# store_align_buf

Figure 1. Nets reached from selected ports (store_align_buf).
Scale: 4 px per µm.
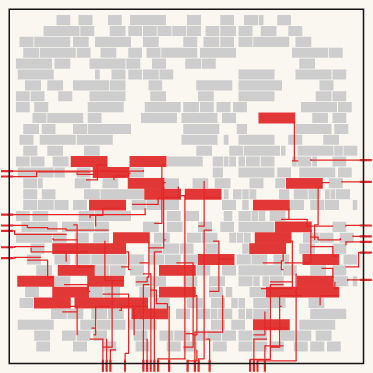
$ cat config.mk
export PLATFORM = sky130hd
export DESIGN_NAME = store_align_buf
export DESIGN_NICKNAME = d
export VERILOG_FILES = /design/src/rtl/store_align_buf.sv
export SDC_FILE = /design/constraint.sdc
export NUM_CORES = 1
export LEC_CHECK = 0
export CORE_UTILIZATION = 40
export CTS_BUF_LIST = sky130_fd_sc_hd__clkbuf_16
export DETAILED_ROUTE_END_ITERATION = 7
export MAX_ROUTING_LAYER = met4
export PLACE_DENSITY = 0.79
export SYNTH_ARGS = -nofsm -noshare
export SYNTH_HDL_FRONTEND = slang
export SYNTH_SLANG_ARGS = --single-unit
$ cat constraint.sdc
create_clock -name clk -period 5.77 [get_ports clk]
set_clock_uncertainty 0.15 [all_clocks]
set_input_delay 0.577 -clock clk [delete_from_list [all_inputs] [get_ports clk]]
set_output_delay 0.577 -clock clk [all_outputs]
set_load 0.01 [all_outputs]
$ cat src/rtl/store_align_buf.sv
// Store alignment buffer: registers one EXE-stage store as a byte-lane-aligned data memory request.
// Optional macro STORE_MISALIGN_TRAP_EN rejects misaligned SH/SW and pulses misalign_exc.
`ifndef DATA_SIZE
`define DATA_SIZE 32
`endif

module store_align_buf #(
  parameter int unsigned DATA_W = `DATA_SIZE
) (
  input  logic              clk,
  input  logic              rst,
  input  logic [DATA_W-1:0] Read_data_sw_EXE,
  input  logic [DATA_W-1:0] alu_result_EXE,
  input  logic [2:0]        funct3_EXE,
  input  logic              MemWrite_EXE,
  input  logic              flush_EXE,
  input  logic              dm_ack,
  output logic              dm_req,
  output logic [DATA_W-1:0] DM_addr,
  output logic [DATA_W-1:0] DM_data_in,
  output logic [3:0]        DM_web,
  output logic              store_busy,
  output logic              misalign_exc
);

  typedef enum logic {IDLE, REQ} state_t;

  state_t            state;
  logic              legal_f3;
  logic              slot;
  logic              accept;
  logic [3:0]        web_n;
  logic [DATA_W-1:0] data_n;

  // A new store may enter when idle or when the current request completes this cycle.
  always_comb begin
    legal_f3 = (funct3_EXE == 3'b000) || (funct3_EXE == 3'b001) || (funct3_EXE == 3'b010);
    slot     = MemWrite_EXE && !flush_EXE && legal_f3 && ((state == IDLE) || dm_ack);
  end

`ifdef STORE_MISALIGN_TRAP_EN
  logic misaligned;

  always_comb begin
    misaligned = ((funct3_EXE == 3'b001) && alu_result_EXE[0]) ||
                 ((funct3_EXE == 3'b010) && (alu_result_EXE[1:0] != 2'b00));
    accept     = slot && !misaligned;
  end

  always_ff @(posedge clk or posedge rst) begin
    if (rst) misalign_exc <= 1'b0;
    else     misalign_exc <= slot && misaligned;
  end
`else
  always_comb accept = slot;
  assign misalign_exc = 1'b0;
`endif

  always_comb begin
    web_n  = '0;
    data_n = Read_data_sw_EXE;
    case (funct3_EXE)
      3'b000: begin
        web_n  = 4'b0001 << alu_result_EXE[1:0];
        data_n = {(DATA_W/8){Read_data_sw_EXE[7:0]}};
      end
      3'b001: begin
        web_n  = alu_result_EXE[1] ? 4'b1100 : 4'b0011;
        data_n = {(DATA_W/16){Read_data_sw_EXE[15:0]}};
      end
      3'b010:  web_n = 4'b1111;
      default: web_n = '0;
    endcase
  end

  always_comb store_busy = (state == REQ) && !dm_ack && MemWrite_EXE;

  always_ff @(posedge clk or posedge rst) begin
    if (rst) begin
      state      <= IDLE;
      dm_req     <= 1'b0;
      DM_addr    <= '0;
      DM_data_in <= '0;
      DM_web     <= '0;
    end else if (accept) begin
      state      <= REQ;
      dm_req     <= 1'b1;
      DM_addr    <= {alu_result_EXE[DATA_W-1:2], 2'b00};
      DM_data_in <= data_n;
      DM_web     <= web_n;
    end else if ((state == REQ) && dm_ack) begin
      state  <= IDLE;
      dm_req <= 1'b0;
    end
  end

endmodule

==> PnR_summary.wiki <==
== Metrics ==
{| class="wikitable"
! Metric !! Value
|-
| Status || finished clean
|-
| Detailed placement HPWL || 5.22 mm
|-
| Crit share post-route || 0.452
|-
| Clock network area share || 0.0766
|-
| Count of buffers from port buffering || 139
|-
| Arr. time, crit path || 2660 ps
|-
| Post-Synthesis Mean Instance Area || 14.3 µm²
|-
| Cell Rows || 31
|-
| Combinational family with the most area after synthesis || multiplexers
|-
| Clk Latency, worst-skew pair || 310 ps
|-
| Area of all placed cells without fillers || 4770 µm²
|-
| Critical Path Source Type || primary input
|-
| Biggest Area Class || registers
|-
| Endpoints failing hold || 0
|-
| Global placer's final weighted congestion || 0.768
|-
| Total via count after detailed routing || 2173
|-
| End of the worst register-to-register path || DM_data_in[31]
|-
| Worst hold path type || reg2reg
|-
| Die Span X || 88.2 µm
|-
| Vertical die dimension || 88.2 µm
|-
| Area share of buffers outside the clock network || 0.296
|-
| XOR/XNOR Area Share || 0
|-
| Drt initial violations || 62
|-
| Tool warnings || 26
|-
| Clock edge transition at the registers on the reported setup and hold paths || 50 ps
|}
Notes on Figure 1 above:
legend:
  red:
    port: DM_data_in
    bits: 32
    direction: output
    end_cells: 32
    buffers: 32
    wire: 1010 µm

## cells in the mapped netlist
| cell type | count | area (µm²) |
|---|---|---|
| mux2_2 | 73 | 822 |
| buf_2 | 6 | 30.0 |
| inv_1 | 6 | 22.5 |
| nor3_2 | 1 | 10.0 |
| nand4b_1 | 1 | 8.76 |
| mux2i_1 | 12 | 120 |
| nor2_1 | 2 | 7.51 |
| clkbuf_1 | 1 | 3.75 |
| mux2_1 | 5 | 56.3 |
| o21bai_1 | 2 | 15.0 |
| buf_6 | 5 | 56.3 |
| o21ai_0 | 16 | 80.1 |
| nand2_1 | 1 | 3.75 |
| a21oi_1 | 3 | 15.0 |
| nand2b_1 | 2 | 12.5 |
| buf_4 | 3 | 22.5 |
| or2_1 | 1 | 6.26 |
| conb_1 | 1 | 3.75 |
| dfrtp_1 | 67 | 1680 |
## critical path: stages
cell and delay (ps):
clkdlybuf4s50_1 720, nor3_2 690, mux2_2 400, mux2_2 260
## power breakdown
group	switching [µW]	internal [µW]
combinational	172	319
sequential	55.2	581
clock	194	465
## metal layers
layer	vias up	wire length [µm]	global-route usage
met1	1073	3030	0.249
met4	0	157	0.0982
met3	11	385	0.0448
met2	75	3520	0.313
li1	1014	-	-
met5	-	0	-

# adder_result_display

==> config.mk <==
export PLATFORM = sky130hd
export DESIGN_NAME = adder_result_display
export DESIGN_NICKNAME = d
export VERILOG_FILES = /design/src/rtl/adder_disp_pkg.sv /design/src/rtl/disp_tick_gen.sv /design/src/rtl/adder_result_display.sv
export SDC_FILE = /design/constraint.sdc
export NUM_CORES = 1
export LEC_CHECK = 0
export CORE_ASPECT_RATIO = 1.1
export CORE_MARGIN = 2
export CORE_UTILIZATION = 52
export DETAILED_ROUTE_END_ITERATION = 16
export PLACE_DENSITY_LB_ADDON = 0.05
export SYNTH_ARGS = -nofsm -noshare
export SYNTH_HDL_FRONTEND = slang
export SYNTH_SLANG_ARGS = --single-unit
==> constraint.sdc <==
create_clock -name clk -period 2.3 [get_ports clk]
set_clock_uncertainty 0.1 [all_clocks]
set_input_delay 0.46 -clock clk [delete_from_list [all_inputs] [get_ports clk]]
set_output_delay 0.46 -clock clk [all_outputs]
set_load 0.01 [all_outputs]
==> src/rtl/adder_disp_pkg.sv <==
// Shared types and segment encodings for the adder result display.
// Segment vectors are ordered {g,f,e,d,c,b,a}, active-high.
package adder_disp_pkg;

    typedef enum logic [1:0] {
        StIdle = 2'd0,
        StHold = 2'd1,
        StShow = 2'd2
    } disp_state_e;

    localparam logic [6:0] SEG_DASH  = 7'h40;
    localparam logic [6:0] SEG_BLANK = 7'h00;

    function automatic logic [6:0] hex_to_seg(input logic [3:0] v);
        hex_to_seg = SEG_BLANK;
        case (v)
            4'h0: hex_to_seg = 7'h3F;
            4'h1: hex_to_seg = 7'h06;
            4'h2: hex_to_seg = 7'h5B;
            4'h3: hex_to_seg = 7'h4F;
            4'h4: hex_to_seg = 7'h66;
            4'h5: hex_to_seg = 7'h6D;
            4'h6: hex_to_seg = 7'h7D;
            4'h7: hex_to_seg = 7'h07;
            4'h8: hex_to_seg = 7'h7F;
            4'h9: hex_to_seg = 7'h6F;
            4'hA: hex_to_seg = 7'h77;
            4'hB: hex_to_seg = 7'h7C;
            4'hC: hex_to_seg = 7'h39;
            4'hD: hex_to_seg = 7'h5E;
            4'hE: hex_to_seg = 7'h79;
            4'hF: hex_to_seg = 7'h71;
            default: hex_to_seg = SEG_BLANK;
        endcase
    endfunction

endpackage

==> src/rtl/disp_tick_gen.sv <==
// Free-running 0..MAX_COUNT-1 divider producing a one-cycle tick at the top count.
// A synchronous clear restarts the period and suppresses the tick on that cycle.
module disp_tick_gen #(
    parameter int unsigned MAX_COUNT = 10_000_000
) (
    input  logic clk,
    input  logic rst_n,
    input  logic ena,
    input  logic clr,
    output logic tick
);

    localparam int unsigned CNT_W = (MAX_COUNT > 2) ? $clog2(MAX_COUNT) : 1;

    logic [CNT_W-1:0] cnt_q, cnt_d;
    logic             at_max;

    assign at_max = (cnt_q == CNT_W'(MAX_COUNT - 1));
    assign tick   = ena && at_max && !clr;

    always_comb begin
        cnt_d = cnt_q;
        if (ena) begin
            if (clr || at_max) begin
                cnt_d = '0;
            end else begin
                cnt_d = cnt_q + CNT_W'(1);
            end
        end
    end

    always_ff @(posedge clk or negedge rst_n) begin
        if (!rst_n) begin
            cnt_q <= '0;
        end else begin
            cnt_q <= cnt_d;
        end
    end

endmodule

==> src/rtl/adder_result_display.sv <==
// Accepts adder results over valid/ready and shows them as a hex digit, holding each
// for a minimum number of ticks and blinking the digit when the carry bit is set.
module adder_result_display
    import adder_disp_pkg::*;
#(
    parameter int unsigned MAX_COUNT  = 10_000_000,
    parameter int unsigned HOLD_TICKS = 2
) (
    input  logic       clk,
    input  logic       rst_n,
    input  logic       ena,
    input  logic       res_valid,
    input  logic [2:0] res_sum,
    input  logic       res_cout,
    output logic       res_ready,
    output logic [6:0] seg,
    output logic       dp,
    output logic [3:0] cap_cnt
);

    localparam int unsigned HOLD_W = $clog2(HOLD_TICKS + 2);

    disp_state_e       state_q, state_d;
    logic [3:0]        val_q, val_d;
    logic [HOLD_W-1:0] hold_q, hold_d;
    logic              blink_q, blink_d;
    logic [3:0]        cap_q, cap_d;
    logic [6:0]        seg_q, seg_d;
    logic              dp_q, dp_d;
    logic              capture;
    logic              tick;

    assign res_ready = ena && (state_q != StHold);
    assign capture   = res_valid && res_ready;

    disp_tick_gen #(
        .MAX_COUNT(MAX_COUNT)
    ) u_tick (
        .clk  (clk),
        .rst_n(rst_n),
        .ena  (ena),
        .clr  (capture),
        .tick (tick)
    );

    always_comb begin
        state_d = state_q;
        val_d   = val_q;
        hold_d  = hold_q;
        blink_d = blink_q;
        cap_d   = cap_q;
        if (capture) begin
            val_d   = {res_cout, res_sum};
            cap_d   = cap_q + 4'd1;
            hold_d  = HOLD_W'(HOLD_TICKS);
            blink_d = 1'b1;
            state_d = (HOLD_TICKS == 0) ? StShow : StHold;
        end else if (tick) begin
            if (state_q == StHold) begin
                hold_d = hold_q - HOLD_W'(1);
                if (hold_q == HOLD_W'(1)) begin
                    state_d = StShow;
                end
            end
            // Only carry-set results blink; others keep blink_q at 1.
            if (state_q != StIdle && val_q[3]) begin
                blink_d = !blink_q;
            end
        end

        // Outputs are registered from next-state so they track captures one cycle later.
        if (state_d == StIdle) begin
            seg_d = SEG_DASH;
        end else if (blink_d) begin
            seg_d = hex_to_seg(val_d);
        end else begin
            seg_d = SEG_BLANK;
        end
        dp_d = (state_d == StHold);
    end

    always_ff @(posedge clk or negedge rst_n) begin
        if (!rst_n) begin
            state_q <= StIdle;
            val_q   <= 4'd0;
            hold_q  <= '0;
            blink_q <= 1'b1;
            cap_q   <= 4'd0;
            seg_q   <= SEG_DASH;
            dp_q    <= 1'b0;
        end else begin
            state_q <= state_d;
            val_q   <= val_d;
            hold_q  <= hold_d;
            blink_q <= blink_d;
            cap_q   <= cap_d;
            seg_q   <= seg_d;
            dp_q    <= dp_d;
        end
    end

    assign seg     = seg_q;
    assign dp      = dp_q;
    assign cap_cnt = cap_q;

endmodule
Figure 2. The clock network (adder_result_display).
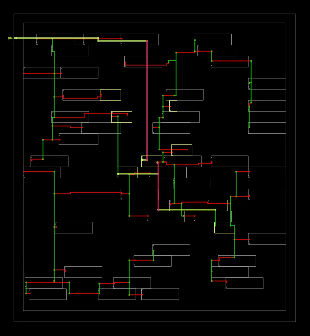
Clk Latency, worst-skew pair: 290 ps
Clk. pwr: 533 µW
cts bufs inserted: 5

Figure 3. Nets reached from selected ports (adder_result_display).
Scale: 4 px per µm.
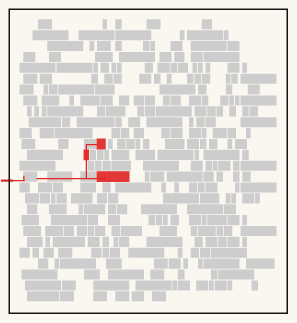
legend:
  red:
    port: res_cout
    bits: 1
    direction: input
    end_cells: 3
    buffers: 1
    wire: 33.6 µm

==> PnR_summary.wiki <==
== Metrics ==
{| class="wikitable"
! Metric !! Value
|-
| Total via count after detailed routing || 1884
|-
| GRT Util Overall || 0.211
|-
| Post-Synthesis Net Count || 256
|-
| Worst Path Max Fanout || 5
|-
| Share of cells above drive strength 1 || 0.197
|-
| Area share, top type || 0.443
|-
| Critical R2R Launch || state_q[1]
|-
| Cell Rows || 26
|-
| Mux share || 0.0582
|-
| Clock edge transition at the registers on the reported setup and hold paths || 90 ps
|-
| N_diodes || 0
|-
| First drt pass iteration count || 4
|-
| TritonCTS clock tree || yes
|-
| Number of H-tree levels || 2
|-
| Vias in the first global route || 1869
|-
| Post-Synthesis Mean Instance Area || 10.1 µm²
|-
| Drt initial violations || 186
|-
| Post-synth tally of flip-flops with integrated enable || 0
|-
| Worst Path Class, Setup || in2reg
|-
| Most used routing layer in global routing || met2
|-
| Dominant Register Cell || dfrtp_1
|-
| Combinational family with the most area after synthesis || simple AND/OR/NAND/NOR gates
|-
| Required arrival time at the worst endpoint || 2430 ps
|-
| Crit share post-route || 0.976
|-
| Routed wire per std cell || 14.7 µm
|-
| Static Leak || 0.00138 µW
|-
| Arr. time, crit path || 2370 ps
|-
| Total wire length || 5.08 mm
|-
| CP Capture Type || flop
|-
| Post-synthesis share of cell area spent on and-or and or-and gates || 0.0737
|-
| Synth Instances || 240
|-
| Number of sinks on the clock net || 45
|-
| Critical Path Source || res_valid
|-
| Tool warnings || 30
|-
| Setup violations, final || 0
|-
| Proportion of register bits with asynchronous set or reset after synthesis || 1.00
|-
| Switching share of total power || 0.331
|-
| Clock Path Buffers || 2
|-
| Met3 Use GR || 0.0410
|-
| Sequential share of power || 0.390
|-
| Die Span X || 69.1 µm
|-
| Setup slack of the worst register-to-register path || 130 ps
|-
| Status || finished clean
|}
Figure 4. Local utilization (adder_result_display).
Scale: 4 px per µm. 7 x 8 tiles, from dark purple (low) to yellow (high), 0 to 100% covered.
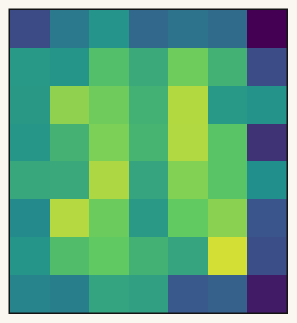
mean over tiles: 56%
fullest tile: 94%
densest ninth of the die: centre
nearly empty tiles: 1.8%
tiles over 75% full: 25%

## power groups by stage
stage	sequential (µW)	combinational [µW]	clock [µW]
3_5_place_dp	1130	1200	0
5_1_grt	1140	1340	584
6_report	1120	1210	533
4_1_cts	1120	1210	553
3_3_place_gp	1130	1180	0
2_1_floorplan	1160	625	0
## critical path: cells and delay by family
family	cells	cell delay (ps)
buffers and inverters	2	540
AND/OR/NAND/NOR	2	320
multiplexers	2	780
adder cells (fa/ha/maj)	1	270
## repair_timing
item                       in CTS  in global routing
setup endpoints to repair       2                  3
resized                         3                  4
setup buffers                   1                  0
pin swaps                       1                  0
## stage by stage
stage           util  area [µm²]  setup TNS [ps]  setup slack (ps)
2_1_floorplan      -        2440               0              36.1
3_3_place_gp   0.636        2900           -2350              -286
3_5_place_dp   0.636        2900           -3660              -334
4_1_cts        0.660        3010               0              27.2
5_1_grt        0.662        3020               0              7.34
6_report       0.662        3020               0              55.8
## area by class of cell
cell class                 instances  area (µm²)
tap                               56        70.1
fill                             372        1540
clock buffer                       7        96.3
timing repair buffer              49         430
inverter                          12        47.5
sequential                        45        1130
clock inverter                     1        5.00
multi-input combinational        176        1240

# alu_op_sequencer

Figure 5. Local utilization (alu_op_sequencer).
Scale: 2 px per µm. 15 x 15 tiles, from dark purple (low) to yellow (high), 0 to 100% covered.
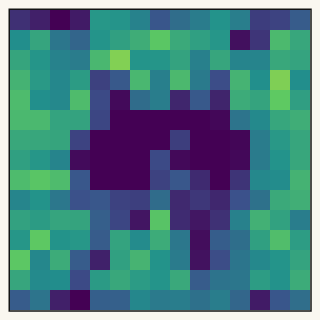
Figure 6. Gate-type map (alu_op_sequencer).
Scale: 3 px per µm.
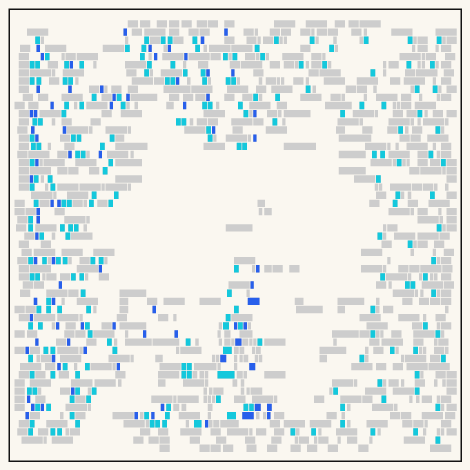
`config.mk`:
```
export PLATFORM = sky130hd
export DESIGN_NAME = alu_op_sequencer
export DESIGN_NICKNAME = d
export VERILOG_FILES = /design/src/rtl/alu_pkg.sv /design/src/rtl/alu_latency_counter.sv /design/src/rtl/alu_op_sequencer.sv
export SDC_FILE = /design/constraint.sdc
export NUM_CORES = 1
export LEC_CHECK = 0
export ABC_AREA = 1
export CORE_MARGIN = 1
export CORE_UTILIZATION = 25
export DETAILED_ROUTE_END_ITERATION = 10
export SLEW_MARGIN = 10
export SYNTH_ARGS = -nofsm -noshare
export SYNTH_HDL_FRONTEND = slang
export SYNTH_SLANG_ARGS = --single-unit
```
`constraint.sdc`:
```
create_clock -name clk -period 3 [get_ports clk]
set_clock_uncertainty 0.05 [all_clocks]
set_input_delay 0.6 -clock clk [delete_from_list [all_inputs] [get_ports clk]]
set_output_delay 0.6 -clock clk [all_outputs]
set_load 0.02 [all_outputs]
```
`src/rtl/alu_pkg.sv`:
```
// Shared ALU definitions: opcodes, sequencer state encoding and per-opcode latency.
// Used by the ALU, the control unit and alu_op_sequencer.
package alu_pkg;

   localparam logic [4:0] OP_ADD = 5'b00011;
   localparam logic [4:0] OP_SUB = 5'b00100;
   localparam logic [4:0] OP_SHR = 5'b00101;
   localparam logic [4:0] OP_SHL = 5'b00110;
   localparam logic [4:0] OP_ROR = 5'b00111;
   localparam logic [4:0] OP_ROL = 5'b01000;
   localparam logic [4:0] OP_AND = 5'b01001;
   localparam logic [4:0] OP_OR  = 5'b01010;
   localparam logic [4:0] OP_MUL = 5'b01110;
   localparam logic [4:0] OP_DIV = 5'b01111;
   localparam logic [4:0] OP_NEG = 5'b10000;
   localparam logic [4:0] OP_NOT = 5'b10001;

   typedef enum logic [1:0] {
      IDLE = 2'd0,
      EXEC = 2'd1,
      RESP = 2'd2
   } state_t;

   function automatic logic is_legal(input logic [4:0] op);
      case (op)
         OP_ADD, OP_SUB, OP_SHR, OP_SHL, OP_ROR, OP_ROL,
         OP_AND, OP_OR, OP_MUL, OP_DIV, OP_NEG, OP_NOT: is_legal = 1'b1;
         default:                                        is_legal = 1'b0;
      endcase
   endfunction

   // Cycles the ALU inputs must be held for a given opcode (1..15).
   function automatic logic [3:0] lat_of(input logic [4:0] op,
                                         input int mul_cycles,
                                         input int div_cycles);
      case (op)
         OP_MUL:  lat_of = 4'(mul_cycles);
         OP_DIV:  lat_of = 4'(div_cycles);
         default: lat_of = 4'd1;
      endcase
   endfunction

endpackage

```
`src/rtl/alu_latency_counter.sv`:
```
// 4-bit down-counter: load sets the count, en decrements it, zero flags count==0.
// Holds at zero rather than wrapping.
module alu_latency_counter (
   input  logic       clk,
   input  logic       clear,
   input  logic       load,
   input  logic       en,
   input  logic [3:0] load_val,
   output logic       zero
);

   logic [3:0] cnt;

   always_ff @(posedge clk) begin
      if (clear) begin
         cnt <= 4'd0;
      end else if (load) begin
         cnt <= load_val;
      end else if (en && (cnt != 4'd0)) begin
         cnt <= cnt - 4'd1;
      end
   end

   assign zero = (cnt == 4'd0);

endmodule

```
`src/rtl/alu_op_sequencer.sv`:
```
// ALU front-end sequencer: one op in flight, IDLE -> EXEC -> RESP with per-opcode latency.
// Optional `ALU_DIV_ZERO_CHECK_EN short-circuits DIV by zero and adds the rsp_div0 output.
module alu_op_sequencer
   import alu_pkg::*;
#(
   parameter int MUL_CYCLES = 4,
   parameter int DIV_CYCLES = 8
) (
   input  logic        clk,
   input  logic        clear,
   input  logic        req_valid,
   output logic        req_ready,
   input  logic [4:0]  req_opcode,
   input  logic [31:0] req_a,
   input  logic [31:0] req_b,
   output logic [31:0] alu_a,
   output logic [31:0] alu_b,
   output logic [4:0]  alu_opcode,
   input  logic [63:0] alu_c,
   output logic        rsp_valid,
   input  logic        rsp_ready,
   output logic [31:0] rsp_hi,
   output logic [31:0] rsp_lo,
   output logic        rsp_illegal,
`ifdef ALU_DIV_ZERO_CHECK_EN
   output logic        rsp_div0,
`endif
   output logic        busy,
   output state_t      dbg_state
);

   // Handshakes: a transfer happens on a rising edge where valid && ready;
   // producers hold payload stable while valid is high and ready is low.

   state_t      state_q, state_d;
   logic        accept, legal, div_zero, load, capture, cnt_zero;
   logic [31:0] a_q, b_q;
   logic [4:0]  op_q;

   assign accept = req_valid && (state_q == IDLE);
   assign legal  = is_legal(req_opcode);

`ifdef ALU_DIV_ZERO_CHECK_EN
   assign div_zero = (req_opcode == OP_DIV) && (req_b == 32'd0);
`else
   assign div_zero = 1'b0;
`endif

   always_ff @(posedge clk) begin
      if (clear) state_q <= IDLE;
      else       state_q <= state_d;
   end

   always_comb begin
      state_d = state_q;
      load    = 1'b0;
      capture = 1'b0;
      case (state_q)
         IDLE: begin
            if (accept) begin
               if (legal && !div_zero) begin
                  state_d = EXEC;
                  load    = 1'b1;
               end else begin
                  state_d = RESP;
               end
            end
         end
         EXEC: begin
            if (cnt_zero) begin
               state_d = RESP;
               capture = 1'b1;
            end
         end
         RESP: begin
            if (rsp_ready) state_d = IDLE;
         end
         default: state_d = IDLE;
      endcase
   end

   alu_latency_counter u_cnt (
      .clk      (clk),
      .clear    (clear),
      .load     (load),
      .en       (state_q == EXEC),
      .load_val (lat_of(req_opcode, MUL_CYCLES, DIV_CYCLES) - 4'd1),
      .zero     (cnt_zero)
   );

   always_ff @(posedge clk) begin
      if (clear) begin
         a_q         <= 32'd0;
         b_q         <= 32'd0;
         op_q        <= 5'd0;
         rsp_hi      <= 32'd0;
         rsp_lo      <= 32'd0;
         rsp_illegal <= 1'b0;
`ifdef ALU_DIV_ZERO_CHECK_EN
         rsp_div0    <= 1'b0;
`endif
      end else if (accept) begin
         a_q         <= req_a;
         b_q         <= req_b;
         op_q        <= req_opcode;
         // Short-circuited responses (illegal, div0) get their final value here.
         rsp_hi      <= div_zero ? 32'hFFFF_FFFF : 32'd0;
         rsp_lo      <= div_zero ? 32'hFFFF_FFFF : 32'd0;
         rsp_illegal <= !legal;
`ifdef ALU_DIV_ZERO_CHECK_EN
         rsp_div0    <= div_zero;
`endif
      end else if (capture) begin
         rsp_hi      <= alu_c[63:32];
         rsp_lo      <= alu_c[31:0];
      end
   end

   // The ALU sees zeros whenever it is not executing.
   assign alu_a      = (state_q == EXEC) ? a_q  : 32'd0;
   assign alu_b      = (state_q == EXEC) ? b_q  : 32'd0;
   assign alu_opcode = (state_q == EXEC) ? op_q : 5'd0;

   assign req_ready = (state_q == IDLE);
   assign rsp_valid = (state_q == RESP);
   assign busy      = (state_q != IDLE);
   assign dbg_state = state_q;

endmodule

```
==> PnR_summary.wiki <==
== Metrics ==
{| class="wikitable"
! Metric !! Value
|-
| Cells along the critical path || inv_2 -> nor2_2 -> inv_2 -> buf_4 -> nor2_1 -> clkdlybuf4s50_1
|-
| Tally of nets with antenna violations remaining after routing || 0
|-
| Detailed placement HPWL || 11.4 mm
|-
| Static Leak || 0.00324 µW
|-
| Final critical-path setup slack || 212 ps
|-
| Required arrival time at the worst endpoint || 2350 ps
|-
| Critical Path Source Type || flop
|-
| Slowest stage cell, crit path || clkdlybuf4s50_1
|-
| Post-synthesis sequential area ratio || 0.511
|-
| Met1 routed wirelength after detailed routing || 7.18 mm
|-
| Top layer reached by signal wires || met4
|-
| Maximum cell stage delay along the critical path || 650 ps
|-
| Area of placed instances || 8450 µm²
|-
| Share of cells above drive strength 1 || 0.0631
|-
| Synth warnings || 0
|-
| Count of unresolved DRC violations after routing || 0
|-
| TritonCTS clock tree || yes
|-
| Antenna violations before repair || 0
|-
| Fmax || 359 MHz
|-
| Cell type with the largest total area after synthesis || dfxtp_1
|-
| Yosys cell count || 734
|-
| Worst Path Class, Setup || reg2out
|-
| Dominant Register Cell || dfxtp_1
|-
| Cells resized by post-CTS repair || 0
|-
| Met2 usage in global routing || 0.228
|-
| Core Util, Final || 0.425
|-
| Grt met1 use || 0.171
|-
| Setup violations, final || 0
|-
| Status || finished clean
|-
| Most numerous cell types in the synthesized netlist || 145 x nand2_1, 140 x dfxtp_1, 135 x a21oi_1
|-
| Cell at the root of the clock tree || clkbuf_16
|-
| Most used routing layer in global routing || met2
|-
| Combined area of all synthesized cells || 5490 µm²
|-
| Maximum capacitance violations || 0
|-
| Final cell count without fillers || 1274
|-
| Total wire length || 16.7 mm
|}
## Picture notes: Figure 5
tiles over 75% full: 0.90%
emptiest ninth of the die: centre
fullest tile: 81%
mean over tiles: 39%
nearly empty tiles: 11%

## Picture notes: Figure 6
legend:
  blue:
    family: NOR gates
    cells: 80
  cyan:
    family: inverting AOI/OAI gates
    cells: 211
    where: all over the die

[kinds of logic after synthesis]
family                   after synthesis  share of synthesized area
flip-flops                           140                      0.511
AND-OR/OR-AND                        211                      0.197
buffers and inverters                139                      0.106
AND/OR/NAND/NOR                      243                      0.185
adder cells (fa/ha/maj)                1                    0.00228
[sequential cells by signal, indices dropped and copies added (netlist names)]
| name | flops |
|---|---|
| a_q | 32 |
| b_q | 32 |
| dbg_state | 2 |
| op_q | 5 |
| rsp_hi | 32 |
| rsp_illegal | 1 |
| rsp_lo | 32 |
| u_cnt.cnt | 4 |
[final cells by class]
class | count | share of cell area
timing repair buffer | 283 | 0.316
sequential | 140 | 0.310
multi-input combinational | 455 | 0.233
clock buffer | 20 | 0.0482
tap | 275 | 0.0380
inverter | 89 | 0.0370
clock inverter | 12 | 0.0181
[report_power, final]
part | internal (µW) | switching [µW]
sequential | 1990 | 42.4
combinational | 373 | 441
clock | 1320 | 852
[path summary, 6_finish.rpt]
kind,end,slack (ps),cells after the start
worst max-delay path,alu_b[1],210,6
worst min-delay path,b_q[4],400,2
worst max register to register,rsp_hi[20],1160,9
worst min register to register,b_q[4],400,2

# microcode_bootstrap_loader

===== src/rtl/boot_pkg.sv =====
// rtl/boot_pkg.sv - shared types and constants for the microcode bootstrap loader
// Contents:
//   BOOT_BYTE_WIDTH  width of a boot byte, of the SRAM data lane and of the checksum
//   boot_state_t     loader states, also reused as the write strobe sequencer phase
package boot_pkg;

  localparam int BOOT_BYTE_WIDTH = 8;

  typedef enum logic [2:0] {
    FETCH,
    SETUP,
    WRITE,
    HOLD,
    CHECK,
    DONE,
    ERROR
  } boot_state_t;

endpackage


===== src/rtl/sram_write_strobe.sv =====
// rtl/sram_write_strobe.sv - SETUP/WRITE/HOLD sequencer producing the active-low SRAM write strobe
// Ports:
//   clk, rst    clock, synchronous active-high reset
//   start       one-cycle request; the next cycle is the setup cycle
//   n_we        registered active-low write strobe, low for WE_PULSE cycles
//   pulse_last  high in the final low cycle of the strobe
//   done        high during the hold cycle that follows the strobe
module sram_write_strobe
  import boot_pkg::*;
#(
  parameter int WE_PULSE = 2
) (
  input  logic clk,
  input  logic rst,
  input  logic start,
  output logic n_we,
  output logic pulse_last,
  output logic done
);

  localparam int CW = (WE_PULSE > 1) ? $clog2(WE_PULSE) : 1;
  localparam logic [CW-1:0] LAST_CNT = CW'(WE_PULSE - 1);

  // FETCH doubles as the idle phase of the sequencer.
  boot_state_t    phase;
  logic [CW-1:0]  pulse_cnt;

  always_ff @(posedge clk) begin
    if (rst) begin
      phase     <= FETCH;
      pulse_cnt <= '0;
      n_we      <= 1'b1;
    end else begin
      case (phase)
        FETCH: begin
          if (start) phase <= SETUP;
        end
        SETUP: begin
          phase     <= WRITE;
          n_we      <= 1'b0;
          pulse_cnt <= '0;
        end
        WRITE: begin
          if (pulse_cnt == LAST_CNT) begin
            phase <= HOLD;
            n_we  <= 1'b1;
          end else begin
            pulse_cnt <= pulse_cnt + 1'b1;
          end
        end
        HOLD: begin
          phase <= FETCH;
        end
        default: begin
          phase <= FETCH;
          n_we  <= 1'b1;
        end
      endcase
    end
  end

  assign pulse_last = (phase == WRITE) && (pulse_cnt == LAST_CNT);
  assign done       = (phase == HOLD);

endmodule


===== src/rtl/microcode_bootstrap_loader.sv =====
// rtl/microcode_bootstrap_loader.sv - loads the microcode SRAM from a byte stream and verifies its checksum
// Ports:
//   CLK, RST        clock, synchronous active-high reset
//   SRC_VALID/DATA  boot byte stream from the boot source
//   SRC_READY       loader accepts SRC_DATA this cycle
//   BOOTSTRAP_ADDR  SRAM write address
//   BOOTSTRAP_DATA  SRAM write data
//   BOOTSTRAP_N_WE  active-low SRAM write strobe
//   N_BOOTED        low once every byte is written and the checksum matches
//   BOOT_ERR        sticky checksum mismatch flag
module microcode_bootstrap_loader
  import boot_pkg::*;
#(
  parameter int ADDR_WIDTH = 12,
  parameter int DEPTH      = 4096,
  parameter int WE_PULSE   = 2
) (
  input  logic                       CLK,
  input  logic                       RST,
  input  logic                       SRC_VALID,
  input  logic [BOOT_BYTE_WIDTH-1:0] SRC_DATA,
  output logic                       SRC_READY,
  output logic [ADDR_WIDTH-1:0]      BOOTSTRAP_ADDR,
  output logic [BOOT_BYTE_WIDTH-1:0] BOOTSTRAP_DATA,
  output logic                       BOOTSTRAP_N_WE,
  output logic                       N_BOOTED,
  output logic                       BOOT_ERR
);

  localparam logic [ADDR_WIDTH-1:0] LAST_ADDR = ADDR_WIDTH'(DEPTH - 1);

  boot_state_t                state;
  logic [BOOT_BYTE_WIDTH-1:0] acc;
  logic [BOOT_BYTE_WIDTH-1:0] sum_next;
  logic                       xfer;
  logic                       we_last;
  logic                       we_done;

  assign xfer     = SRC_VALID && SRC_READY;
  assign sum_next = acc + SRC_DATA;

  sram_write_strobe #(
    .WE_PULSE(WE_PULSE)
  ) u_strobe (
    .clk        (CLK),
    .rst        (RST),
    .start      ((state == FETCH) && xfer),
    .n_we       (BOOTSTRAP_N_WE),
    .pulse_last (we_last),
    .done       (we_done)
  );

  // SRC_READY is registered, so it is raised on the edge that enters FETCH or
  // CHECK; this keeps the accept-to-accept spacing at WE_PULSE+3 cycles.
  always_ff @(posedge CLK) begin
    if (RST) begin
      state          <= FETCH;
      SRC_READY      <= 1'b0;
      BOOTSTRAP_ADDR <= '0;
      BOOTSTRAP_DATA <= '0;
      N_BOOTED       <= 1'b1;
      BOOT_ERR       <= 1'b0;
      acc            <= '0;
    end else begin
      case (state)
        FETCH: begin
          if (xfer) begin
            BOOTSTRAP_DATA <= SRC_DATA;
            acc            <= sum_next;
            SRC_READY      <= 1'b0;
            state          <= SETUP;
          end else begin
            SRC_READY <= 1'b1;
          end
        end
        SETUP: state <= WRITE;
        WRITE: begin
          if (we_last) state <= HOLD;
        end
        HOLD: begin
          if (we_done) begin
            SRC_READY <= 1'b1;
            if (BOOTSTRAP_ADDR == LAST_ADDR) begin
              state <= CHECK;
            end else begin
              BOOTSTRAP_ADDR <= BOOTSTRAP_ADDR + ADDR_WIDTH'(1);
              state          <= FETCH;
            end
          end
        end
        CHECK: begin
          if (xfer) begin
            SRC_READY <= 1'b0;
            acc       <= sum_next;
            if (sum_next == '0) begin
              state          <= DONE;
              N_BOOTED       <= 1'b0;
              BOOTSTRAP_ADDR <= '0;
              BOOTSTRAP_DATA <= '0;
            end else begin
              state    <= ERROR;
              BOOT_ERR <= 1'b1;
            end
          end else begin
            SRC_READY <= 1'b1;
          end
        end
        DONE:  SRC_READY <= 1'b0;
        ERROR: SRC_READY <= 1'b0;
        default: begin
          state     <= ERROR;
          SRC_READY <= 1'b0;
          BOOT_ERR  <= 1'b1;
        end
      endcase
    end
  end

endmodule


===== config.mk =====
export PLATFORM = sky130hd
export DESIGN_NAME = microcode_bootstrap_loader
export DESIGN_NICKNAME = d
export VERILOG_FILES = /design/src/rtl/boot_pkg.sv /design/src/rtl/sram_write_strobe.sv /design/src/rtl/microcode_bootstrap_loader.sv
export SDC_FILE = /design/constraint.sdc
export NUM_CORES = 1
export LEC_CHECK = 0
export CORE_MARGIN = 8
export CORE_UTILIZATION = 44
export CTS_CLUSTER_DIAMETER = 30
export CTS_CLUSTER_SIZE = 14
export DETAILED_ROUTE_END_ITERATION = 16
export PLACE_DENSITY = 0.65
export SLEW_MARGIN = 10
export SYNTH_ARGS = -nofsm -noshare
export SYNTH_HDL_FRONTEND = slang
export SYNTH_SLANG_ARGS = --single-unit

===== constraint.sdc =====
create_clock -name CLK -period 4.2 [get_ports CLK]
set_input_delay 0.42 -clock CLK [delete_from_list [all_inputs] [get_ports CLK]]
set_output_delay 0.42 -clock CLK [all_outputs]
set_load 0.05 [all_outputs]

Figure 7. Gate-type map (microcode_bootstrap_loader).
Scale: 6 px per µm.
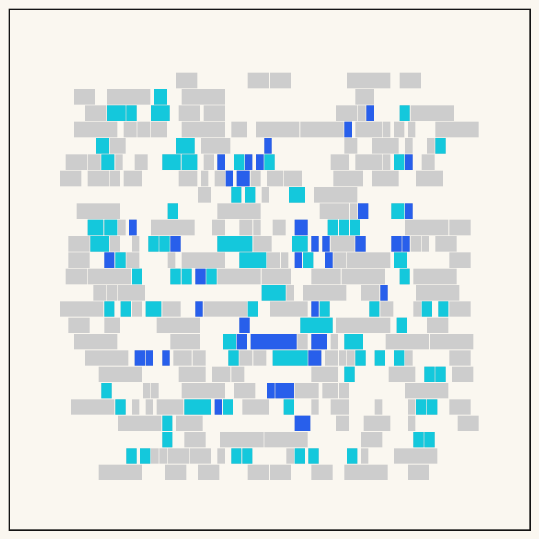
legend:
  blue:
    family: NOR gates
    cells: 38
    where: centre
  cyan:
    family: inverting AOI/OAI gates
    cells: 77

==> PnR_summary.wiki <==
== Metrics ==
{| class="wikitable"
! Metric !! Value
|-
| FA/HA/MAJ Cells, Area Fraction || 0.0834
|-
| Maximum capacitance violations || 0
|-
| Detailed placement HPWL || 3.74 mm
|-
| Count of unresolved DRC violations after routing || 0
|-
| Worst Path Max Fanout || 10
|-
| Status || finished clean
|-
| Antenna violations before repair || 0
|-
| Static Leak || 0.000968 µW
|-
| Critical Path Source || SRC_DATA[0]
|-
| Count of buffers from port buffering || 34
|-
| Slowest stage cell, crit path || clkdlybuf4s50_1
|-
| Post-Synthesis Net Count || 291
|-
| Setup violations, final || 0
|-
| Hold-fix buffers at CTS || 0
|-
| Dominant Register Cell || dfxtp_1
|-
| Core Density at Floorplan || 0.461
|}
Figure 8. Local utilization (microcode_bootstrap_loader).
Scale: 3 px per µm. 9 x 9 tiles, from dark purple (low) to yellow (high), 0 to 100% covered.
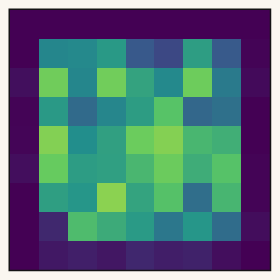
nearly empty tiles: 26%
tiles over 75% full: 11%
mean over tiles: 35%

[how the worst min path moves through the flow]
stage,cells past startpoint,startpoint,endpoint
2_1_floorplan,2,acc[0],acc[0]
3_3_place_gp,1,u_strobe.n_we,u_strobe.n_we
3_5_place_dp,1,N_BOOTED,N_BOOTED
4_1_cts,2,acc[6],acc[6]
5_1_grt,1,u_strobe.n_we,u_strobe.n_we
6_report,1,N_BOOTED,N_BOOTED
[critical path: cells and delay by family]
kind                     cells  cell delay, ps
AND-OR/OR-AND                4             870
adder cells (fa/ha/maj)      2             650
buffers and inverters        1             430
AND/OR/NAND/NOR              3             830
[power breakdown]
| part | switching (µW) | total, µW | leakage (µW) | internal [µW] |
|---|---|---|---|---|
| Sequential | 24.9 | 411 | 0.000309 | 386 |
| Combinational | 149 | 254 | 0.000611 | 105 |
| Clock | 132 | 264 | 0.0000482 | 133 |
[area by class of cell]
class                   instances  area (µm²)
clock buffers                   7        86.3
repair buffers                 35         348
multi-input cells             211        1370
flip-flops and latches         38         761
well taps                      67        83.8
clock inverters                 1        5.00
fillers                       460        2090
inverters                       5        18.8

# ram_arbiter_flat

Figure 9. Gate-type map (ram_arbiter_flat).
Scale: 6 px per µm.
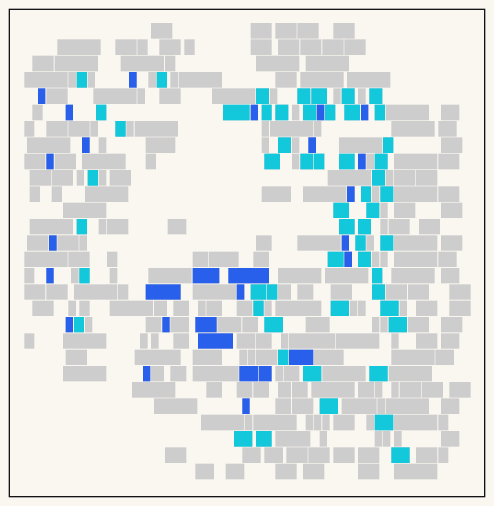
Figure 10. Local utilization (ram_arbiter_flat).
Scale: 3 px per µm. 8 x 8 tiles, from dark purple (low) to yellow (high), 0 to 100% covered.
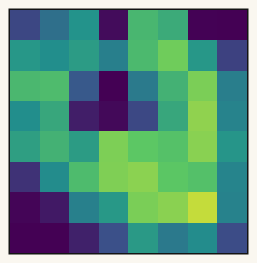
<file path="config.mk">
export PLATFORM = sky130hd
export DESIGN_NAME = ram_arbiter_flat
export DESIGN_NICKNAME = d
export VERILOG_FILES = /design/src/rtl/ram_arbiter_if.sv /design/src/rtl/ram_arbiter.sv /design/src/flat_wrapper.sv
export SDC_FILE = /design/constraint.sdc
export NUM_CORES = 1
export LEC_CHECK = 0
export CORE_AREA = 2 2 77 79
export CTS_CLUSTER_SIZE = 12
export DETAILED_ROUTE_END_ITERATION = 16
export DIE_AREA = 0 0 79 81
export PLACE_DENSITY = 0.8
export SYNTH_ARGS = -nofsm -noshare
export SYNTH_HDL_FRONTEND = slang
export SYNTH_SLANG_ARGS = --single-unit
</file>
<file path="constraint.sdc">
create_clock -name clk -period 1.3 [get_ports clk]
set_input_delay 0.39 -clock clk [delete_from_list [all_inputs] [get_ports clk]]
set_output_delay 0.39 -clock clk [all_outputs]
set_load 0.01 [all_outputs]
</file>
<file path="src/rtl/ram_arbiter_if.sv">
// Bundle of requester handshakes and RAM-side bus signals for ram_arbiter.
// slave: the arbiter's view; master: the clients and RAM environment around it.
interface ram_arbiter_if #(
    parameter int DATA_WIDTH = 8,
    parameter int ADDR_WIDTH = 8
);
    logic                  req0;
    logic                  req1;
    logic                  we0;
    logic                  we1;
    logic [ADDR_WIDTH-1:0] addr0;
    logic [ADDR_WIDTH-1:0] addr1;
    logic [DATA_WIDTH-1:0] wdata0;
    logic [DATA_WIDTH-1:0] wdata1;
    logic                  done0;
    logic                  done1;
    logic [DATA_WIDTH-1:0] rdata0;
    logic [DATA_WIDTH-1:0] rdata1;
    logic                  busy;
    logic                  ram_cs;
    logic                  ram_w_r1;
    logic                  ram_oe;
    logic [ADDR_WIDTH-1:0] ram_addr;
    logic [DATA_WIDTH-1:0] ram_wdata;
    logic                  ram_wdata_en;
    logic [DATA_WIDTH-1:0] ram_rdata;

    modport slave (
        input  req0, req1, we0, we1, addr0, addr1, wdata0, wdata1, ram_rdata,
        output done0, done1, rdata0, rdata1, busy,
               ram_cs, ram_w_r1, ram_oe, ram_addr, ram_wdata, ram_wdata_en
    );

    modport master (
        output req0, req1, we0, we1, addr0, addr1, wdata0, wdata1, ram_rdata,
        input  done0, done1, rdata0, rdata1, busy,
               ram_cs, ram_w_r1, ram_oe, ram_addr, ram_wdata, ram_wdata_en
    );
endinterface

</file>
<file path="src/rtl/ram_arbiter.sv">
// Round-robin arbiter between two requesters for a single-port synchronous RAM.
// Sequences a 1-cycle write or a 2-cycle read (latch, then output-enable), then a
// DONE cycle that pulses the requester's done and gives the data bus a turnaround.
//
// state   | meaning
// IDLE    | sample req0/req1, grant one, register its access
// WR      | cs, w_r1 and the write driver active for one cycle
// RD_ADDR | cs with w_r1=0; RAM latches mem[addr]
// RD_DATA | cs and oe; RAM drives the bus, captured at the closing edge
// DONE    | all RAM controls low, done pulse to the granted requester
//
// Outputs are registered: the output logic decodes the *next* state so that the
// registered controls line up with the state they belong to.
module ram_arbiter #(
    parameter int DATA_WIDTH = 8,
    parameter int ADDR_WIDTH = 8
) (
    input  logic          clk,
    input  logic          rst,
    ram_arbiter_if.slave  bus
);
    typedef enum logic [2:0] {IDLE, WR, RD_ADDR, RD_DATA, DONE} state_t;

    state_t                state;
    state_t                state_nxt;
    logic                  ptr;
    logic                  gnt_id;
    logic                  gnt_we;
    logic [ADDR_WIDTH-1:0] gnt_addr;
    logic [DATA_WIDTH-1:0] gnt_wdata;

    logic                  grant0;
    logic                  grant1;
    logic                  any_req;
    logic                  sel_id;
    logic                  sel_we;
    logic [ADDR_WIDTH-1:0] sel_addr;
    logic [DATA_WIDTH-1:0] sel_wdata;

    logic                  cs_nxt;
    logic                  w_r1_nxt;
    logic                  oe_nxt;
    logic [ADDR_WIDTH-1:0] addr_nxt;
    logic [DATA_WIDTH-1:0] wdata_nxt;
    logic                  wdata_en_nxt;
    logic                  done0_nxt;
    logic                  done1_nxt;
    logic                  busy_nxt;

    // Grant selection: in IDLE the live request mux, otherwise the registered grant.
    always_comb begin
        grant0  = bus.req0 & (~bus.req1 | ~ptr);
        grant1  = bus.req1 & ~grant0;
        any_req = bus.req0 | bus.req1;
        if (state == IDLE) begin
            sel_id    = grant1;
            sel_we    = grant1 ? bus.we1    : bus.we0;
            sel_addr  = grant1 ? bus.addr1  : bus.addr0;
            sel_wdata = grant1 ? bus.wdata1 : bus.wdata0;
        end else begin
            sel_id    = gnt_id;
            sel_we    = gnt_we;
            sel_addr  = gnt_addr;
            sel_wdata = gnt_wdata;
        end
    end

    // Next-state logic.
    always_comb begin
        state_nxt = state;
        case (state)
            IDLE:    if (any_req) state_nxt = sel_we ? WR : RD_ADDR;
            WR:      state_nxt = DONE;
            RD_ADDR: state_nxt = RD_DATA;
            RD_DATA: state_nxt = DONE;
            DONE:    state_nxt = IDLE;
            default: state_nxt = IDLE;
        endcase
    end

    // Output decode for the state being entered; registered below.
    always_comb begin
        cs_nxt       = 1'b0;
        w_r1_nxt     = 1'b0;
        oe_nxt       = 1'b0;
        addr_nxt     = '0;
        wdata_nxt    = '0;
        wdata_en_nxt = 1'b0;
        done0_nxt    = 1'b0;
        done1_nxt    = 1'b0;
        busy_nxt     = (state_nxt != IDLE);
        case (state_nxt)
            WR: begin
                cs_nxt       = 1'b1;
                w_r1_nxt     = 1'b1;
                addr_nxt     = sel_addr;
                wdata_nxt    = sel_wdata;
                wdata_en_nxt = 1'b1;
            end
            RD_ADDR: begin
                cs_nxt   = 1'b1;
                addr_nxt = sel_addr;
            end
            RD_DATA: begin
                cs_nxt   = 1'b1;
                oe_nxt   = 1'b1;
                addr_nxt = sel_addr;
            end
            DONE: begin
                done0_nxt = ~sel_id;
                done1_nxt = sel_id;
            end
            default: ;
        endcase
    end

    // State, grant registers, registered outputs and read-data capture.
    always_ff @(posedge clk) begin
        if (rst) begin
            state            <= IDLE;
            ptr              <= 1'b0;
            gnt_id           <= 1'b0;
            gnt_we           <= 1'b0;
            gnt_addr         <= '0;
            gnt_wdata        <= '0;
            bus.ram_cs       <= 1'b0;
            bus.ram_w_r1     <= 1'b0;
            bus.ram_oe       <= 1'b0;
            bus.ram_addr     <= '0;
            bus.ram_wdata    <= '0;
            bus.ram_wdata_en <= 1'b0;
            bus.done0        <= 1'b0;
            bus.done1        <= 1'b0;
            bus.busy         <= 1'b0;
            bus.rdata0       <= '0;
            bus.rdata1       <= '0;
        end else begin
            state            <= state_nxt;
            bus.ram_cs       <= cs_nxt;
            bus.ram_w_r1     <= w_r1_nxt;
            bus.ram_oe       <= oe_nxt;
            bus.ram_addr     <= addr_nxt;
            bus.ram_wdata    <= wdata_nxt;
            bus.ram_wdata_en <= wdata_en_nxt;
            bus.done0        <= done0_nxt;
            bus.done1        <= done1_nxt;
            bus.busy         <= busy_nxt;
            if (state == IDLE && any_req) begin
                ptr       <= ~sel_id;
                gnt_id    <= sel_id;
                gnt_we    <= sel_we;
                gnt_addr  <= sel_addr;
                gnt_wdata <= sel_wdata;
            end
            if (state == RD_DATA) begin
                if (gnt_id) bus.rdata1 <= bus.ram_rdata;
                else        bus.rdata0 <= bus.ram_rdata;
            end
        end
    end
endmodule
</file>
<file path="src/flat_wrapper.sv">
// flat-port wrapper written by rule: the top's interface ports become plain ports
module ram_arbiter_flat 
#(
    parameter int DATA_WIDTH = 8,
    parameter int ADDR_WIDTH = 8
)
  (clk, rst, bus_req0, bus_req1, bus_we0, bus_we1, bus_addr0, bus_addr1, bus_wdata0, bus_wdata1, bus_ram_rdata, bus_done0, bus_done1, bus_rdata0, bus_rdata1, bus_busy, bus_ram_cs, bus_ram_w_r1, bus_ram_oe, bus_ram_addr, bus_ram_wdata, bus_ram_wdata_en);
  ram_arbiter_if #(.DATA_WIDTH(DATA_WIDTH), .ADDR_WIDTH(ADDR_WIDTH)) bus_i ();
  input  logic clk;
  input  logic rst;
  input wire logic [$bits(bus_i.req0)-1:0] bus_req0;
  input wire logic [$bits(bus_i.req1)-1:0] bus_req1;
  input wire logic [$bits(bus_i.we0)-1:0] bus_we0;
  input wire logic [$bits(bus_i.we1)-1:0] bus_we1;
  input wire logic [$bits(bus_i.addr0)-1:0] bus_addr0;
  input wire logic [$bits(bus_i.addr1)-1:0] bus_addr1;
  input wire logic [$bits(bus_i.wdata0)-1:0] bus_wdata0;
  input wire logic [$bits(bus_i.wdata1)-1:0] bus_wdata1;
  input wire logic [$bits(bus_i.ram_rdata)-1:0] bus_ram_rdata;
  output wire logic [$bits(bus_i.done0)-1:0] bus_done0;
  output wire logic [$bits(bus_i.done1)-1:0] bus_done1;
  output wire logic [$bits(bus_i.rdata0)-1:0] bus_rdata0;
  output wire logic [$bits(bus_i.rdata1)-1:0] bus_rdata1;
  output wire logic [$bits(bus_i.busy)-1:0] bus_busy;
  output wire logic [$bits(bus_i.ram_cs)-1:0] bus_ram_cs;
  output wire logic [$bits(bus_i.ram_w_r1)-1:0] bus_ram_w_r1;
  output wire logic [$bits(bus_i.ram_oe)-1:0] bus_ram_oe;
  output wire logic [$bits(bus_i.ram_addr)-1:0] bus_ram_addr;
  output wire logic [$bits(bus_i.ram_wdata)-1:0] bus_ram_wdata;
  output wire logic [$bits(bus_i.ram_wdata_en)-1:0] bus_ram_wdata_en;
  assign bus_i.req0 = bus_req0;
  assign bus_i.req1 = bus_req1;
  assign bus_i.we0 = bus_we0;
  assign bus_i.we1 = bus_we1;
  assign bus_i.addr0 = bus_addr0;
  assign bus_i.addr1 = bus_addr1;
  assign bus_i.wdata0 = bus_wdata0;
  assign bus_i.wdata1 = bus_wdata1;
  assign bus_i.ram_rdata = bus_ram_rdata;
  assign bus_done0 = bus_i.done0;
  assign bus_done1 = bus_i.done1;
  assign bus_rdata0 = bus_i.rdata0;
  assign bus_rdata1 = bus_i.rdata1;
  assign bus_busy = bus_i.busy;
  assign bus_ram_cs = bus_i.ram_cs;
  assign bus_ram_w_r1 = bus_i.ram_w_r1;
  assign bus_ram_oe = bus_i.ram_oe;
  assign bus_ram_addr = bus_i.ram_addr;
  assign bus_ram_wdata = bus_i.ram_wdata;
  assign bus_ram_wdata_en = bus_i.ram_wdata_en;
  ram_arbiter #(.DATA_WIDTH(DATA_WIDTH), .ADDR_WIDTH(ADDR_WIDTH)) u_core (.clk(clk), .rst(rst), .bus(bus_i));
endmodule
</file>
==> PnR_summary.wiki <==
== Metrics ==
{| class="wikitable"
! Metric !! Value
|-
| Core Density at Floorplan || 0.353
|-
| Arr. time, crit path || 1530 ps
|-
| Drt initial violations || 116
|-
| Maximum capacitance violations || 0
|-
| Clock Buffer Count || 6
|-
| Dominant Register Cell || dfxtp_1
|-
| Length in cells of the worst reg-to-reg path || 4
|-
| Cts bufs inserted || 5
|-
| Most frequent cells in the layout || 53 x nand2_1, 47 x dfxtp_1, 42 x clkdlybuf4s50_1
|-
| Static Leak || 0.00128 µW
|-
| Slowest stage cell, crit path || a21bo_4
|-
| Global-route wire length before repair || 8.02 mm
|-
| Storage element area || 1030 µm²
|-
| Status || finished clean
|-
| Count of buffers from port buffering || 84
|-
| Worst Path Buf+Inv || 1
|-
| Clk Latency, worst-skew pair || 290 ps
|-
| Required arrival time at the worst endpoint || 1530 ps
|-
| Cells along the critical path || dlygate4sd2_1 -> nor3_4 -> nor3b_4 -> a21bo_4 -> a21oi_2
|-
| Vias in the first global route || 1846
|-
| CP Capture Type || flop
|-
| Post-synthesis share of cell area spent on and-or and or-and gates || 0.194
|-
| Mux share || 0.0400
|-
| Worst Path Class, Setup || in2reg
|-
| MI comb area || 900 µm²
|-
| Setup slack of the worst register-to-register path || 20 ps
|-
| Layout filler cell count || 507
|-
| Combinational family with the most area after synthesis || AND-OR/OR-AND gates
|-
| Most common logic cell in the routed design || nand2_1
|-
| Synth warnings || 0
|-
| Worst hold path type || reg2reg
|-
| Seq/total area || 0.332
|-
| Setup violations, final || 0
|-
| Boundary Pins || 85
|-
| Tool warnings || 28
|-
| Number of H-tree levels || 2
|-
| Crit share post-route || 0.998
|-
| Final count of pins violating max slew || 0
|-
| Fmax || 770 MHz
|-
| Proportion of register bits with asynchronous set or reset after synthesis || 0
|-
| Met3 routed wirelength || 473 µm
|}
## Picture notes: Figure 9
legend:
  cyan:
    family: inverting AOI/OAI gates
    cells: 55
  blue:
    family: NOR gates
    cells: 28

## Picture notes: Figure 10
densest ninth of the die: middle right
nearly empty tiles: 9.4%
fullest tile: 91%
tiles over 75% full: 16%

report_power, final:
| group | total [µW] | leakage, µW | switching [µW] | internal (µW) |
|---|---|---|---|---|
| logic | 1180 | 0.000817 | 565 | 618 |
| clock network | 859 | 0.0000412 | 482 | 376 |
| registers | 1870 | 0.000418 | 105 | 1770 |
tightest hold or removal path, cell delays in order, from the launching register on:
cell	delay, ps
dfxtp_1	320
nand2_1	50
a21oi_1	50
through the flow:
stage,setup slack [ps],hold slack (ps),TNS (ps),cells,cell area [µm²]
after floorplan,-61.4,469,-547,227,2020
after global placement,-567,441,-18370,389,3040
after detailed placement,-667,448,-20000,389,3040
after CTS,3.26,460,0,398,3120
after global routing,-75.3,478,-919,398,3090
final,2.05,457,0,398,3090
how the worst max path moves through the flow:
stage / cells past startpoint / from / to
floorplan: 6 / rst / u_core.bus.ram_wdata[0]
global placement: 5 / rst / u_core.bus.ram_wdata[2]
detailed placement: 5 / rst / u_core.bus.ram_wdata[2]
CTS: 1 / u_core.bus.rdata0[1] / bus_rdata0[1]
global route: 5 / u_core.state[1] / u_core.gnt_addr[5]
finish: 5 / rst / u_core.bus.ram_wdata[3]

# program_counter_stack

Figure 11. Gate-type map (program_counter_stack).
Scale: 6 px per µm.
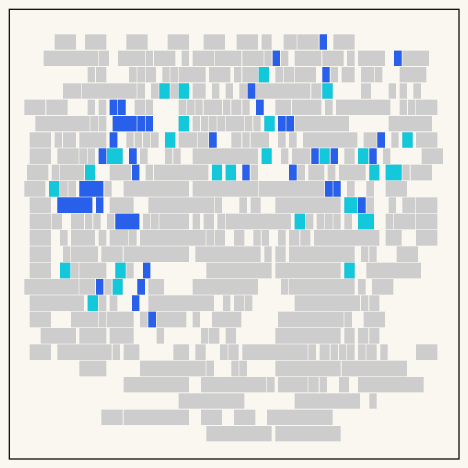
Figure 12. Nets reached from selected ports (program_counter_stack).
Scale: 4 px per µm.
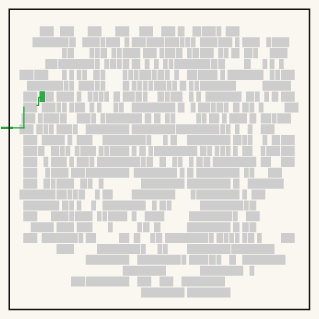
Figure 13. The clock network (program_counter_stack).
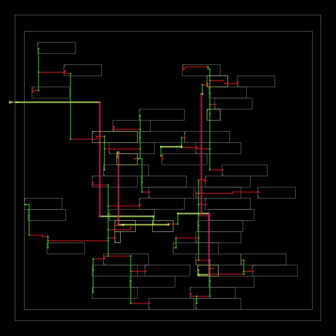
## src/rtl/pc_pkg.sv

```systemverilog
// rtl/pc_pkg.sv - shared mode encodings for the program counter block
package pc_pkg;

    localparam int MODO_W = 3;

    localparam logic [MODO_W-1:0] MODO_INC    = 3'b000;
    localparam logic [MODO_W-1:0] MODO_BRANCH = 3'b001;
    localparam logic [MODO_W-1:0] MODO_JUMP   = 3'b010;
    localparam logic [MODO_W-1:0] MODO_CALL   = 3'b011;
    localparam logic [MODO_W-1:0] MODO_RET    = 3'b100;

endpackage

```

## src/rtl/pilha_retorno.sv

```systemverilog
// rtl/pilha_retorno.sv - return-address LIFO with occupancy flags
module pilha_retorno #(
    parameter int WIDTH = 8,
    parameter int DEPTH = 4
) (
    input  logic                       Clock,
    input  logic                       Reset_n,
    input  logic                       push,
    input  logic                       pop,
    input  logic [WIDTH-1:0]           din,
    output logic [WIDTH-1:0]           top,
    output logic                       vazia,
    output logic                       cheia,
    output logic [$clog2(DEPTH+1)-1:0] count
);

    localparam int CW = $clog2(DEPTH + 1);
    localparam int IW = (DEPTH > 1) ? $clog2(DEPTH) : 1;

    logic [WIDTH-1:0] mem [DEPTH];
    logic [CW-1:0]    ptr;
    logic [CW-1:0]    ptr_m1;
    logic [IW-1:0]    wr_idx;
    logic [IW-1:0]    rd_idx;
    logic             do_push;
    logic             do_pop;

    // The pointer is the number of occupied entries; the top sits one below it.
    assign ptr_m1  = ptr - CW'(1);
    assign wr_idx  = ptr[IW-1:0];
    assign rd_idx  = ptr_m1[IW-1:0];
    assign vazia   = (ptr == '0);
    assign cheia   = (ptr == CW'(DEPTH));
    assign count   = ptr;
    assign top     = vazia ? '0 : mem[rd_idx];

    // Guard locally as well so a careless caller can never corrupt the pointer.
    assign do_push = push & ~cheia;
    assign do_pop  = pop & ~vazia & ~push;

    // Occupancy pointer: cleared asynchronously, which empties the stack at once.
    always_ff @(posedge Clock or negedge Reset_n) begin
        if (!Reset_n) begin
            ptr <= '0;
        end else if (do_push) begin
            ptr <= ptr + CW'(1);
        end else if (do_pop) begin
            ptr <= ptr_m1;
        end
    end

    // Entry storage needs no reset; entries above the pointer are never read.
    always_ff @(posedge Clock) begin
        if (do_push) begin
            mem[wr_idx] <= din;
        end
    end

endmodule

```

## src/rtl/program_counter_stack.sv

```systemverilog
// rtl/program_counter_stack.sv - registered PC with branch/jump/call/return and error flag
module program_counter_stack
    import pc_pkg::*;
#(
    parameter int              WIDTH        = 8,
    parameter int              DEPTH        = 4,
    parameter logic [WIDTH-1:0] RESET_VECTOR = '0
) (
    input  logic                       Clock,
    input  logic                       Reset_n,
    input  logic                       EscPC,
    input  logic [MODO_W-1:0]          Modo,
    input  logic                       Cond,
    input  logic [WIDTH-1:0]           Offset,
    input  logic [WIDTH-1:0]           Destino,
    output logic [WIDTH-1:0]           SaidaPC,
    output logic [WIDTH-1:0]           PCMais1,
    output logic                       PilhaVazia,
    output logic                       PilhaCheia,
    output logic [$clog2(DEPTH+1)-1:0] Profundidade,
    output logic                       Erro
);

    logic [WIDTH-1:0] pc;
    logic [WIDTH-1:0] pc_next;
    logic [WIDTH-1:0] pc_inc;
    logic [WIDTH-1:0] stack_top;
    logic             push;
    logic             pop;
    logic             set_err;
    logic             vazia;
    logic             cheia;

    // Offset has the full address width, so plain modular addition is the signed add.
    assign pc_inc  = pc + WIDTH'(1);
    assign SaidaPC = pc;
    assign PCMais1 = pc_inc;
    assign PilhaVazia = vazia;
    assign PilhaCheia = cheia;

    pilha_retorno #(
        .WIDTH (WIDTH),
        .DEPTH (DEPTH)
    ) u_pilha (
        .Clock   (Clock),
        .Reset_n (Reset_n),
        .push    (push),
        .pop     (pop),
        .din     (pc_inc),
        .top     (stack_top),
        .vazia   (vazia),
        .cheia   (cheia),
        .count   (Profundidade)
    );

    // Next-PC selection plus stack requests; overflow, underflow and bad modes fall back to INC.
    always_comb begin
        pc_next = pc;
        push    = 1'b0;
        pop     = 1'b0;
        set_err = 1'b0;
        if (EscPC) begin
            case (Modo)
                MODO_INC:    pc_next = pc_inc;
                MODO_BRANCH: pc_next = Cond ? (pc + Offset) : pc_inc;
                MODO_JUMP:   pc_next = Destino;
                MODO_CALL: begin
                    if (cheia) begin
                        pc_next = pc_inc;
                        set_err = 1'b1;
                    end else begin
                        pc_next = Destino;
                        push    = 1'b1;
                    end
                end
                MODO_RET: begin
                    if (vazia) begin
                        pc_next = pc_inc;
                        set_err = 1'b1;
                    end else begin
                        pc_next = stack_top;
                        pop     = 1'b1;
                    end
                end
                default: begin
                    pc_next = pc_inc;
                    set_err = 1'b1;
                end
            endcase
        end
    end

    // PC register; holds whenever EscPC is low because pc_next defaults to pc.
    always_ff @(posedge Clock or negedge Reset_n) begin
        if (!Reset_n) begin
            pc <= RESET_VECTOR;
        end else begin
            pc <= pc_next;
        end
    end

    // Sticky error: once set only reset clears it.
    always_ff @(posedge Clock or negedge Reset_n) begin
        if (!Reset_n) begin
            Erro <= 1'b0;
        end else if (set_err) begin
            Erro <= 1'b1;
        end
    end

endmodule
```

## config.mk

```make
export PLATFORM = sky130hd
export DESIGN_NAME = program_counter_stack
export DESIGN_NICKNAME = d
export VERILOG_FILES = /design/src/rtl/pc_pkg.sv /design/src/rtl/pilha_retorno.sv /design/src/rtl/program_counter_stack.sv
export SDC_FILE = /design/constraint.sdc
export NUM_CORES = 1
export LEC_CHECK = 0
export ABC_AREA = 1
export ABC_CLOCK_PERIOD_IN_PS = 3100
export CORE_MARGIN = 2
export CORE_UTILIZATION = 53
export CTS_CLUSTER_SIZE = 40
export DETAILED_ROUTE_END_ITERATION = 8
export MAX_ROUTING_LAYER = met4
export PLACE_DENSITY = 0.83
export SLEW_MARGIN = 40
export SYNTH_ARGS = -nofsm -noshare
export SYNTH_HDL_FRONTEND = slang
export SYNTH_SLANG_ARGS = --single-unit
```

## constraint.sdc

```tcl
create_clock -name Clock -period 3.1 [get_ports Clock]
set_input_delay 0.31 -clock Clock [delete_from_list [all_inputs] [get_ports Clock]]
set_output_delay 0.31 -clock Clock [all_outputs]
set_load 0.01 [all_outputs]
```

==> PnR_summary.wiki <==
== Metrics ==
{| class="wikitable"
! Metric !! Value
|-
| Post-layout minimum cycle time || 2630 ps
|-
| Pin count of the biggest net entering global routing || 19
|-
| Fmax || 381 MHz
|-
| Total wire length || 6.30 mm
|-
| N_diodes || 0
|-
| Post-Synthesis Mean Instance Area || 8.57 µm²
|-
| Vertical die dimension || 74.7 µm
|-
| Post-synthesis sequential area ratio || 0.476
|-
| Clock Path Buffers || 2
|-
| Logic pwr share || 0.514
|-
| Combinational cell power || 1350 µW
|-
| Most numerous cell types in the synthesized netlist || 87 x nand2_1, 34 x inv_1, 33 x nand3_1
|-
| Chip area from the yosys synthesis statistics || 2650 µm²
|-
| Cells resized by post-CTS repair || 0
|-
| Cell internal pwr || 1560 µW
|-
| Power density cells || 799 nW/µm²
|-
| Unrepaired setup endpoints after global routing || no
|-
| Met2 usage in global routing || 0.390
|-
| Combinational family with the most area after synthesis || simple AND/OR/NAND/NOR gates
|-
| Cts bufs inserted || 5
|-
| Biggest area contributors in the synthesized netlist || edfxtp_1 36%, nand2_1 12%, dfrtp_1 11%
|-
| Setup violations, final || 0
|-
| Most frequent cell after synthesis || nand2_1
|-
| Count of unresolved DRC violations after routing || 0
|-
| Total via count after detailed routing || 2242
|-
| Worst Path Class, Setup || reg2out
|-
| Maximum capacitance violations || 0
|-
| Number of H-tree levels || 2
|-
| Required arrival time at the worst endpoint || 2790 ps
|-
| Detailed placement HPWL || 4.72 mm
|-
| Worst vdd ir || 0.575 mV
|-
| Post-Synthesis Net Count || 347
|-
| Tool warnings || 30
|-
| Final critical-path setup slack || 474 ps
|-
| Synth warnings || 0
|-
| CP Capture Type || output port
|-
| Sum of negative setup slack || 0 ps
|-
| Routed wire per std cell || 14.7 µm
|-
| MI comb area || 1210 µm²
|-
| Tally of nets with antenna violations remaining after routing || 0
|-
| Simple-gate share of the synthesized area || 0.304
|-
| Synth Instances || 309
|-
| Critical Path Source Type || flop
|-
| Global-route wire length before repair || 9.93 mm
|-
| Multi-In Gates || 221
|-
| Nonclk inv count || 39
|-
| Clock network area share || 0.0338
|-
| Area of placed instances || 3180 µm²
|-
| Worst Path Buf+Inv || 2
|-
| Status || finished clean
|-
| FA/HA/MAJ Cells, Area Fraction || 0.0737
|-
| Clk Latency, worst-skew pair || 300 ps
|-
| Slew at the pin closest to its max-slew limit || 734 ps
|-
| Chip Area || 5580 µm²
|-
| Final count of pins violating max slew || 0
|-
| Cells along the critical path || ha_1 -> nand2_1 -> inv_1 -> nand3_1 -> xnor2_1 -> clkdlybuf4s50_1
|-
| Distinct cell type count of the synthesized netlist || 33
|-
| Global placer's final weighted congestion || 0.846
|-
| Post-synth tally of flip-flops with integrated enable || 32
|-
| Total of plain and repair buffers excluding clock buffers || 50
|-
| # nets final || 399
|-
| Worst setup skew after layout || 8.92 ps
|-
| Die Span X || 74.7 µm
|}
## Picture notes: Figure 11
legend:
  cyan:
    family: inverting AOI/OAI gates
    cells: 26
  blue:
    family: NOR gates
    cells: 36

## Picture notes: Figure 12
legend:
  green:
    port: Cond
    bits: 1
    direction: input
    end_cells: 1
    buffers: 1
    wire: 11.4 µm

## Picture notes: Figure 13
Clk. pwr: 437 µW
number of sinks on the clock net: 44

-- cells in the final DEF (no fill, tap or decap), types with 6 or more instances in the layout --
cell             netlist  routed
nor2_1                32      32
a21oi_1               12      12
nand3_1               33      33
buf_4                  1       6
ha_1                  14      14
nand2_1               87      87
edfxtp_1              32      32
clkdlybuf4s50_1        0      44
dfrtp_1               12      12
inv_1                 34      34
-- sequential cells by signal (all words and copies together), names as in the netlist --
register       count
SaidaPC            8
Erro               1
u_pilha.count      3
u_pilha.mem       32
-- final timing paths --
kind / end / depth (start not counted) / start / slack (ps)
min: u_pilha.count[2] / 1 / Reset_n / 390
max: PCMais1[6] / 6 / SaidaPC[0] / 470
min in group Clock: Erro / 1 / Erro / 520
max in group asynchronous: SaidaPC[1] / 1 / Reset_n / 2290
max reg2reg: u_pilha.mem[1][3] / 8 / u_pilha.count[0] / 820
min reg2reg: Erro / 1 / Erro / 520
-- routing by layer --
layer / wire length, µm / up-vias
met5: 0 / -
met4: 136 / 0
met3: 484 / 12
met2: 2990 / 95
met1: 2690 / 1019
li1: - / 1116

# jtframe_pll_rst_seq_flat

## config.mk

```make
export PLATFORM = sky130hd
export DESIGN_NAME = jtframe_pll_rst_seq_flat
export DESIGN_NICKNAME = d
export VERILOG_FILES = /design/src/rtl/jtframe_pll_rst_seq_if.sv /design/src/rtl/jtframe_pll_rst_seq.sv /design/src/flat_wrapper.sv
export SDC_FILE = /design/constraint.sdc
export NUM_CORES = 1
export LEC_CHECK = 0
export CAP_MARGIN = 20
export CORE_ASPECT_RATIO = 0.6
export CORE_MARGIN = 2
export CORE_UTILIZATION = 55
export CTS_CLUSTER_SIZE = 8
export DETAILED_ROUTE_END_ITERATION = 10
export GPL_TIMING_DRIVEN = 0
export PLACE_DENSITY = 0.85
export SETUP_SLACK_MARGIN = 0.15
export SLEW_MARGIN = 20
export SYNTH_ARGS = -nofsm -noshare
export SYNTH_HDL_FRONTEND = slang
export SYNTH_SLANG_ARGS = --single-unit
export TNS_END_PERCENT = 10
```

## constraint.sdc

```tcl
create_clock -name clk -period 2.25 [get_ports clk]
set_clock_uncertainty 0.05 [all_clocks]
set_input_delay 0.45 -clock clk [delete_from_list [all_inputs] [get_ports clk]]
set_output_delay 0.45 -clock clk [all_outputs]
set_load 0.01 [all_outputs]
```

## src/rtl/jtframe_pll_rst_seq_if.sv

```systemverilog
// Signal bundle between the PLL reset sequencer and its surroundings.
// The master side drives lock/init/soft-reset inputs; the slave is the sequencer.
interface jtframe_pll_rst_seq_if;
    logic       pll_locked;
    logic       sdram_init_done;
    logic       soft_rst;
    logic       sdram_init;
    logic       game_rst;
    logic       ready;
    logic       lock_lost;
    logic [7:0] loss_cnt;
    logic [2:0] st;

    modport master (
        output pll_locked,
        output sdram_init_done,
        output soft_rst,
        input  sdram_init,
        input  game_rst,
        input  ready,
        input  lock_lost,
        input  loss_cnt,
        input  st
    );

    modport slave (
        input  pll_locked,
        input  sdram_init_done,
        input  soft_rst,
        output sdram_init,
        output game_rst,
        output ready,
        output lock_lost,
        output loss_cnt,
        output st
    );
endinterface

```

## src/rtl/jtframe_pll_rst_seq.sv

```systemverilog
// Ordered bring-up after PLL lock: stable-lock wait, SDRAM init, reset hold.
// Any lock loss restarts the sequence and is logged once lock had been used.
module jtframe_pll_rst_seq #(
    parameter int LOCK_W = 16,
    parameter int HOLD_W = 10
)(
    input  logic clk,
    input  logic rst,
    jtframe_pll_rst_seq_if.slave bus
);

    localparam logic [2:0] WAIT_LOCK = 3'd0;
    localparam logic [2:0] STABLE    = 3'd1;
    localparam logic [2:0] SDINIT    = 3'd2;
    localparam logic [2:0] HOLD      = 3'd3;
    localparam logic [2:0] RUN       = 3'd4;

    logic [1:0]        sync;
    logic              locked_s;
    logic [2:0]        st_q;
    logic [2:0]        st_nx;
    logic [LOCK_W-1:0] lock_cnt;
    logic [HOLD_W-1:0] hold_cnt;
    logic              hold_done;
    logic              inited;
    logic              lost;
    logic              count_loss;
    logic              game_rst_q;
    logic              sdram_init_q;
    logic              ready_q;
    logic              lock_lost_q;
    logic [7:0]        loss_cnt_q;

    assign locked_s   = sync[1];
    assign lost       = !locked_s && (st_q != WAIT_LOCK);
    assign count_loss = lost && (inited || (st_q != STABLE));

    always_comb begin
        st_nx = st_q;
        if (lost) begin
            st_nx = WAIT_LOCK;
        end else begin
            unique case (1'b1)
                (st_q == WAIT_LOCK): if (locked_s) st_nx = STABLE;
                (st_q == STABLE):    if (&lock_cnt) st_nx = SDINIT;
                (st_q == SDINIT):    if (bus.sdram_init_done) st_nx = HOLD;
                (st_q == HOLD):      if (hold_done) st_nx = RUN;
                (st_q == RUN):       if (bus.soft_rst) st_nx = HOLD;
                default:             st_nx = WAIT_LOCK;
            endcase
        end
    end

    always_ff @(posedge clk) begin
        if (rst) begin
            sync         <= 2'b00;
            st_q         <= WAIT_LOCK;
            lock_cnt     <= '0;
            hold_cnt     <= '0;
            hold_done    <= 1'b0;
            inited       <= 1'b0;
            game_rst_q   <= 1'b1;
            sdram_init_q <= 1'b0;
            ready_q      <= 1'b0;
            lock_lost_q  <= 1'b0;
            loss_cnt_q   <= 8'd0;
        end else begin
            sync         <= {sync[0], bus.pll_locked};
            st_q         <= st_nx;
            lock_cnt     <= (st_q == STABLE) ? lock_cnt + 1'b1 : '0;
            hold_cnt     <= (st_q == HOLD) ? hold_cnt + 1'b1 : '0;
            // terminal-count flag adds one cycle: HOLD lasts 2^HOLD_W+1
            hold_done    <= (st_q == HOLD) && (&hold_cnt);
            inited       <= inited | (st_q == SDINIT);
            game_rst_q   <= (st_nx != RUN);
            sdram_init_q <= (st_nx == SDINIT);
            ready_q      <= (st_nx == RUN);
            if (count_loss) begin
                lock_lost_q <= 1'b1;
                if (loss_cnt_q != 8'hff) loss_cnt_q <= loss_cnt_q + 8'd1;
            end
        end
    end

    assign bus.st         = st_q;
    assign bus.game_rst   = game_rst_q;
    assign bus.sdram_init = sdram_init_q;
    assign bus.ready      = ready_q;
    assign bus.lock_lost  = lock_lost_q;
    assign bus.loss_cnt   = loss_cnt_q;

endmodule

```

## src/flat_wrapper.sv

```systemverilog
// flat-port wrapper written by rule: the top's interface ports become plain ports
module jtframe_pll_rst_seq_flat 
#(
    parameter int LOCK_W = 16,
    parameter int HOLD_W = 10
)
  (clk, rst, bus_pll_locked, bus_sdram_init_done, bus_soft_rst, bus_sdram_init, bus_game_rst, bus_ready, bus_lock_lost, bus_loss_cnt, bus_st);
  jtframe_pll_rst_seq_if bus_i ();
  input  logic clk;
  input  logic rst;
  input wire logic [$bits(bus_i.pll_locked)-1:0] bus_pll_locked;
  input wire logic [$bits(bus_i.sdram_init_done)-1:0] bus_sdram_init_done;
  input wire logic [$bits(bus_i.soft_rst)-1:0] bus_soft_rst;
  output wire logic [$bits(bus_i.sdram_init)-1:0] bus_sdram_init;
  output wire logic [$bits(bus_i.game_rst)-1:0] bus_game_rst;
  output wire logic [$bits(bus_i.ready)-1:0] bus_ready;
  output wire logic [$bits(bus_i.lock_lost)-1:0] bus_lock_lost;
  output wire logic [$bits(bus_i.loss_cnt)-1:0] bus_loss_cnt;
  output wire logic [$bits(bus_i.st)-1:0] bus_st;
  assign bus_i.pll_locked = bus_pll_locked;
  assign bus_i.sdram_init_done = bus_sdram_init_done;
  assign bus_i.soft_rst = bus_soft_rst;
  assign bus_sdram_init = bus_i.sdram_init;
  assign bus_game_rst = bus_i.game_rst;
  assign bus_ready = bus_i.ready;
  assign bus_lock_lost = bus_i.lock_lost;
  assign bus_loss_cnt = bus_i.loss_cnt;
  assign bus_st = bus_i.st;
  jtframe_pll_rst_seq #(.LOCK_W(LOCK_W), .HOLD_W(HOLD_W)) u_core (.clk(clk), .rst(rst), .bus(bus_i));
endmodule
```

Figure 14. The clock network (jtframe_pll_rst_seq_flat).
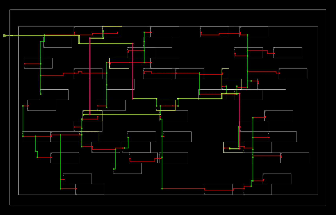
cts bufs inserted: 5
Clk Latency, worst-skew pair: 300 ps
Clk. pwr: 545 µW

Figure 15. Local utilization (jtframe_pll_rst_seq_flat).
Scale: 4 px per µm. 8 x 5 tiles, from dark purple (low) to yellow (high), 0 to 100% covered.
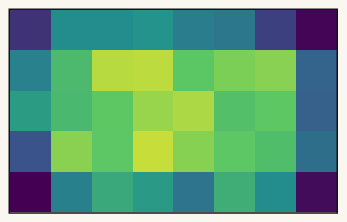
fullest tile: 91%
mean over tiles: 55%
nearly empty tiles: 5.0%
tiles over 75% full: 23%
emptiest ninth of the die: upper right

==> PnR_summary.wiki <==
== Metrics ==
{| class="wikitable"
! Metric !! Value
|-
| Area share, top type || 0.453
|-
| Share of cells above drive strength 1 || 0.0779
|-
| Tool warnings || 26
|-
| Cell at the root of the clock tree || clkbuf_8
|-
| Synth Instances || 217
|-
| CP delay by family, top || buffers and inverters
|-
| Arr. time, crit path || 1370 ps
|-
| Total wire length || 3.95 mm
|-
| Clock Path Buffers || 2
|-
| Chip Area || 4130 µm²
|-
| Drt initial violations || 130
|-
| Global placer's final weighted congestion || 0.792
|-
| Antenna violations before repair || 0
|-
| Switching share of total power || 0.211
|-
| Slew at the pin closest to its max-slew limit || 489 ps
|-
| Combined area of all synthesized cells || 1990 µm²
|-
| Overflow left after global routing || 0
|-
| Critical Path Source || u_core.bus.st[1]
|-
| Overall power of the completed layout || 1390 µW
|-
| Post-synthesis share of cell area spent on and-or and or-and gates || 0.0843
|-
| Status || finished clean
|-
| Total of flip-flops plus latches after synthesis || 45
|-
| Part of the power in the clock network || 0.394
|-
| Critical R2R Launch || u_core.bus.loss_cnt[0]
|-
| Routed length on met2 || 1.61 mm
|-
| Worst Hold Slack || 397 ps
|-
| Total via count after detailed routing || 1577
|-
| Vias in the first global route || 1534
|-
| TritonCTS clock tree || yes
|-
| Core Density at Floorplan || 0.592
|-
| Most used routing layer in global routing || met2
|-
| Chip area from the yosys synthesis statistics || 1990 µm²
|-
| Top layer reached by signal wires || met4
|-
| Via density per instance || 5.46
|-
| Worst-case hold path end point || u_core.hold_done
|-
| Post-Synthesis Net Count || 225
|-
| Setup violations, final || 0
|-
| Sum of negative setup slack || 0 ps
|-
| Critical Path Source Type || flop
|-
| Startpoint of the worst hold path || u_core.hold_cnt[9]
|-
| Number of H-tree levels || 2
|-
| Logic depth of the worst path, buffers included || 1
|-
| Worst Path Max Fanout || 7
|-
| Boundary Pins || 20
|-
| Tally of nets with antenna violations remaining after routing || 0
|-
| CP Capture Type || output port
|-
| Maximum capacitance violations || 0
|-
| Cell internal pwr || 1090 µW
|-
| Detailed placement HPWL || 2.80 mm
|-
| Grt met1 use || 0.311
|-
| Yosys cell count || 217
|-
| Fmax || 534 MHz
|-
| Worst hold path type || reg2reg
|-
| End of the worst register-to-register path || u_core.bus.loss_cnt[4]
|}
Figure 16. Nets reached from selected ports (jtframe_pll_rst_seq_flat).
Scale: 6 px per µm.
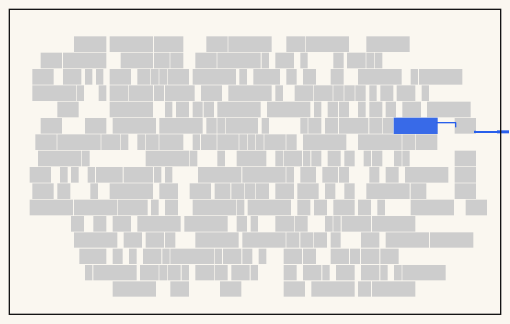
legend:
  blue:
    port: bus_ready
    bits: 1
    direction: output
    end_cells: 1
    buffers: 1
    wire: 8.00 µm

-- layout make-up --
class / instances / area [µm²]
Fill cell: 270 / 1030
Multi-Input combinational cell: 157 / 1020
Sequential cell: 45 / 901
Timing Repair Buffer: 19 / 190
Clock buffer: 7 / 96.3
Tap cell: 45 / 56.3
Buffer: 8 / 38.8
Inverter: 7 / 26.3
Clock inverter: 1 / 5.00
-- registers in the layout (all words and copies together), names as in the netlist, 2 cells and up --
| register | flops |
|---|---|
| u_core.bus.st | 3 |
| u_core.bus.loss_cnt | 8 |
| u_core.lock_cnt | 16 |
| u_core.sync | 2 |
| u_core.hold_cnt | 10 |
-- Yosys cell counts, types with 2 or more instances --
library cell	n
dfxtp_1	45
nor2_1	40
xor2_1	12
nand3_1	11
nand4_1	11
nand2_1	9
xnor2_1	9
inv_1	7
and4_1	6
nor2b_1	6
a21oi_1	5
nor3_1	5
and2_1	4
buf_2	4
and3_1	3
clkbuf_1	3
ha_1	3
mux2i_1	3
nor3b_1	3
nor4_1	3
a211oi_4	2
nor4b_2	2
o211a_1	2
o21ai_0	2
or3_1	2

# cn_rst_seq

Figure 17. Local utilization (cn_rst_seq).
Scale: 4 px per µm. 8 x 8 tiles, from dark purple (low) to yellow (high), 0 to 100% covered.
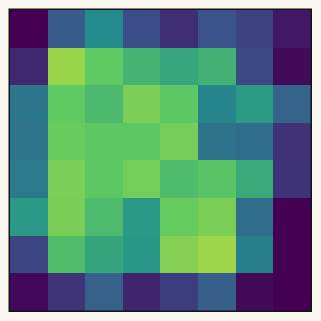
Figure 18. Nets reached from selected ports (cn_rst_seq).
Scale: 4 px per µm.
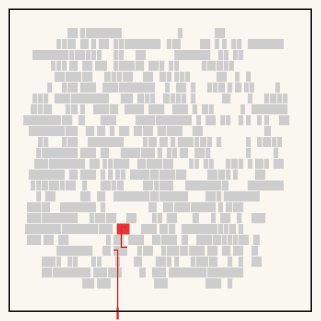
`config.mk`:
```
export PLATFORM = sky130hd
export DESIGN_NAME = cn_rst_seq
export DESIGN_NICKNAME = d
export VERILOG_FILES = /design/src/rtl/cn_rst_seq.sv
export SDC_FILE = /design/constraint.sdc
export NUM_CORES = 1
export LEC_CHECK = 0
export ABC_AREA = 1
export CAP_MARGIN = 30
export CELL_PAD_IN_SITES_DETAIL_PLACEMENT = 0
export CELL_PAD_IN_SITES_GLOBAL_PLACEMENT = 1
export CORE_MARGIN = 3
export CORE_UTILIZATION = 37
export CTS_CLUSTER_SIZE = 40
export DETAILED_ROUTE_END_ITERATION = 8
export PLACE_DENSITY_LB_ADDON = 0.1
export SLEW_MARGIN = 20
export SYNTH_ARGS = -nofsm -noshare
export SYNTH_HDL_FRONTEND = slang
export SYNTH_SLANG_ARGS = --single-unit
```
`constraint.sdc`:
```
create_clock -name clk -period 1.51 [get_ports clk]
set_clock_uncertainty 0.15 [all_clocks]
set_input_delay 0.151 -clock clk [delete_from_list [all_inputs] [get_ports clk]]
set_output_delay 0.151 -clock clk [all_outputs]
set_load 0.005 [all_outputs]
```
`src/rtl/cn_rst_seq.sv`:
```
// Reset/BIST sequencer for a chip-level reset interface.
// Order of events: power-good (dcok), a counted reset hold, an optional BIST
// clear/start phase that waits for completion with a timeout, then release of
// rst_n. From DONE a warm-reset request replays the reset hold (and the BIST
// phase if enabled) with dcok kept high.
//
// Handshake: none of the inputs use valid/ready. bist_complete is a level
// sampled on each clk edge while in BIST_RUN only. sw_rst_req is a level
// sampled on each clk edge while in DONE only; it is not remembered from any
// other state.
//
// One down-counter is shared by all timed phases. Each phase loads N-1 on
// entry and exits on the edge where the counter reads zero, so that phase
// lasts exactly N cycles.
module cn_rst_seq #(
  parameter int DCOK_DLY     = 16,
  parameter int RST_HOLD     = 32,
  parameter int BIST_TIMEOUT = 4096,
  parameter int CNT_W        = 16
) (
  input  logic clk,
  input  logic rst,
  input  logic bist_en,
  input  logic sw_rst_req,
  input  logic bist_complete,
  output logic dcok,
  output logic rst_n,
  output logic clear_bist,
  output logic start_bist,
  output logic seq_done,
  output logic bist_fail,
  output logic busy
);

  typedef enum logic [2:0] {
    S_IDLE      = 3'd0,
    S_DCOK_WAIT = 3'd1,
    S_RST_HOLD  = 3'd2,
    S_BIST_CLR  = 3'd3,
    S_BIST_RUN  = 3'd4,
    S_RELEASE   = 3'd5,
    S_DONE      = 3'd6
  } state_t;

  localparam logic [CNT_W-1:0] DCOK_LD = CNT_W'(DCOK_DLY - 1);
  localparam logic [CNT_W-1:0] HOLD_LD = CNT_W'(RST_HOLD - 1);
  localparam logic [CNT_W-1:0] TO_LD   = CNT_W'(BIST_TIMEOUT - 1);

  state_t           state_q, state_d;
  logic [CNT_W-1:0] cnt_q, cnt_d;
  logic             dcok_q, dcok_d;
  logic             rst_n_q, rst_n_d;
  logic             clear_q, clear_d;
  logic             start_q, start_d;
  logic             done_q, done_d;
  logic             fail_q, fail_d;
  logic             busy_q, busy_d;

  // State, counter and every output are registered; reset acts at once.
  always_ff @(posedge clk or posedge rst) begin
    if (rst) begin
      state_q <= S_IDLE;
      cnt_q   <= '0;
      dcok_q  <= 1'b0;
      rst_n_q <= 1'b0;
      clear_q <= 1'b0;
      start_q <= 1'b0;
      done_q  <= 1'b0;
      fail_q  <= 1'b0;
      busy_q  <= 1'b1;
    end else begin
      state_q <= state_d;
      cnt_q   <= cnt_d;
      dcok_q  <= dcok_d;
      rst_n_q <= rst_n_d;
      clear_q <= clear_d;
      start_q <= start_d;
      done_q  <= done_d;
      fail_q  <= fail_d;
      busy_q  <= busy_d;
    end
  end

  // Next-state and next-output logic; everything holds unless a state changes it.
  always_comb begin
    state_d = state_q;
    cnt_d   = cnt_q;
    dcok_d  = dcok_q;
    rst_n_d = rst_n_q;
    clear_d = clear_q;
    start_d = start_q;
    done_d  = done_q;
    fail_d  = fail_q;
    busy_d  = busy_q;
    case (state_q)
      S_IDLE: begin
        cnt_d   = DCOK_LD;
        state_d = S_DCOK_WAIT;
      end
      S_DCOK_WAIT: begin
        if (cnt_q == '0) begin
          dcok_d  = 1'b1;
          cnt_d   = HOLD_LD;
          state_d = S_RST_HOLD;
        end else begin
          cnt_d = cnt_q - 1'b1;
        end
      end
      S_RST_HOLD: begin
        rst_n_d = 1'b0;
        if (cnt_q == '0) begin
          if (bist_en) begin
            clear_d = 1'b1;
            state_d = S_BIST_CLR;
          end else begin
            rst_n_d = 1'b1;
            done_d  = 1'b1;
            busy_d  = 1'b0;
            state_d = S_DONE;
          end
        end else begin
          cnt_d = cnt_q - 1'b1;
        end
      end
      S_BIST_CLR: begin
        clear_d = 1'b0;
        start_d = 1'b1;
        cnt_d   = TO_LD;
        state_d = S_BIST_RUN;
      end
      S_BIST_RUN: begin
        // Completion is checked first so it wins over a same-cycle timeout.
        if (bist_complete) begin
          start_d = 1'b0;
          state_d = S_RELEASE;
        end else if (cnt_q == '0) begin
          start_d = 1'b0;
          fail_d  = 1'b1;
          state_d = S_RELEASE;
        end else begin
          cnt_d = cnt_q - 1'b1;
        end
      end
      S_RELEASE: begin
        rst_n_d = 1'b1;
        done_d  = 1'b1;
        busy_d  = 1'b0;
        state_d = S_DONE;
      end
      S_DONE: begin
        if (sw_rst_req) begin
          rst_n_d = 1'b0;
          done_d  = 1'b0;
          fail_d  = 1'b0;
          busy_d  = 1'b1;
          cnt_d   = HOLD_LD;
          state_d = S_RST_HOLD;
        end
      end
      default: begin
        state_d = S_IDLE;
      end
    endcase
  end

  assign dcok       = dcok_q;
  assign rst_n      = rst_n_q;
  assign clear_bist = clear_q;
  assign start_bist = start_q;
  assign seq_done   = done_q;
  assign bist_fail  = fail_q;
  assign busy       = busy_q;

endmodule

```
==> PnR_summary.wiki <==
== Metrics ==
{| class="wikitable"
! Metric !! Value
|-
| Post-synth tally of flip-flops with integrated enable || 0
|-
| Post-layout minimum cycle time || 1620 ps
|-
| Dominant Register Cell || dfrtp_1
|-
| Global-route wire length before repair || 8.29 mm
|-
| Final critical-path setup slack || -115 ps
|-
| GRT Util Overall || 0.192
|-
| Critical R2R Launch || cnt_q[2]
|-
| TritonCTS clock tree || yes
|-
| FFs & Latches || 26
|-
| Worst Hold Slack || 31.2 ps
|-
| Cell Rows || 24
|-
| Status || finished with violations
|-
| Violated checks || setup timing
|-
| CP Capture Type || flop
|-
| Setup violations, final || 24
|}
Notes on Figure 17 above:
nearly empty tiles: 6.2%
tiles over 75% full: 20%
densest ninth of the die: centre

Notes on Figure 18 above:
legend:
  red:
    port: sw_rst_req
    bits: 1
    direction: input
    end_cells: 2
    buffers: 1
    wire: 23.6 µm

Yosys cell counts (2+ instances only):
master      n  area [µm²]
nand2_1   116         435
nor2_1     32         120
inv_1      26        97.6
dfrtp_1    25         626
nand3_1    18        90.1
o21ai_0     6        30.0
a21oi_1     5        25.0
nand2_2     5        31.3
nor2_2      5        31.3
inv_2       3        11.3
nand4_1     3        18.8
nor2_4      3        33.8
nor3_1      3        15.0
ha_1        2        25.0
nand2_4     2        22.5
nand3b_1    2        15.0
o21a_1      2        15.0
o21ai_1     2        10.0
how the worst max path moves through the flow:
| stage | startpoint | endpoint | slack (ps) | cells past startpoint |
|---|---|---|---|---|
| after floorplan | cnt_q[8] | cnt_q[0] | 0.9 | 9 |
| after global placement | cnt_q[1] | cnt_q[10] | -140 | 11 |
| after detailed placement | cnt_q[2] | cnt_q[10] | -160 | 10 |
| after CTS | cnt_q[0] | cnt_q[1] | -110 | 9 |
| after global routing | cnt_q[11] | cnt_q[10] | -240 | 10 |
| final | cnt_q[2] | cnt_q[10] | -110 | 8 |
per-layer routing:
layer	routed length (µm)	GRT usage	vias to the layer above
li1	-	-	980
met1	2640	0.294	844
met2	2100	0.284	20
met3	125	0.0254	8
met4	61	0.0524	0
met5	0	0	-

# instr_fetch_flat

<file path="src/rtl/isa_pkg.sv">
// Shared ISA definitions for the core: opcode encodings, the operand-length
// rule and the instruction fetch FSM state type. Used by the fetch unit, the
// control unit and the program loader in the testbench.
package isa_pkg;

    localparam int unsigned IsaWordW = 16;

    localparam logic [IsaWordW-1:0] OpLdac  = 16'd7;
    localparam logic [IsaWordW-1:0] OpStac  = 16'd11;
    localparam logic [IsaWordW-1:0] OpMvac  = 16'd15;
    localparam logic [IsaWordW-1:0] OpMvr   = 16'd16;
    localparam logic [IsaWordW-1:0] OpAdd   = 16'd17;
    localparam logic [IsaWordW-1:0] OpAddm  = 16'd19;
    localparam logic [IsaWordW-1:0] OpInac  = 16'd23;
    localparam logic [IsaWordW-1:0] OpSub   = 16'd24;
    localparam logic [IsaWordW-1:0] OpMul   = 16'd26;
    localparam logic [IsaWordW-1:0] OpMulm  = 16'd28;
    localparam logic [IsaWordW-1:0] OpClac  = 16'd32;
    localparam logic [IsaWordW-1:0] OpJump  = 16'd33;
    localparam logic [IsaWordW-1:0] OpJpnz  = 16'd35;
    localparam logic [IsaWordW-1:0] OpEndop = 16'd40;
    localparam logic [IsaWordW-1:0] OpNop   = 16'd41;

    typedef enum logic [2:0] {
        StIdle,
        StOpAddr,
        StOpData,
        StArgAddr,
        StArgData,
        StOffer,
        StHalt
    } fetch_state_e;

    // Opcodes followed by an operand word; anything else (unknown values
    // included) is a single-word instruction.
    function automatic logic has_operand(input logic [IsaWordW-1:0] opcode);
        return (opcode == OpLdac) || (opcode == OpStac) ||
               (opcode == OpJump) || (opcode == OpJpnz);
    endfunction

endpackage

</file>
<file path="src/rtl/instr_fetch_if.sv">
// Bundle between the instruction fetch unit, the instruction RAM and the
// core control unit.
//   start / start_pc          : launch fetching (control -> fetch)
//   iram_addr / iram_data     : word address out, registered read data back
//   instr_valid / instr_ready : instruction handshake (fetch -> control)
//   instr_opcode/operand/pc   : instruction payload
//   redirect / redirect_pc    : fetch restart from a taken branch
//   halted / busy             : fetch unit status
// master = fetch unit side, slave = RAM/control side.
interface instr_fetch_if #(
    parameter int unsigned AW = 16,
    parameter int unsigned DW = 16
);
    logic          start;
    logic [AW-1:0] start_pc;
    logic [AW-1:0] iram_addr;
    logic [DW-1:0] iram_data;
    logic          instr_valid;
    logic          instr_ready;
    logic [DW-1:0] instr_opcode;
    logic [DW-1:0] instr_operand;
    logic [AW-1:0] instr_pc;
    logic          redirect;
    logic [AW-1:0] redirect_pc;
    logic          halted;
    logic          busy;

    modport master (
        input  start, start_pc, iram_data, instr_ready, redirect, redirect_pc,
        output iram_addr, instr_valid, instr_opcode, instr_operand, instr_pc,
               halted, busy
    );

    modport slave (
        output start, start_pc, iram_data, instr_ready, redirect, redirect_pc,
        input  iram_addr, instr_valid, instr_opcode, instr_operand, instr_pc,
               halted, busy
    );
endinterface

</file>
<file path="src/rtl/instr_fetch.sv">
// Instruction fetch unit. Reads opcode words (and the operand word of
// two-word opcodes) from a 1-cycle registered-read instruction RAM, offers the
// assembled instruction to the core over valid/ready, restarts on branch
// redirects and stops after ENDOP has been consumed.
// Ports:
//   clk  : core clock, rising edge
//   rst  : asynchronous active-high reset
//   bus  : instr_fetch_if master modport (RAM, handshake, redirect, status)
// Every output is a register; no input reaches an output combinationally.
module instr_fetch
    import isa_pkg::*;
#(
    parameter int unsigned AW = 16,
    parameter int unsigned DW = 16
) (
    input logic           clk,
    input logic           rst,
    instr_fetch_if.master bus
);

    fetch_state_e  state;
    logic [AW-1:0] pc;          // address of the opcode being fetched/offered
    logic [AW-1:0] fetch_addr;  // address currently presented to the RAM
    logic [DW-1:0] opcode;
    logic [DW-1:0] operand;
    logic          valid;
    logic          halt_flag;
    logic          busy_flag;   // mirrors "state is neither idle nor halt"

    always_ff @(posedge clk or posedge rst) begin
        if (rst) begin
            state      <= StIdle;
            pc         <= '0;
            fetch_addr <= '0;
            opcode     <= '0;
            operand    <= '0;
            valid      <= 1'b0;
            halt_flag  <= 1'b0;
            busy_flag  <= 1'b0;
        end else if (bus.redirect && busy_flag) begin
            // Redirect beats every other transition. Any word in flight is
            // dropped; an offer accepted at this edge still completes since
            // the core has taken it, only the next fetch address changes.
            pc         <= bus.redirect_pc;
            fetch_addr <= bus.redirect_pc;
            valid      <= 1'b0;
            state      <= StOpAddr;
        end else begin
            unique case (state)
                StIdle, StHalt: begin
                    if (bus.start) begin
                        pc         <= bus.start_pc;
                        fetch_addr <= bus.start_pc;
                        halt_flag  <= 1'b0;
                        busy_flag  <= 1'b1;
                        state      <= StOpAddr;
                    end
                end
                StOpAddr: begin
                    state <= StOpData;
                end
                StOpData: begin
                    opcode <= bus.iram_data;
                    if (has_operand(bus.iram_data)) begin
                        // Natural AW-bit wrap: operand of 0xFFFF comes from 0.
                        fetch_addr <= pc + AW'(1);
                        state      <= StArgAddr;
                    end else begin
                        operand <= '0;
                        valid   <= 1'b1;
                        state   <= StOffer;
                    end
                end
                StArgAddr: begin
                    state <= StArgData;
                end
                StArgData: begin
                    operand <= bus.iram_data;
                    valid   <= 1'b1;
                    state   <= StOffer;
                end
                StOffer: begin
                    if (bus.instr_ready) begin
                        valid      <= 1'b0;
                        pc         <= pc + (has_operand(opcode) ? AW'(2) : AW'(1));
                        fetch_addr <= pc + (has_operand(opcode) ? AW'(2) : AW'(1));
                        if (opcode == OpEndop) begin
                            halt_flag <= 1'b1;
                            busy_flag <= 1'b0;
                            state     <= StHalt;
                        end else begin
                            state <= StOpAddr;
                        end
                    end
                end
                default: begin
                    state <= StIdle;
                end
            endcase
        end
    end

    assign bus.iram_addr     = fetch_addr;
    assign bus.instr_valid   = valid;
    assign bus.instr_opcode  = opcode;
    assign bus.instr_operand = operand;
    assign bus.instr_pc      = pc;
    assign bus.halted        = halt_flag;
    assign bus.busy          = busy_flag;

endmodule

</file>
<file path="src/flat_wrapper.sv">
// flat-port wrapper written by rule: the top's interface ports become plain ports
module instr_fetch_flat import isa_pkg::*;
#(
    parameter int unsigned AW = 16,
    parameter int unsigned DW = 16
)
  (clk, rst, bus_start, bus_start_pc, bus_iram_data, bus_instr_ready, bus_redirect, bus_redirect_pc, bus_iram_addr, bus_instr_valid, bus_instr_opcode, bus_instr_operand, bus_instr_pc, bus_halted, bus_busy);
  instr_fetch_if #(.AW(AW), .DW(DW)) bus_i ();
  input logic clk;
  input logic rst;
  input wire logic [$bits(bus_i.start)-1:0] bus_start;
  input wire logic [$bits(bus_i.start_pc)-1:0] bus_start_pc;
  input wire logic [$bits(bus_i.iram_data)-1:0] bus_iram_data;
  input wire logic [$bits(bus_i.instr_ready)-1:0] bus_instr_ready;
  input wire logic [$bits(bus_i.redirect)-1:0] bus_redirect;
  input wire logic [$bits(bus_i.redirect_pc)-1:0] bus_redirect_pc;
  output wire logic [$bits(bus_i.iram_addr)-1:0] bus_iram_addr;
  output wire logic [$bits(bus_i.instr_valid)-1:0] bus_instr_valid;
  output wire logic [$bits(bus_i.instr_opcode)-1:0] bus_instr_opcode;
  output wire logic [$bits(bus_i.instr_operand)-1:0] bus_instr_operand;
  output wire logic [$bits(bus_i.instr_pc)-1:0] bus_instr_pc;
  output wire logic [$bits(bus_i.halted)-1:0] bus_halted;
  output wire logic [$bits(bus_i.busy)-1:0] bus_busy;
  assign bus_i.start = bus_start;
  assign bus_i.start_pc = bus_start_pc;
  assign bus_i.iram_data = bus_iram_data;
  assign bus_i.instr_ready = bus_instr_ready;
  assign bus_i.redirect = bus_redirect;
  assign bus_i.redirect_pc = bus_redirect_pc;
  assign bus_iram_addr = bus_i.iram_addr;
  assign bus_instr_valid = bus_i.instr_valid;
  assign bus_instr_opcode = bus_i.instr_opcode;
  assign bus_instr_operand = bus_i.instr_operand;
  assign bus_instr_pc = bus_i.instr_pc;
  assign bus_halted = bus_i.halted;
  assign bus_busy = bus_i.busy;
  instr_fetch #(.AW(AW), .DW(DW)) u_core (.clk(clk), .rst(rst), .bus(bus_i));
endmodule
</file>
<file path="config.mk">
export PLATFORM = sky130hd
export DESIGN_NAME = instr_fetch_flat
export DESIGN_NICKNAME = d
export VERILOG_FILES = /design/src/rtl/isa_pkg.sv /design/src/rtl/instr_fetch_if.sv /design/src/rtl/instr_fetch.sv /design/src/flat_wrapper.sv
export SDC_FILE = /design/constraint.sdc
export NUM_CORES = 1
export LEC_CHECK = 0
export ABC_AREA = 1
export CAP_MARGIN = 20
export CORE_ASPECT_RATIO = 1.1
export CORE_UTILIZATION = 35
export CTS_BUF_LIST = sky130_fd_sc_hd__clkbuf_4
export DETAILED_ROUTE_END_ITERATION = 8
export SETUP_SLACK_MARGIN = 0.1
export SLEW_MARGIN = 10
export SYNTH_ARGS = -nofsm -noshare
export SYNTH_HDL_FRONTEND = slang
export SYNTH_SLANG_ARGS = --single-unit
</file>
<file path="constraint.sdc">
create_clock -name clk -period 5.4 [get_ports clk]
set_clock_uncertainty 0.1 [all_clocks]
set_input_delay 1.08 -clock clk [delete_from_list [all_inputs] [get_ports clk]]
set_output_delay 1.08 -clock clk [all_outputs]
set_load 0.05 [all_outputs]
</file>
Figure 19. The clock network (instr_fetch_flat).
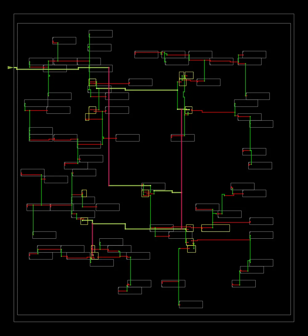
cts bufs inserted: 9
number of sinks on the clock net: 70
Clk. pwr: 341 µW
Clock Buffer Count: 9

==> PnR_summary.wiki <==
== Metrics ==
{| class="wikitable"
! Metric !! Value
|-
| Worst Path Class, Setup || reg2reg
|-
| Most frequent cell after synthesis || nand2_1
|-
| Antenna violations before repair || 0
|-
| Clk Latency, worst-skew pair || 430 ps
|-
| Final critical-path setup slack || 2180 ps
|-
| Setup fix buffers added after clock tree synthesis || 0
|-
| Detailed placement HPWL || 10.2 mm
|-
| Core Density at Floorplan || 0.366
|-
| Slew at the pin closest to its max-slew limit || 693 ps
|-
| Critical Path Source || u_core.bus.instr_opcode[7]
|-
| Sum of negative setup slack || 0 ps
|-
| Post-synthesis sequential area ratio || 0.391
|-
| End of the worst register-to-register path || u_core.bus.iram_addr[6]
|-
| Synth Instances || 638
|-
| Yosys cell count || 638
|-
| Tool warnings || 26
|-
| Required arrival time at the worst endpoint || 5620 ps
|-
| # nets final || 805
|-
| Most numerous cell types in the synthesized netlist || 228 x nand2_1, 70 x dfrtp_1, 64 x nand3_1
|-
| Count of buffers from port buffering || 119
|-
| Number of H-tree levels || 3
|-
| Most frequent cells in the layout || 228 x nand2_1, 119 x clkdlybuf4s50_1, 70 x dfrtp_1
|-
| Critical R2R Launch || u_core.bus.instr_opcode[7]
|-
| Slowest stage cell, crit path || dfrtp_1
|-
| CP delay by family, top || simple AND/OR/NAND/NOR gates
|-
| Area share, top type || 0.391
|-
| Worst vdd ir || 0.379 mV
|-
| Arr. time, crit path || 3440 ps
|-
| FA/HA/MAJ Cells, Area Fraction || 0.0128
|-
| Overflow left after global routing || 0
|-
| Mux share || 0
|-
| Clock Path Buffers || 2
|-
| Global-route wire length before repair || 23.0 mm
|-
| Cells resized by post-CTS repair || 0
|-
| Worst-case hold path end point || u_core.bus.iram_addr[9]
|-
| Share of cells above drive strength 1 || 0.0943
|-
| Worst Path Buf+Inv || 1
|-
| Proportion of register bits with asynchronous set or reset after synthesis || 1.00
|-
| Critical Path Source Type || flop
|-
| Tally of nets with antenna violations remaining after routing || 0
|-
| Synth warnings || 0
|-
| Worst hold path type || reg2reg
|-
| Worst Path Max Fanout || 7
|-
| Relative slew slack || 0.537
|-
| Vertical die dimension || 121 µm
|-
| Storage element area || 1750 µm²
|-
| Combinational family with the most area after synthesis || simple AND/OR/NAND/NOR gates
|-
| N_diodes || 0
|-
| Placed Cells incl. Taps || 891
|-
| Simple-gate share of the synthesized area || 0.374
|-
| CP dominant cell by count || nand3_1
|-
| Cells along the critical path || or2_2 -> nor3b_2 -> nand3_1 -> nand2_1 -> nand3_1 -> ha_1 -> fa_1 -> nand3_1 -> nor2_2 -> inv_1 -> nand2_1 -> nand3_1 -> nand3_1 -> a21boi_0 -> o21ai_1
|-
| Cell at the root of the clock tree || clkbuf_4
|-
| Status || finished clean
|-
| Number of cells on the worst hold path || 2
|-
| Unrepaired setup endpoints after global routing || no
|-
| Overall power of the completed layout || 3920 µW
|-
| GRT Util Overall || 0.227
|-
| Vias in the first global route || 4699
|-
| Post-synth tally of flip-flops with integrated enable || 0
|-
| Total of flip-flops plus latches after synthesis || 70
|-
| Synth-to-layout area growth || 30.6%
|-
| MI comb area || 2300 µm²
|-
| Most common logic cell in the routed design || nand2_1
|-
| Die Span X || 110 µm
|}
[state kept, by name (all words and copies together) (netlist names)]
name                      flops
u_core.bus.busy               1
u_core.bus.halted             1
u_core.bus.instr_opcode      16
u_core.bus.instr_operand     16
u_core.bus.instr_pc          16
u_core.bus.instr_valid        1
u_core.bus.iram_addr         16
u_core.state                  3
[where the power goes]
| part | leakage (µW) | switching [µW] | internal [µW] | total (µW) |
|---|---|---|---|---|
| registers | 0.000871 | 265 | 775 | 1040 |
| logic | 0.00188 | 1750 | 791 | 2540 |
| clock network | 0.0000747 | 203 | 138 | 341 |
| total | 0.00282 | 2220 | 1700 | 3920 |
[area by class of cell]
cell class / count / share of cell area
clock inverters: 7 / 0.0111
inverters: 67 / 0.0438
multi-input cells: 478 / 0.394
repair buffers: 122 / 0.207
well taps: 154 / 0.0329
flip-flops and latches: 70 / 0.299
clock buffers: 9 / 0.0115
[routing by layer]
layer | track usage | vias to the layer above | routed length (µm)
met3 | 0.0652 | 26 | 1210
met2 | 0.388 | 176 | 6790
met5 | 0 | - | 0
met4 | 0.0808 | 0 | 289
met1 | 0.268 | 2137 | 5840
li1 | - | 2276 | -

# pipe_ctrl

Figure 20. Nets reached from selected ports (pipe_ctrl).
Scale: 8 px per µm.
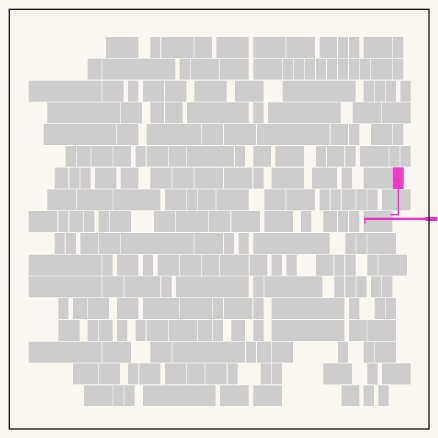
Figure 21. Local utilization (pipe_ctrl).
Scale: 6 px per µm. 10 x 10 tiles, from dark purple (low) to yellow (high), 0 to 100% covered.
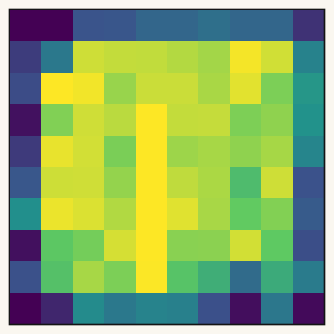
Figure 22. Gate-type map (pipe_ctrl).
Scale: 10 px per µm.
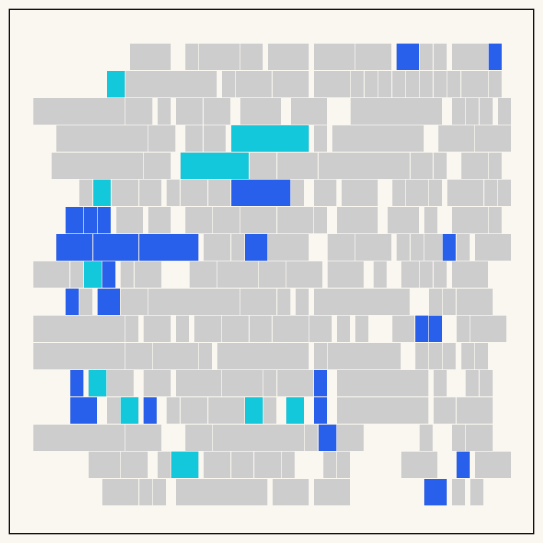
--- config.mk ---
export PLATFORM = sky130hd
export DESIGN_NAME = pipe_ctrl
export DESIGN_NICKNAME = d
export VERILOG_FILES = /design/src/rtl/pipe_ctrl_pkg.sv /design/src/rtl/pipe_ctrl.sv
export SDC_FILE = /design/constraint.sdc
export NUM_CORES = 1
export LEC_CHECK = 0
export ABC_AREA = 1
export ABC_CLOCK_PERIOD_IN_PS = 1500
export CAP_MARGIN = 20
export CORE_MARGIN = 2
export CORE_UTILIZATION = 47
export CTS_CLUSTER_DIAMETER = 80
export CTS_CLUSTER_SIZE = 28
export DETAILED_ROUTE_END_ITERATION = 10
export GPL_ROUTABILITY_DRIVEN = 0
export PLACE_DENSITY = 0.78
export SYNTH_ARGS = -nofsm -noshare
export SYNTH_HDL_FRONTEND = slang
export SYNTH_SLANG_ARGS = --single-unit
--- constraint.sdc ---
create_clock -name clk -period 1.5 [get_ports clk]
set_input_delay 0.15 -clock clk [delete_from_list [all_inputs] [get_ports clk]]
set_output_delay 0.15 -clock clk [all_outputs]
set_load 0.02 [all_outputs]
--- src/rtl/pipe_ctrl_pkg.sv ---
// Shared types and widths for the pipeline sequencing controller.
package pipe_ctrl_pkg;
  localparam int REG_ADDR_W = 5;
  localparam int WCNT_W     = 8;

  typedef enum logic {
    PC_RUN      = 1'b0,
    PC_MEM_WAIT = 1'b1
  } pc_state_e;

  // Shadow of the instruction currently sitting in EX.
  typedef struct packed {
    logic                  valid;
    logic                  load;
    logic [REG_ADDR_W-1:0] rd;
  } ex_shadow_t;
endpackage

--- src/rtl/pipe_ctrl.sv ---
// Stall/flush sequencing for IF/ID/EX/MEM: load-use, taken jumps, and
// data-memory waits bounded by a timeout.
module pipe_ctrl
  import pipe_ctrl_pkg::*;
#(
  parameter int MAX_WAIT = 255
) (
  input  logic                  clk,
  input  logic                  rst_n,
  input  logic                  id_valid,
  input  logic [REG_ADDR_W-1:0] id_rs1_addr,
  input  logic [REG_ADDR_W-1:0] id_rs2_addr,
  input  logic                  id_uses_rs2,
  input  logic                  id_rmem,
  input  logic [REG_ADDR_W-1:0] id_rd_addr,
  input  logic                  ex_jump_taken,
  input  logic                  mem_req,
  input  logic                  mem_ready,
  output logic                  stall_if,
  output logic                  stall_id,
  output logic                  stall_ex,
  output logic                  flush_id,
  output logic                  flush_ex,
  output logic                  mem_timeout
);

  localparam logic [WCNT_W-1:0] WCNT_LAST = WCNT_W'(MAX_WAIT - 1);

  pc_state_e         state, state_nxt;
  logic [WCNT_W-1:0] wcnt, wcnt_nxt;
  logic              timeout_nxt;
  ex_shadow_t        ex_q;
  logic              lu, mw;

  always_comb begin
    lu = id_valid && ex_q.valid && ex_q.load && (ex_q.rd != '0) &&
         ((ex_q.rd == id_rs1_addr) || (id_uses_rs2 && (ex_q.rd == id_rs2_addr)));
    mw = ((state == PC_RUN) && mem_req && !mem_ready) ||
         ((state == PC_MEM_WAIT) && !mem_ready && (wcnt < WCNT_LAST));

    stall_if = 1'b0;
    stall_id = 1'b0;
    stall_ex = 1'b0;
    flush_id = 1'b0;
    flush_ex = 1'b0;
    // Outputs are gated by reset so the pipe is never held while in reset.
    if (rst_n) begin
      if (mw) begin
        stall_if = 1'b1;
        stall_id = 1'b1;
        stall_ex = 1'b1;
      end else if (ex_jump_taken) begin
        flush_id = 1'b1;
        flush_ex = 1'b1;
      end else if (lu) begin
        stall_if = 1'b1;
        stall_id = 1'b1;
        flush_ex = 1'b1;
      end
    end

    state_nxt   = state;
    wcnt_nxt    = wcnt;
    timeout_nxt = 1'b0;
    case (state)
      PC_RUN: begin
        if (mem_req && !mem_ready) begin
          state_nxt = PC_MEM_WAIT;
          wcnt_nxt  = WCNT_W'(1);
        end
      end
      PC_MEM_WAIT: begin
        if (mem_ready) begin
          state_nxt = PC_RUN;
          wcnt_nxt  = '0;
        end else if (wcnt == WCNT_LAST) begin
          state_nxt   = PC_RUN;
          wcnt_nxt    = '0;
          timeout_nxt = 1'b1;
        end else begin
          wcnt_nxt = wcnt + 1'b1;
        end
      end
      default: begin
        state_nxt = PC_RUN;
        wcnt_nxt  = '0;
      end
    endcase
  end

  always_ff @(posedge clk or negedge rst_n) begin
    if (!rst_n) begin
      state       <= PC_RUN;
      wcnt        <= '0;
      mem_timeout <= 1'b0;
      ex_q        <= '0;
    end else begin
      state       <= state_nxt;
      wcnt        <= wcnt_nxt;
      mem_timeout <= timeout_nxt;
      // A bubble only clears valid; rd/load are don't-care once invalid.
      if (!stall_ex) begin
        if (flush_ex || !id_valid) ex_q.valid <= 1'b0;
        else ex_q <= '{valid: 1'b1, load: id_rmem, rd: id_rd_addr};
      end
    end
  end

endmodule
==> PnR_summary.wiki <==
== Metrics ==
{| class="wikitable"
! Metric !! Value
|-
| Status || finished with violations
|-
| Violated checks || setup timing
|-
| Worst Path Max Fanout || 4
|-
| Worst Hold Slack || 252 ps
|-
| Antenna violations before repair || 0
|-
| Mux share || 0
|-
| Setup fix buffers added after clock tree synthesis || 4
|-
| Setup violations, final || 12
|-
| Drt initial violations || 29
|-
| Vertical die dimension || 52.3 µm
|-
| Final critical-path setup slack || -358 ps
|-
| Core ar. || 2210 µm²
|-
| Area share of buffers outside the clock network || 0.298
|-
| Post-Synthesis Net Count || 183
|-
| Number of sinks on the clock net || 17
|-
| Logic depth of the worst path, buffers included || 9
|-
| Number of well-tap cells placed || 28
|-
| Total of flip-flops plus latches after synthesis || 17
|-
| Maximum capacitance violations || 0
|-
| Slowest stage cell, crit path || dfrtp_1
|-
| Switching share of total power || 0.348
|-
| Most used routing layer in global routing || met2
|-
| MI comb area || 666 µm²
|-
| Combined area of all synthesized cells || 1100 µm²
|-
| Seq/total area || 0.236
|-
| Number of H-tree levels || 1
|-
| Most frequent cells in the layout || 47 x nand2_1, 29 x buf_4, 23 x clkdlybuf4s50_1
|-
| Post-layout minimum cycle time || 1860 ps
|-
| Total of plain and repair buffers excluding clock buffers || 60
|-
| End of the worst register-to-register path || ex_q[5]
|-
| Tool warnings || 29
|-
| Cells along the critical path || inv_2 -> nand2_1 -> nand2_1 -> nor2_1 -> nand3_1 -> nand2_1 -> nand2_2 -> o31ai_4 -> buf_6
|-
| XOR/XNOR Area Share || 0.0160
|-
| GRT Util Overall || 0.236
|-
| Worst Path Class, Setup || reg2out
|-
| Power density cells || 702 nW/µm²
|-
| N_diodes || 0
|}
## Picture notes: Figure 20
legend:
  magenta:
    port: id_uses_rs2
    bits: 1
    direction: input
    end_cells: 1
    buffers: 1
    wire: 13.9 µm

## Picture notes: Figure 21
densest ninth of the die: centre
nearly empty tiles: 3.0%
mean over tiles: 65%
tiles over 75% full: 56%

## Picture notes: Figure 22
legend:
  blue:
    family: NOR gates
    cells: 24
  cyan:
    family: inverting AOI/OAI gates
    cells: 10

==> power by group through the flow <==
stage                     sequential, µW  clock, µW  combinational (µW)
after floorplan                      547          0                 199
after detailed placement             556          0                 380
after global routing                 557        264                 509
final                                552        250                 465
after global placement               551          0                 364
after CTS                            547        251                 417
==> flip-flops by register name, indices dropped and copies added (netlist names) <==
signal / cells
wcnt: 8
mem_timeout: 1
ex_q: 7
state: 1
==> synthesized netlist by cell type <==
cell / n / area (µm²)
nor3_1: 4 / 20.0
nand2_2: 3 / 18.8
o21ai_0: 3 / 15.0
inv_2: 3 / 11.3
buf_4: 1 / 7.51
nand3_1: 10 / 50.1
nand2_1: 54 / 203
a21boi_4: 1 / 18.8
xor2_1: 1 / 8.76
nand3_2: 1 / 10.0
nor3_4: 1 / 16.3
ha_1: 2 / 25.0
nand4_1: 3 / 18.8
inv_1: 26 / 97.6
a21oi_1: 4 / 20.0
xnor2_1: 1 / 8.76
nand2_4: 2 / 22.5
nor2_1: 15 / 56.3
o31ai_1: 2 / 15.0
dfrtp_1: 17 / 425
nor2_2: 1 / 6.26
nor3b_1: 2 / 15.0
nor4_1: 1 / 6.26

# fetch_unit

Figure 23. Nets reached from selected ports (fetch_unit).
Scale: 3 px per µm.
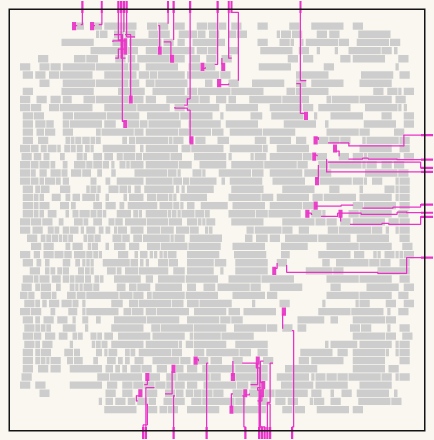
### config.mk
export PLATFORM = sky130hd
export DESIGN_NAME = fetch_unit
export DESIGN_NICKNAME = d
export VERILOG_FILES = /design/src/rtl/cpu_pkg.sv /design/src/rtl/sync_fifo.sv /design/src/rtl/fetch_unit.sv
export SDC_FILE = /design/constraint.sdc
export NUM_CORES = 1
export LEC_CHECK = 0
export CAP_MARGIN = 0
export CORE_AREA = 3 3 135 137
export DETAILED_ROUTE_END_ITERATION = 6
export DIE_AREA = 0 0 138 140
export GPL_TIMING_DRIVEN = 0
export PLACE_DENSITY = 0.84
export SLEW_MARGIN = 15
export SYNTH_ARGS = -nofsm -noshare
export SYNTH_HDL_FRONTEND = slang
export SYNTH_SLANG_ARGS = --single-unit
### constraint.sdc
create_clock -name clk -period 12.79 [get_ports clk]
set_input_delay 2.558 -clock clk [delete_from_list [all_inputs] [get_ports clk]]
set_output_delay 2.558 -clock clk [all_outputs]
set_load 0.01 [all_outputs]
### src/rtl/cpu_pkg.sv
// cpu_pkg: shared constants and types for the fetch stage.
//   XLEN       - architectural address/instruction width
//   INSTR_NOP  - canonical NOP encoding (addi x0, x0, 0)
//   PC_STEP    - byte distance between sequential instructions
//   fetch_entry_t - one buffered fetch result, laid out {pc, instr}
package cpu_pkg;

  localparam int          XLEN      = 32;
  localparam logic [31:0] INSTR_NOP = 32'h0000_0013;
  localparam int          PC_STEP   = 4;

  typedef struct packed {
    logic [XLEN-1:0] pc;
    logic [XLEN-1:0] instr;
  } fetch_entry_t;

endpackage

### src/rtl/sync_fifo.sv
// sync_fifo: single-clock FIFO with synchronous flush.
//   clk, reset_n   - clock, asynchronous active-low reset (control state only)
//   flush          - empties the FIFO; overrides push and pop in that cycle
//   push/push_data - write request and data; accepted when not full or when
//                    a pop happens in the same cycle
//   pop/pop_data   - read request; pop_data is the current head (show-ahead)
//   empty/full     - occupancy flags
//   count          - number of stored entries
module sync_fifo #(
  parameter int WIDTH = 8,
  parameter int DEPTH = 2,
  localparam int CW   = $clog2(DEPTH + 1)
) (
  input  logic             clk,
  input  logic             reset_n,
  input  logic             flush,
  input  logic             push,
  input  logic [WIDTH-1:0] push_data,
  input  logic             pop,
  output logic [WIDTH-1:0] pop_data,
  output logic             empty,
  output logic             full,
  output logic [CW-1:0]    count
);

  localparam int AW = (DEPTH > 1) ? $clog2(DEPTH) : 1;

  logic [WIDTH-1:0] r_mem [DEPTH];
  logic [AW-1:0]    r_wr_ptr;
  logic [AW-1:0]    r_rd_ptr;
  logic [CW-1:0]    r_count;
  logic             w_do_push;
  logic             w_do_pop;

  // Explicit wrap so that non-power-of-two depths also work.
  function automatic logic [AW-1:0] next_ptr(input logic [AW-1:0] p);
    return (p == AW'(DEPTH - 1)) ? '0 : p + 1'b1;
  endfunction

  assign empty     = (r_count == '0);
  assign full      = (r_count == CW'(DEPTH));
  assign count     = r_count;
  assign pop_data  = r_mem[r_rd_ptr];
  assign w_do_pop  = pop && !empty;
  assign w_do_push = push && (!full || w_do_pop);

  always_ff @(posedge clk or negedge reset_n) begin
    if (!reset_n) begin
      r_wr_ptr <= '0;
      r_rd_ptr <= '0;
      r_count  <= '0;
    end else if (flush) begin
      r_wr_ptr <= '0;
      r_rd_ptr <= '0;
      r_count  <= '0;
    end else begin
      if (w_do_push) r_wr_ptr <= next_ptr(r_wr_ptr);
      if (w_do_pop)  r_rd_ptr <= next_ptr(r_rd_ptr);
      r_count <= r_count + CW'(w_do_push) - CW'(w_do_pop);
    end
  end

  // Storage carries no reset; occupancy alone decides what is valid.
  always_ff @(posedge clk) begin
    if (w_do_push && !flush) r_mem[r_wr_ptr] <= push_data;
  end

endmodule

### src/rtl/fetch_unit.sv
// fetch_unit: instruction-fetch stage wrapped around an external pc register.
//   clk, reset_n                 - clock, asynchronous active-low reset
//   current_pc / next_pc         - pc register output / input (next_pc is comb)
//   imem_req/addr/gnt            - in-order request channel to instruction memory
//   imem_rvalid/rdata            - in-order, variable-latency response channel
//   redirect_valid/redirect_pc   - taken branch/jump from execute
//   if_valid/if_ready            - handshake towards decode
//   if_instr/if_pc               - head of the output buffer (zero when empty)
module fetch_unit #(
  parameter int              XLEN         = 32,
  parameter logic [XLEN-1:0] RESET_VECTOR = '0,
  parameter int              FIFO_DEPTH   = 2,
  parameter int              MAX_OUTST    = 2
) (
  input  logic            clk,
  input  logic            reset_n,
  input  logic [XLEN-1:0] current_pc,
  output logic [XLEN-1:0] next_pc,
  output logic            imem_req,
  output logic [XLEN-1:0] imem_addr,
  input  logic            imem_gnt,
  input  logic            imem_rvalid,
  input  logic [XLEN-1:0] imem_rdata,
  input  logic            redirect_valid,
  input  logic [XLEN-1:0] redirect_pc,
  output logic            if_valid,
  input  logic            if_ready,
  output logic [XLEN-1:0] if_instr,
  output logic [XLEN-1:0] if_pc
);

  import cpu_pkg::*;

  localparam int OW = $clog2(MAX_OUTST + 1);
  localparam int FW = $clog2(FIFO_DEPTH + 1);

  logic [OW-1:0]     r_outst;
  logic [OW-1:0]     r_discard;
  logic              w_fire;
  logic              w_rsp;
  logic              w_drop;
  logic              w_credit_ok;
  logic [XLEN-1:0]   w_pend_pc;
  logic              w_pend_empty;
  logic              w_pend_full;
  logic [OW-1:0]     w_pend_count;
  logic              w_out_push;
  logic              w_out_pop;
  logic              w_out_empty;
  logic              w_out_full;
  logic [FW-1:0]     w_out_count;
  logic [2*XLEN-1:0] w_out_head;

  assign imem_addr = current_pc & ~XLEN'(3);

  // Every granted request and every buffered word owns one output slot, except
  // the words already condemned by a redirect. A slot being read by decode this
  // cycle counts as free, which is what sustains one instruction per clock.
  assign w_credit_ok = (32'(w_out_count) - 32'(w_out_pop) + 32'(r_outst)
                        - 32'(r_discard)) < 32'(FIFO_DEPTH);

  assign imem_req = reset_n && !redirect_valid
                    && (r_outst < OW'(MAX_OUTST)) && w_credit_ok;
  assign w_fire   = imem_req && imem_gnt;

  // A response with nothing in flight is a protocol error and is ignored.
  assign w_rsp      = imem_rvalid && (r_outst != '0);
  assign w_drop     = w_rsp && (r_discard != '0);
  assign w_out_push = w_rsp && !w_drop && !redirect_valid;
  assign w_out_pop  = if_valid && if_ready;

  always_comb begin
    next_pc = current_pc;
    if (!reset_n)            next_pc = RESET_VECTOR;
    else if (redirect_valid) next_pc = redirect_pc & ~XLEN'(3);
    else if (w_fire)         next_pc = current_pc + XLEN'(PC_STEP);
  end

  always_ff @(posedge clk or negedge reset_n) begin
    if (!reset_n) begin
      r_outst   <= '0;
      r_discard <= '0;
    end else begin
      r_outst <= r_outst + OW'(w_fire) - OW'(w_rsp);
      // On redirect everything still in flight after this cycle is stale.
      // No request fires in a redirect cycle, so that is outst minus any
      // response retired now.
      if (redirect_valid) r_discard <= r_outst - OW'(w_rsp);
      else                r_discard <= r_discard - OW'(w_drop);
    end
  end

  // Pending-pc queue: pc of every granted request, popped by its response.
  sync_fifo #(.WIDTH(XLEN), .DEPTH(MAX_OUTST)) u_pend_q (
    .clk       (clk),
    .reset_n   (reset_n),
    .flush     (1'b0),
    .push      (w_fire),
    .push_data (imem_addr),
    .pop       (w_rsp),
    .pop_data  (w_pend_pc),
    .empty     (w_pend_empty),
    .full      (w_pend_full),
    .count     (w_pend_count)
  );

  // Output buffer of {pc, instr} towards decode; flushed by a redirect.
  sync_fifo #(.WIDTH(2*XLEN), .DEPTH(FIFO_DEPTH)) u_out_q (
    .clk       (clk),
    .reset_n   (reset_n),
    .flush     (redirect_valid),
    .push      (w_out_push),
    .push_data ({w_pend_pc, imem_rdata}),
    .pop       (w_out_pop),
    .pop_data  (w_out_head),
    .empty     (w_out_empty),
    .full      (w_out_full),
    .count     (w_out_count)
  );

  assign if_valid = !w_out_empty;
  assign if_pc    = if_valid ? w_out_head[2*XLEN-1:XLEN] : '0;
  assign if_instr = if_valid ? w_out_head[XLEN-1:0]      : '0;

  a_rvalid_without_request: assert property (@(posedge clk) disable iff (!reset_n)
    !(imem_rvalid && r_outst == '0))
    else $error("imem_rvalid with no outstanding request");

  a_pending_tracks_outst: assert property (@(posedge clk) disable iff (!reset_n)
    (w_pend_count == r_outst) && !(w_rsp && w_pend_empty) && !(w_fire && w_pend_full));

  a_no_output_overflow: assert property (@(posedge clk) disable iff (!reset_n)
    !(w_out_push && w_out_full && !w_out_pop));

endmodule

==> PnR_summary.wiki <==
== Metrics ==
{| class="wikitable"
! Metric !! Value
|-
| Total wire length || 22.4 mm
|-
| Most used routing layer in global routing || met2
|-
| Met3 routed wirelength || 1.73 mm
|-
| Final count of pins violating max slew || 0
|-
| Number of sinks on the clock net || 196
|-
| Timing endpoint of the critical path || next_pc[26]
|-
| Setup fix buffers added after clock tree synthesis || 0
|-
| Global-route wire length before repair || 34.7 mm
|-
| Tool warnings || 28
|-
| Combined area of all synthesized cells || 9050 µm²
|-
| Count of buffers from port buffering || 224
|-
| Status || finished clean
|-
| Arr. time, crit path || 7900 ps
|-
| Count of unresolved DRC violations after routing || 0
|-
| Part of the power in the clock network || 0.229
|-
| Yosys cell count || 667
|-
| Setup violations, final || 0
|-
| Worst hold path type || reg2reg
|-
| Synth-to-layout area growth || 35.7%
|-
| Final cell count without fillers || 1159
|-
| Placed Cells incl. Taps || 1127
|-
| Share of cells above drive strength 1 || 0.122
|-
| Endpoints failing hold || 0
|-
| Grt met1 use || 0.280
|-
| NetSw || 696 µW
|-
| Critical Path Source || if_ready
|-
| CP delay by family, top || adder cells
|-
| Routed wire per std cell || 19.3 µm
|-
| Area of placed instances || 11700 µm²
|-
| Routed length on met2 || 11.0 mm
|-
| Pin count of the biggest net entering global routing || 43
|-
| Fmax || 95.6 MHz
|-
| Via density per instance || 5.50
|-
| Maximum capacitance violations || 0
|-
| Met3 Use GR || 0.0550
|-
| TritonCTS clock tree || yes
|-
| Required arrival time at the worst endpoint || 10230 ps
|-
| Post-layout minimum cycle time || 10460 ps
|-
| Cts bufs inserted || 17
|-
| Most frequent cells in the layout || 224 x clkdlybuf4s50_1, 184 x edfxtp_1, 71 x nor2_1
|-
| Cell Rows || 48
|-
| Proportion of register bits with asynchronous set or reset after synthesis || 0.0612
|-
| End of the worst register-to-register path || u_pend_q.r_mem[0][27]
|-
| Worst Path Max Fanout || 9
|-
| Overall power of the completed layout || 2140 µW
|-
| Met1 routed wirelength after detailed routing || 8.93 mm
|-
| Clk Latency, worst-skew pair || 420 ps
|-
| Logic pwr share || 0.398
|-
| Cell internal pwr || 1440 µW
|-
| Clock edge transition at the registers on the reported setup and hold paths || 70 ps
|-
| Sequential share of power || 0.373
|-
| Core Density at Floorplan || 0.527
|-
| Setup slack of the worst register-to-register path || 8190 ps
|-
| Overflow left after global routing || 0
|-
| Die Span X || 138 µm
|-
| Pre-CTS worst setup slack || 2390 ps
|-
| Antenna violations before repair || 0
|-
| Largest registers || u_out_q.r_mem: 124 flops, u_pend_q.r_mem: 60 flops
|-
| Post-synth tally of flip-flops with integrated enable || 184
|-
| Vertical die dimension || 140 µm
|-
| Slowest stage cell, crit path || nor4_2
|-
| Synth warnings || 0
|}
About Figure 23:
legend:
  magenta:
    port: if_pc
    bits: 32
    direction: output
    end_cells: 32
    buffers: 32
    wire: 864 µm

-- how the worst min path moves through the flow --
stage / from / end / depth (start not counted)
3_5_place_dp: u_pend_q.r_wr_ptr / u_pend_q.r_wr_ptr / 1
5_1_grt: u_pend_q.r_wr_ptr / u_pend_q.r_wr_ptr / 1
6_report: u_pend_q.r_wr_ptr / u_pend_q.r_wr_ptr / 1
3_3_place_gp: u_pend_q.r_wr_ptr / u_pend_q.r_wr_ptr / 1
2_1_floorplan: u_pend_q.r_wr_ptr / u_pend_q.r_wr_ptr / 1
4_1_cts: u_pend_q.r_wr_ptr / u_pend_q.r_wr_ptr / 1
-- cell type report --
class	instances	area [µm²]
inverters	20	75.1
clock inverters	15	119
well taps	225	282
fillers	1190	4900
multi-input cells	389	2800
repair buffers	232	2380
clock buffers	17	425
plain buffers	65	379
flip-flops and latches	196	5830
-- kinds of logic after synthesis --
group,after synthesis,share of synthesized area
adder cells (fa/ha/maj),16,0.0246
buffers and inverters,85,0.0502
AND-OR/OR-AND,78,0.0513
multiplexers,95,0.109
AND/OR/NAND/NOR,169,0.0943
flip-flops,196,0.644
XOR/XNOR,27,0.0261
other,1,0.000414


## Gallery

Local utilization.
Plate I
Scale: 4 px per µm. 7 x 7 tiles, from dark purple (low) to yellow (high), 0 to 100% covered.
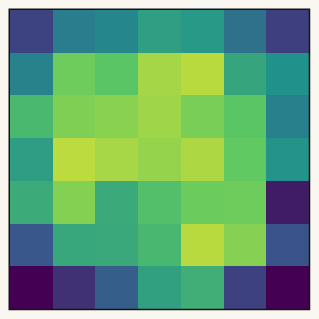
Plate II
Scale: 3 px per µm. 9 x 9 tiles, from dark purple (low) to yellow (high), 0 to 100% covered.
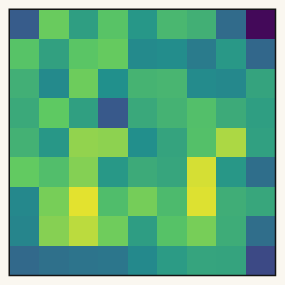
Plate III
Scale: 2 px per µm. 14 x 14 tiles, from dark purple (low) to yellow (high), 0 to 100% covered.
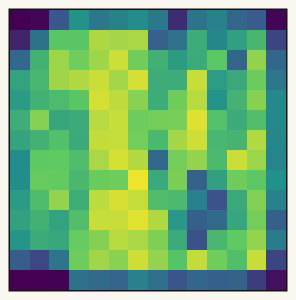
Plate IV
Scale: 2 px per µm. 11 x 12 tiles, from dark purple (low) to yellow (high), 0 to 100% covered.
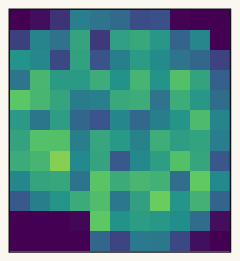
Plate III comes from fetch_unit.
Plate II comes from store_align_buf.
Plate I comes from program_counter_stack.
Plate IV comes from instr_fetch_flat.
The one with the largest die is Plate III.


==> layout pictures side by side <==
Where the registers sit.
panel A
Scale: 4 px per µm.
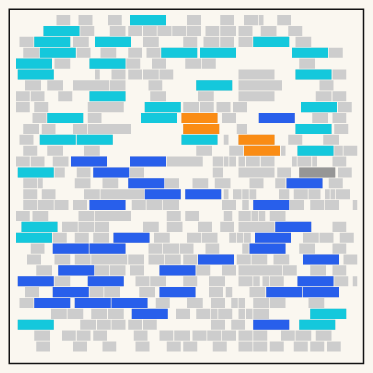
panel B
Scale: 3 px per µm.
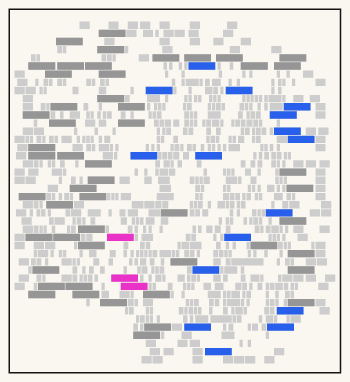
panel C
Scale: 3 px per µm.
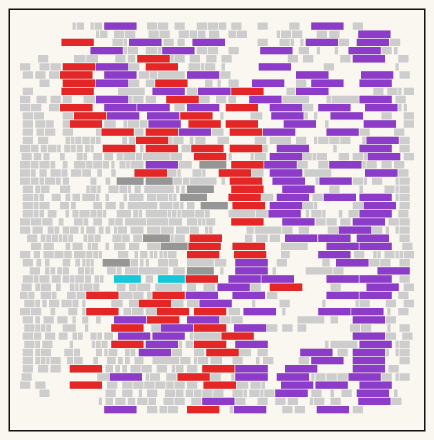
panel D
Scale: 4 px per µm.
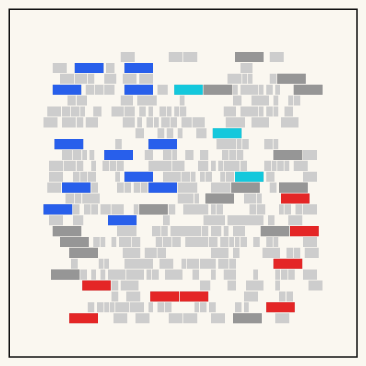
panel E
Scale: 4 px per µm.
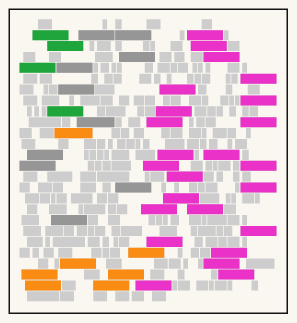
panel F
Scale: 6 px per µm.
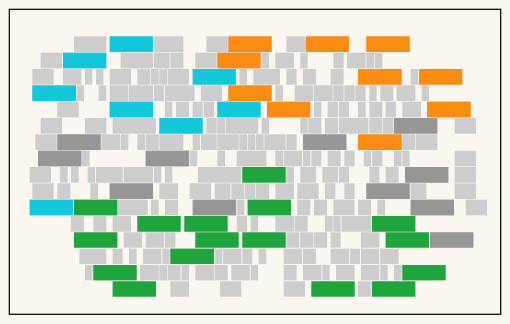
panel C: fetch_unit
panel A: store_align_buf
panel F: jtframe_pll_rst_seq_flat
panel D: microcode_bootstrap_loader
panel B: instr_fetch_flat
panel E: adder_result_display

Power is estimated from default activity; no workload was simulated.
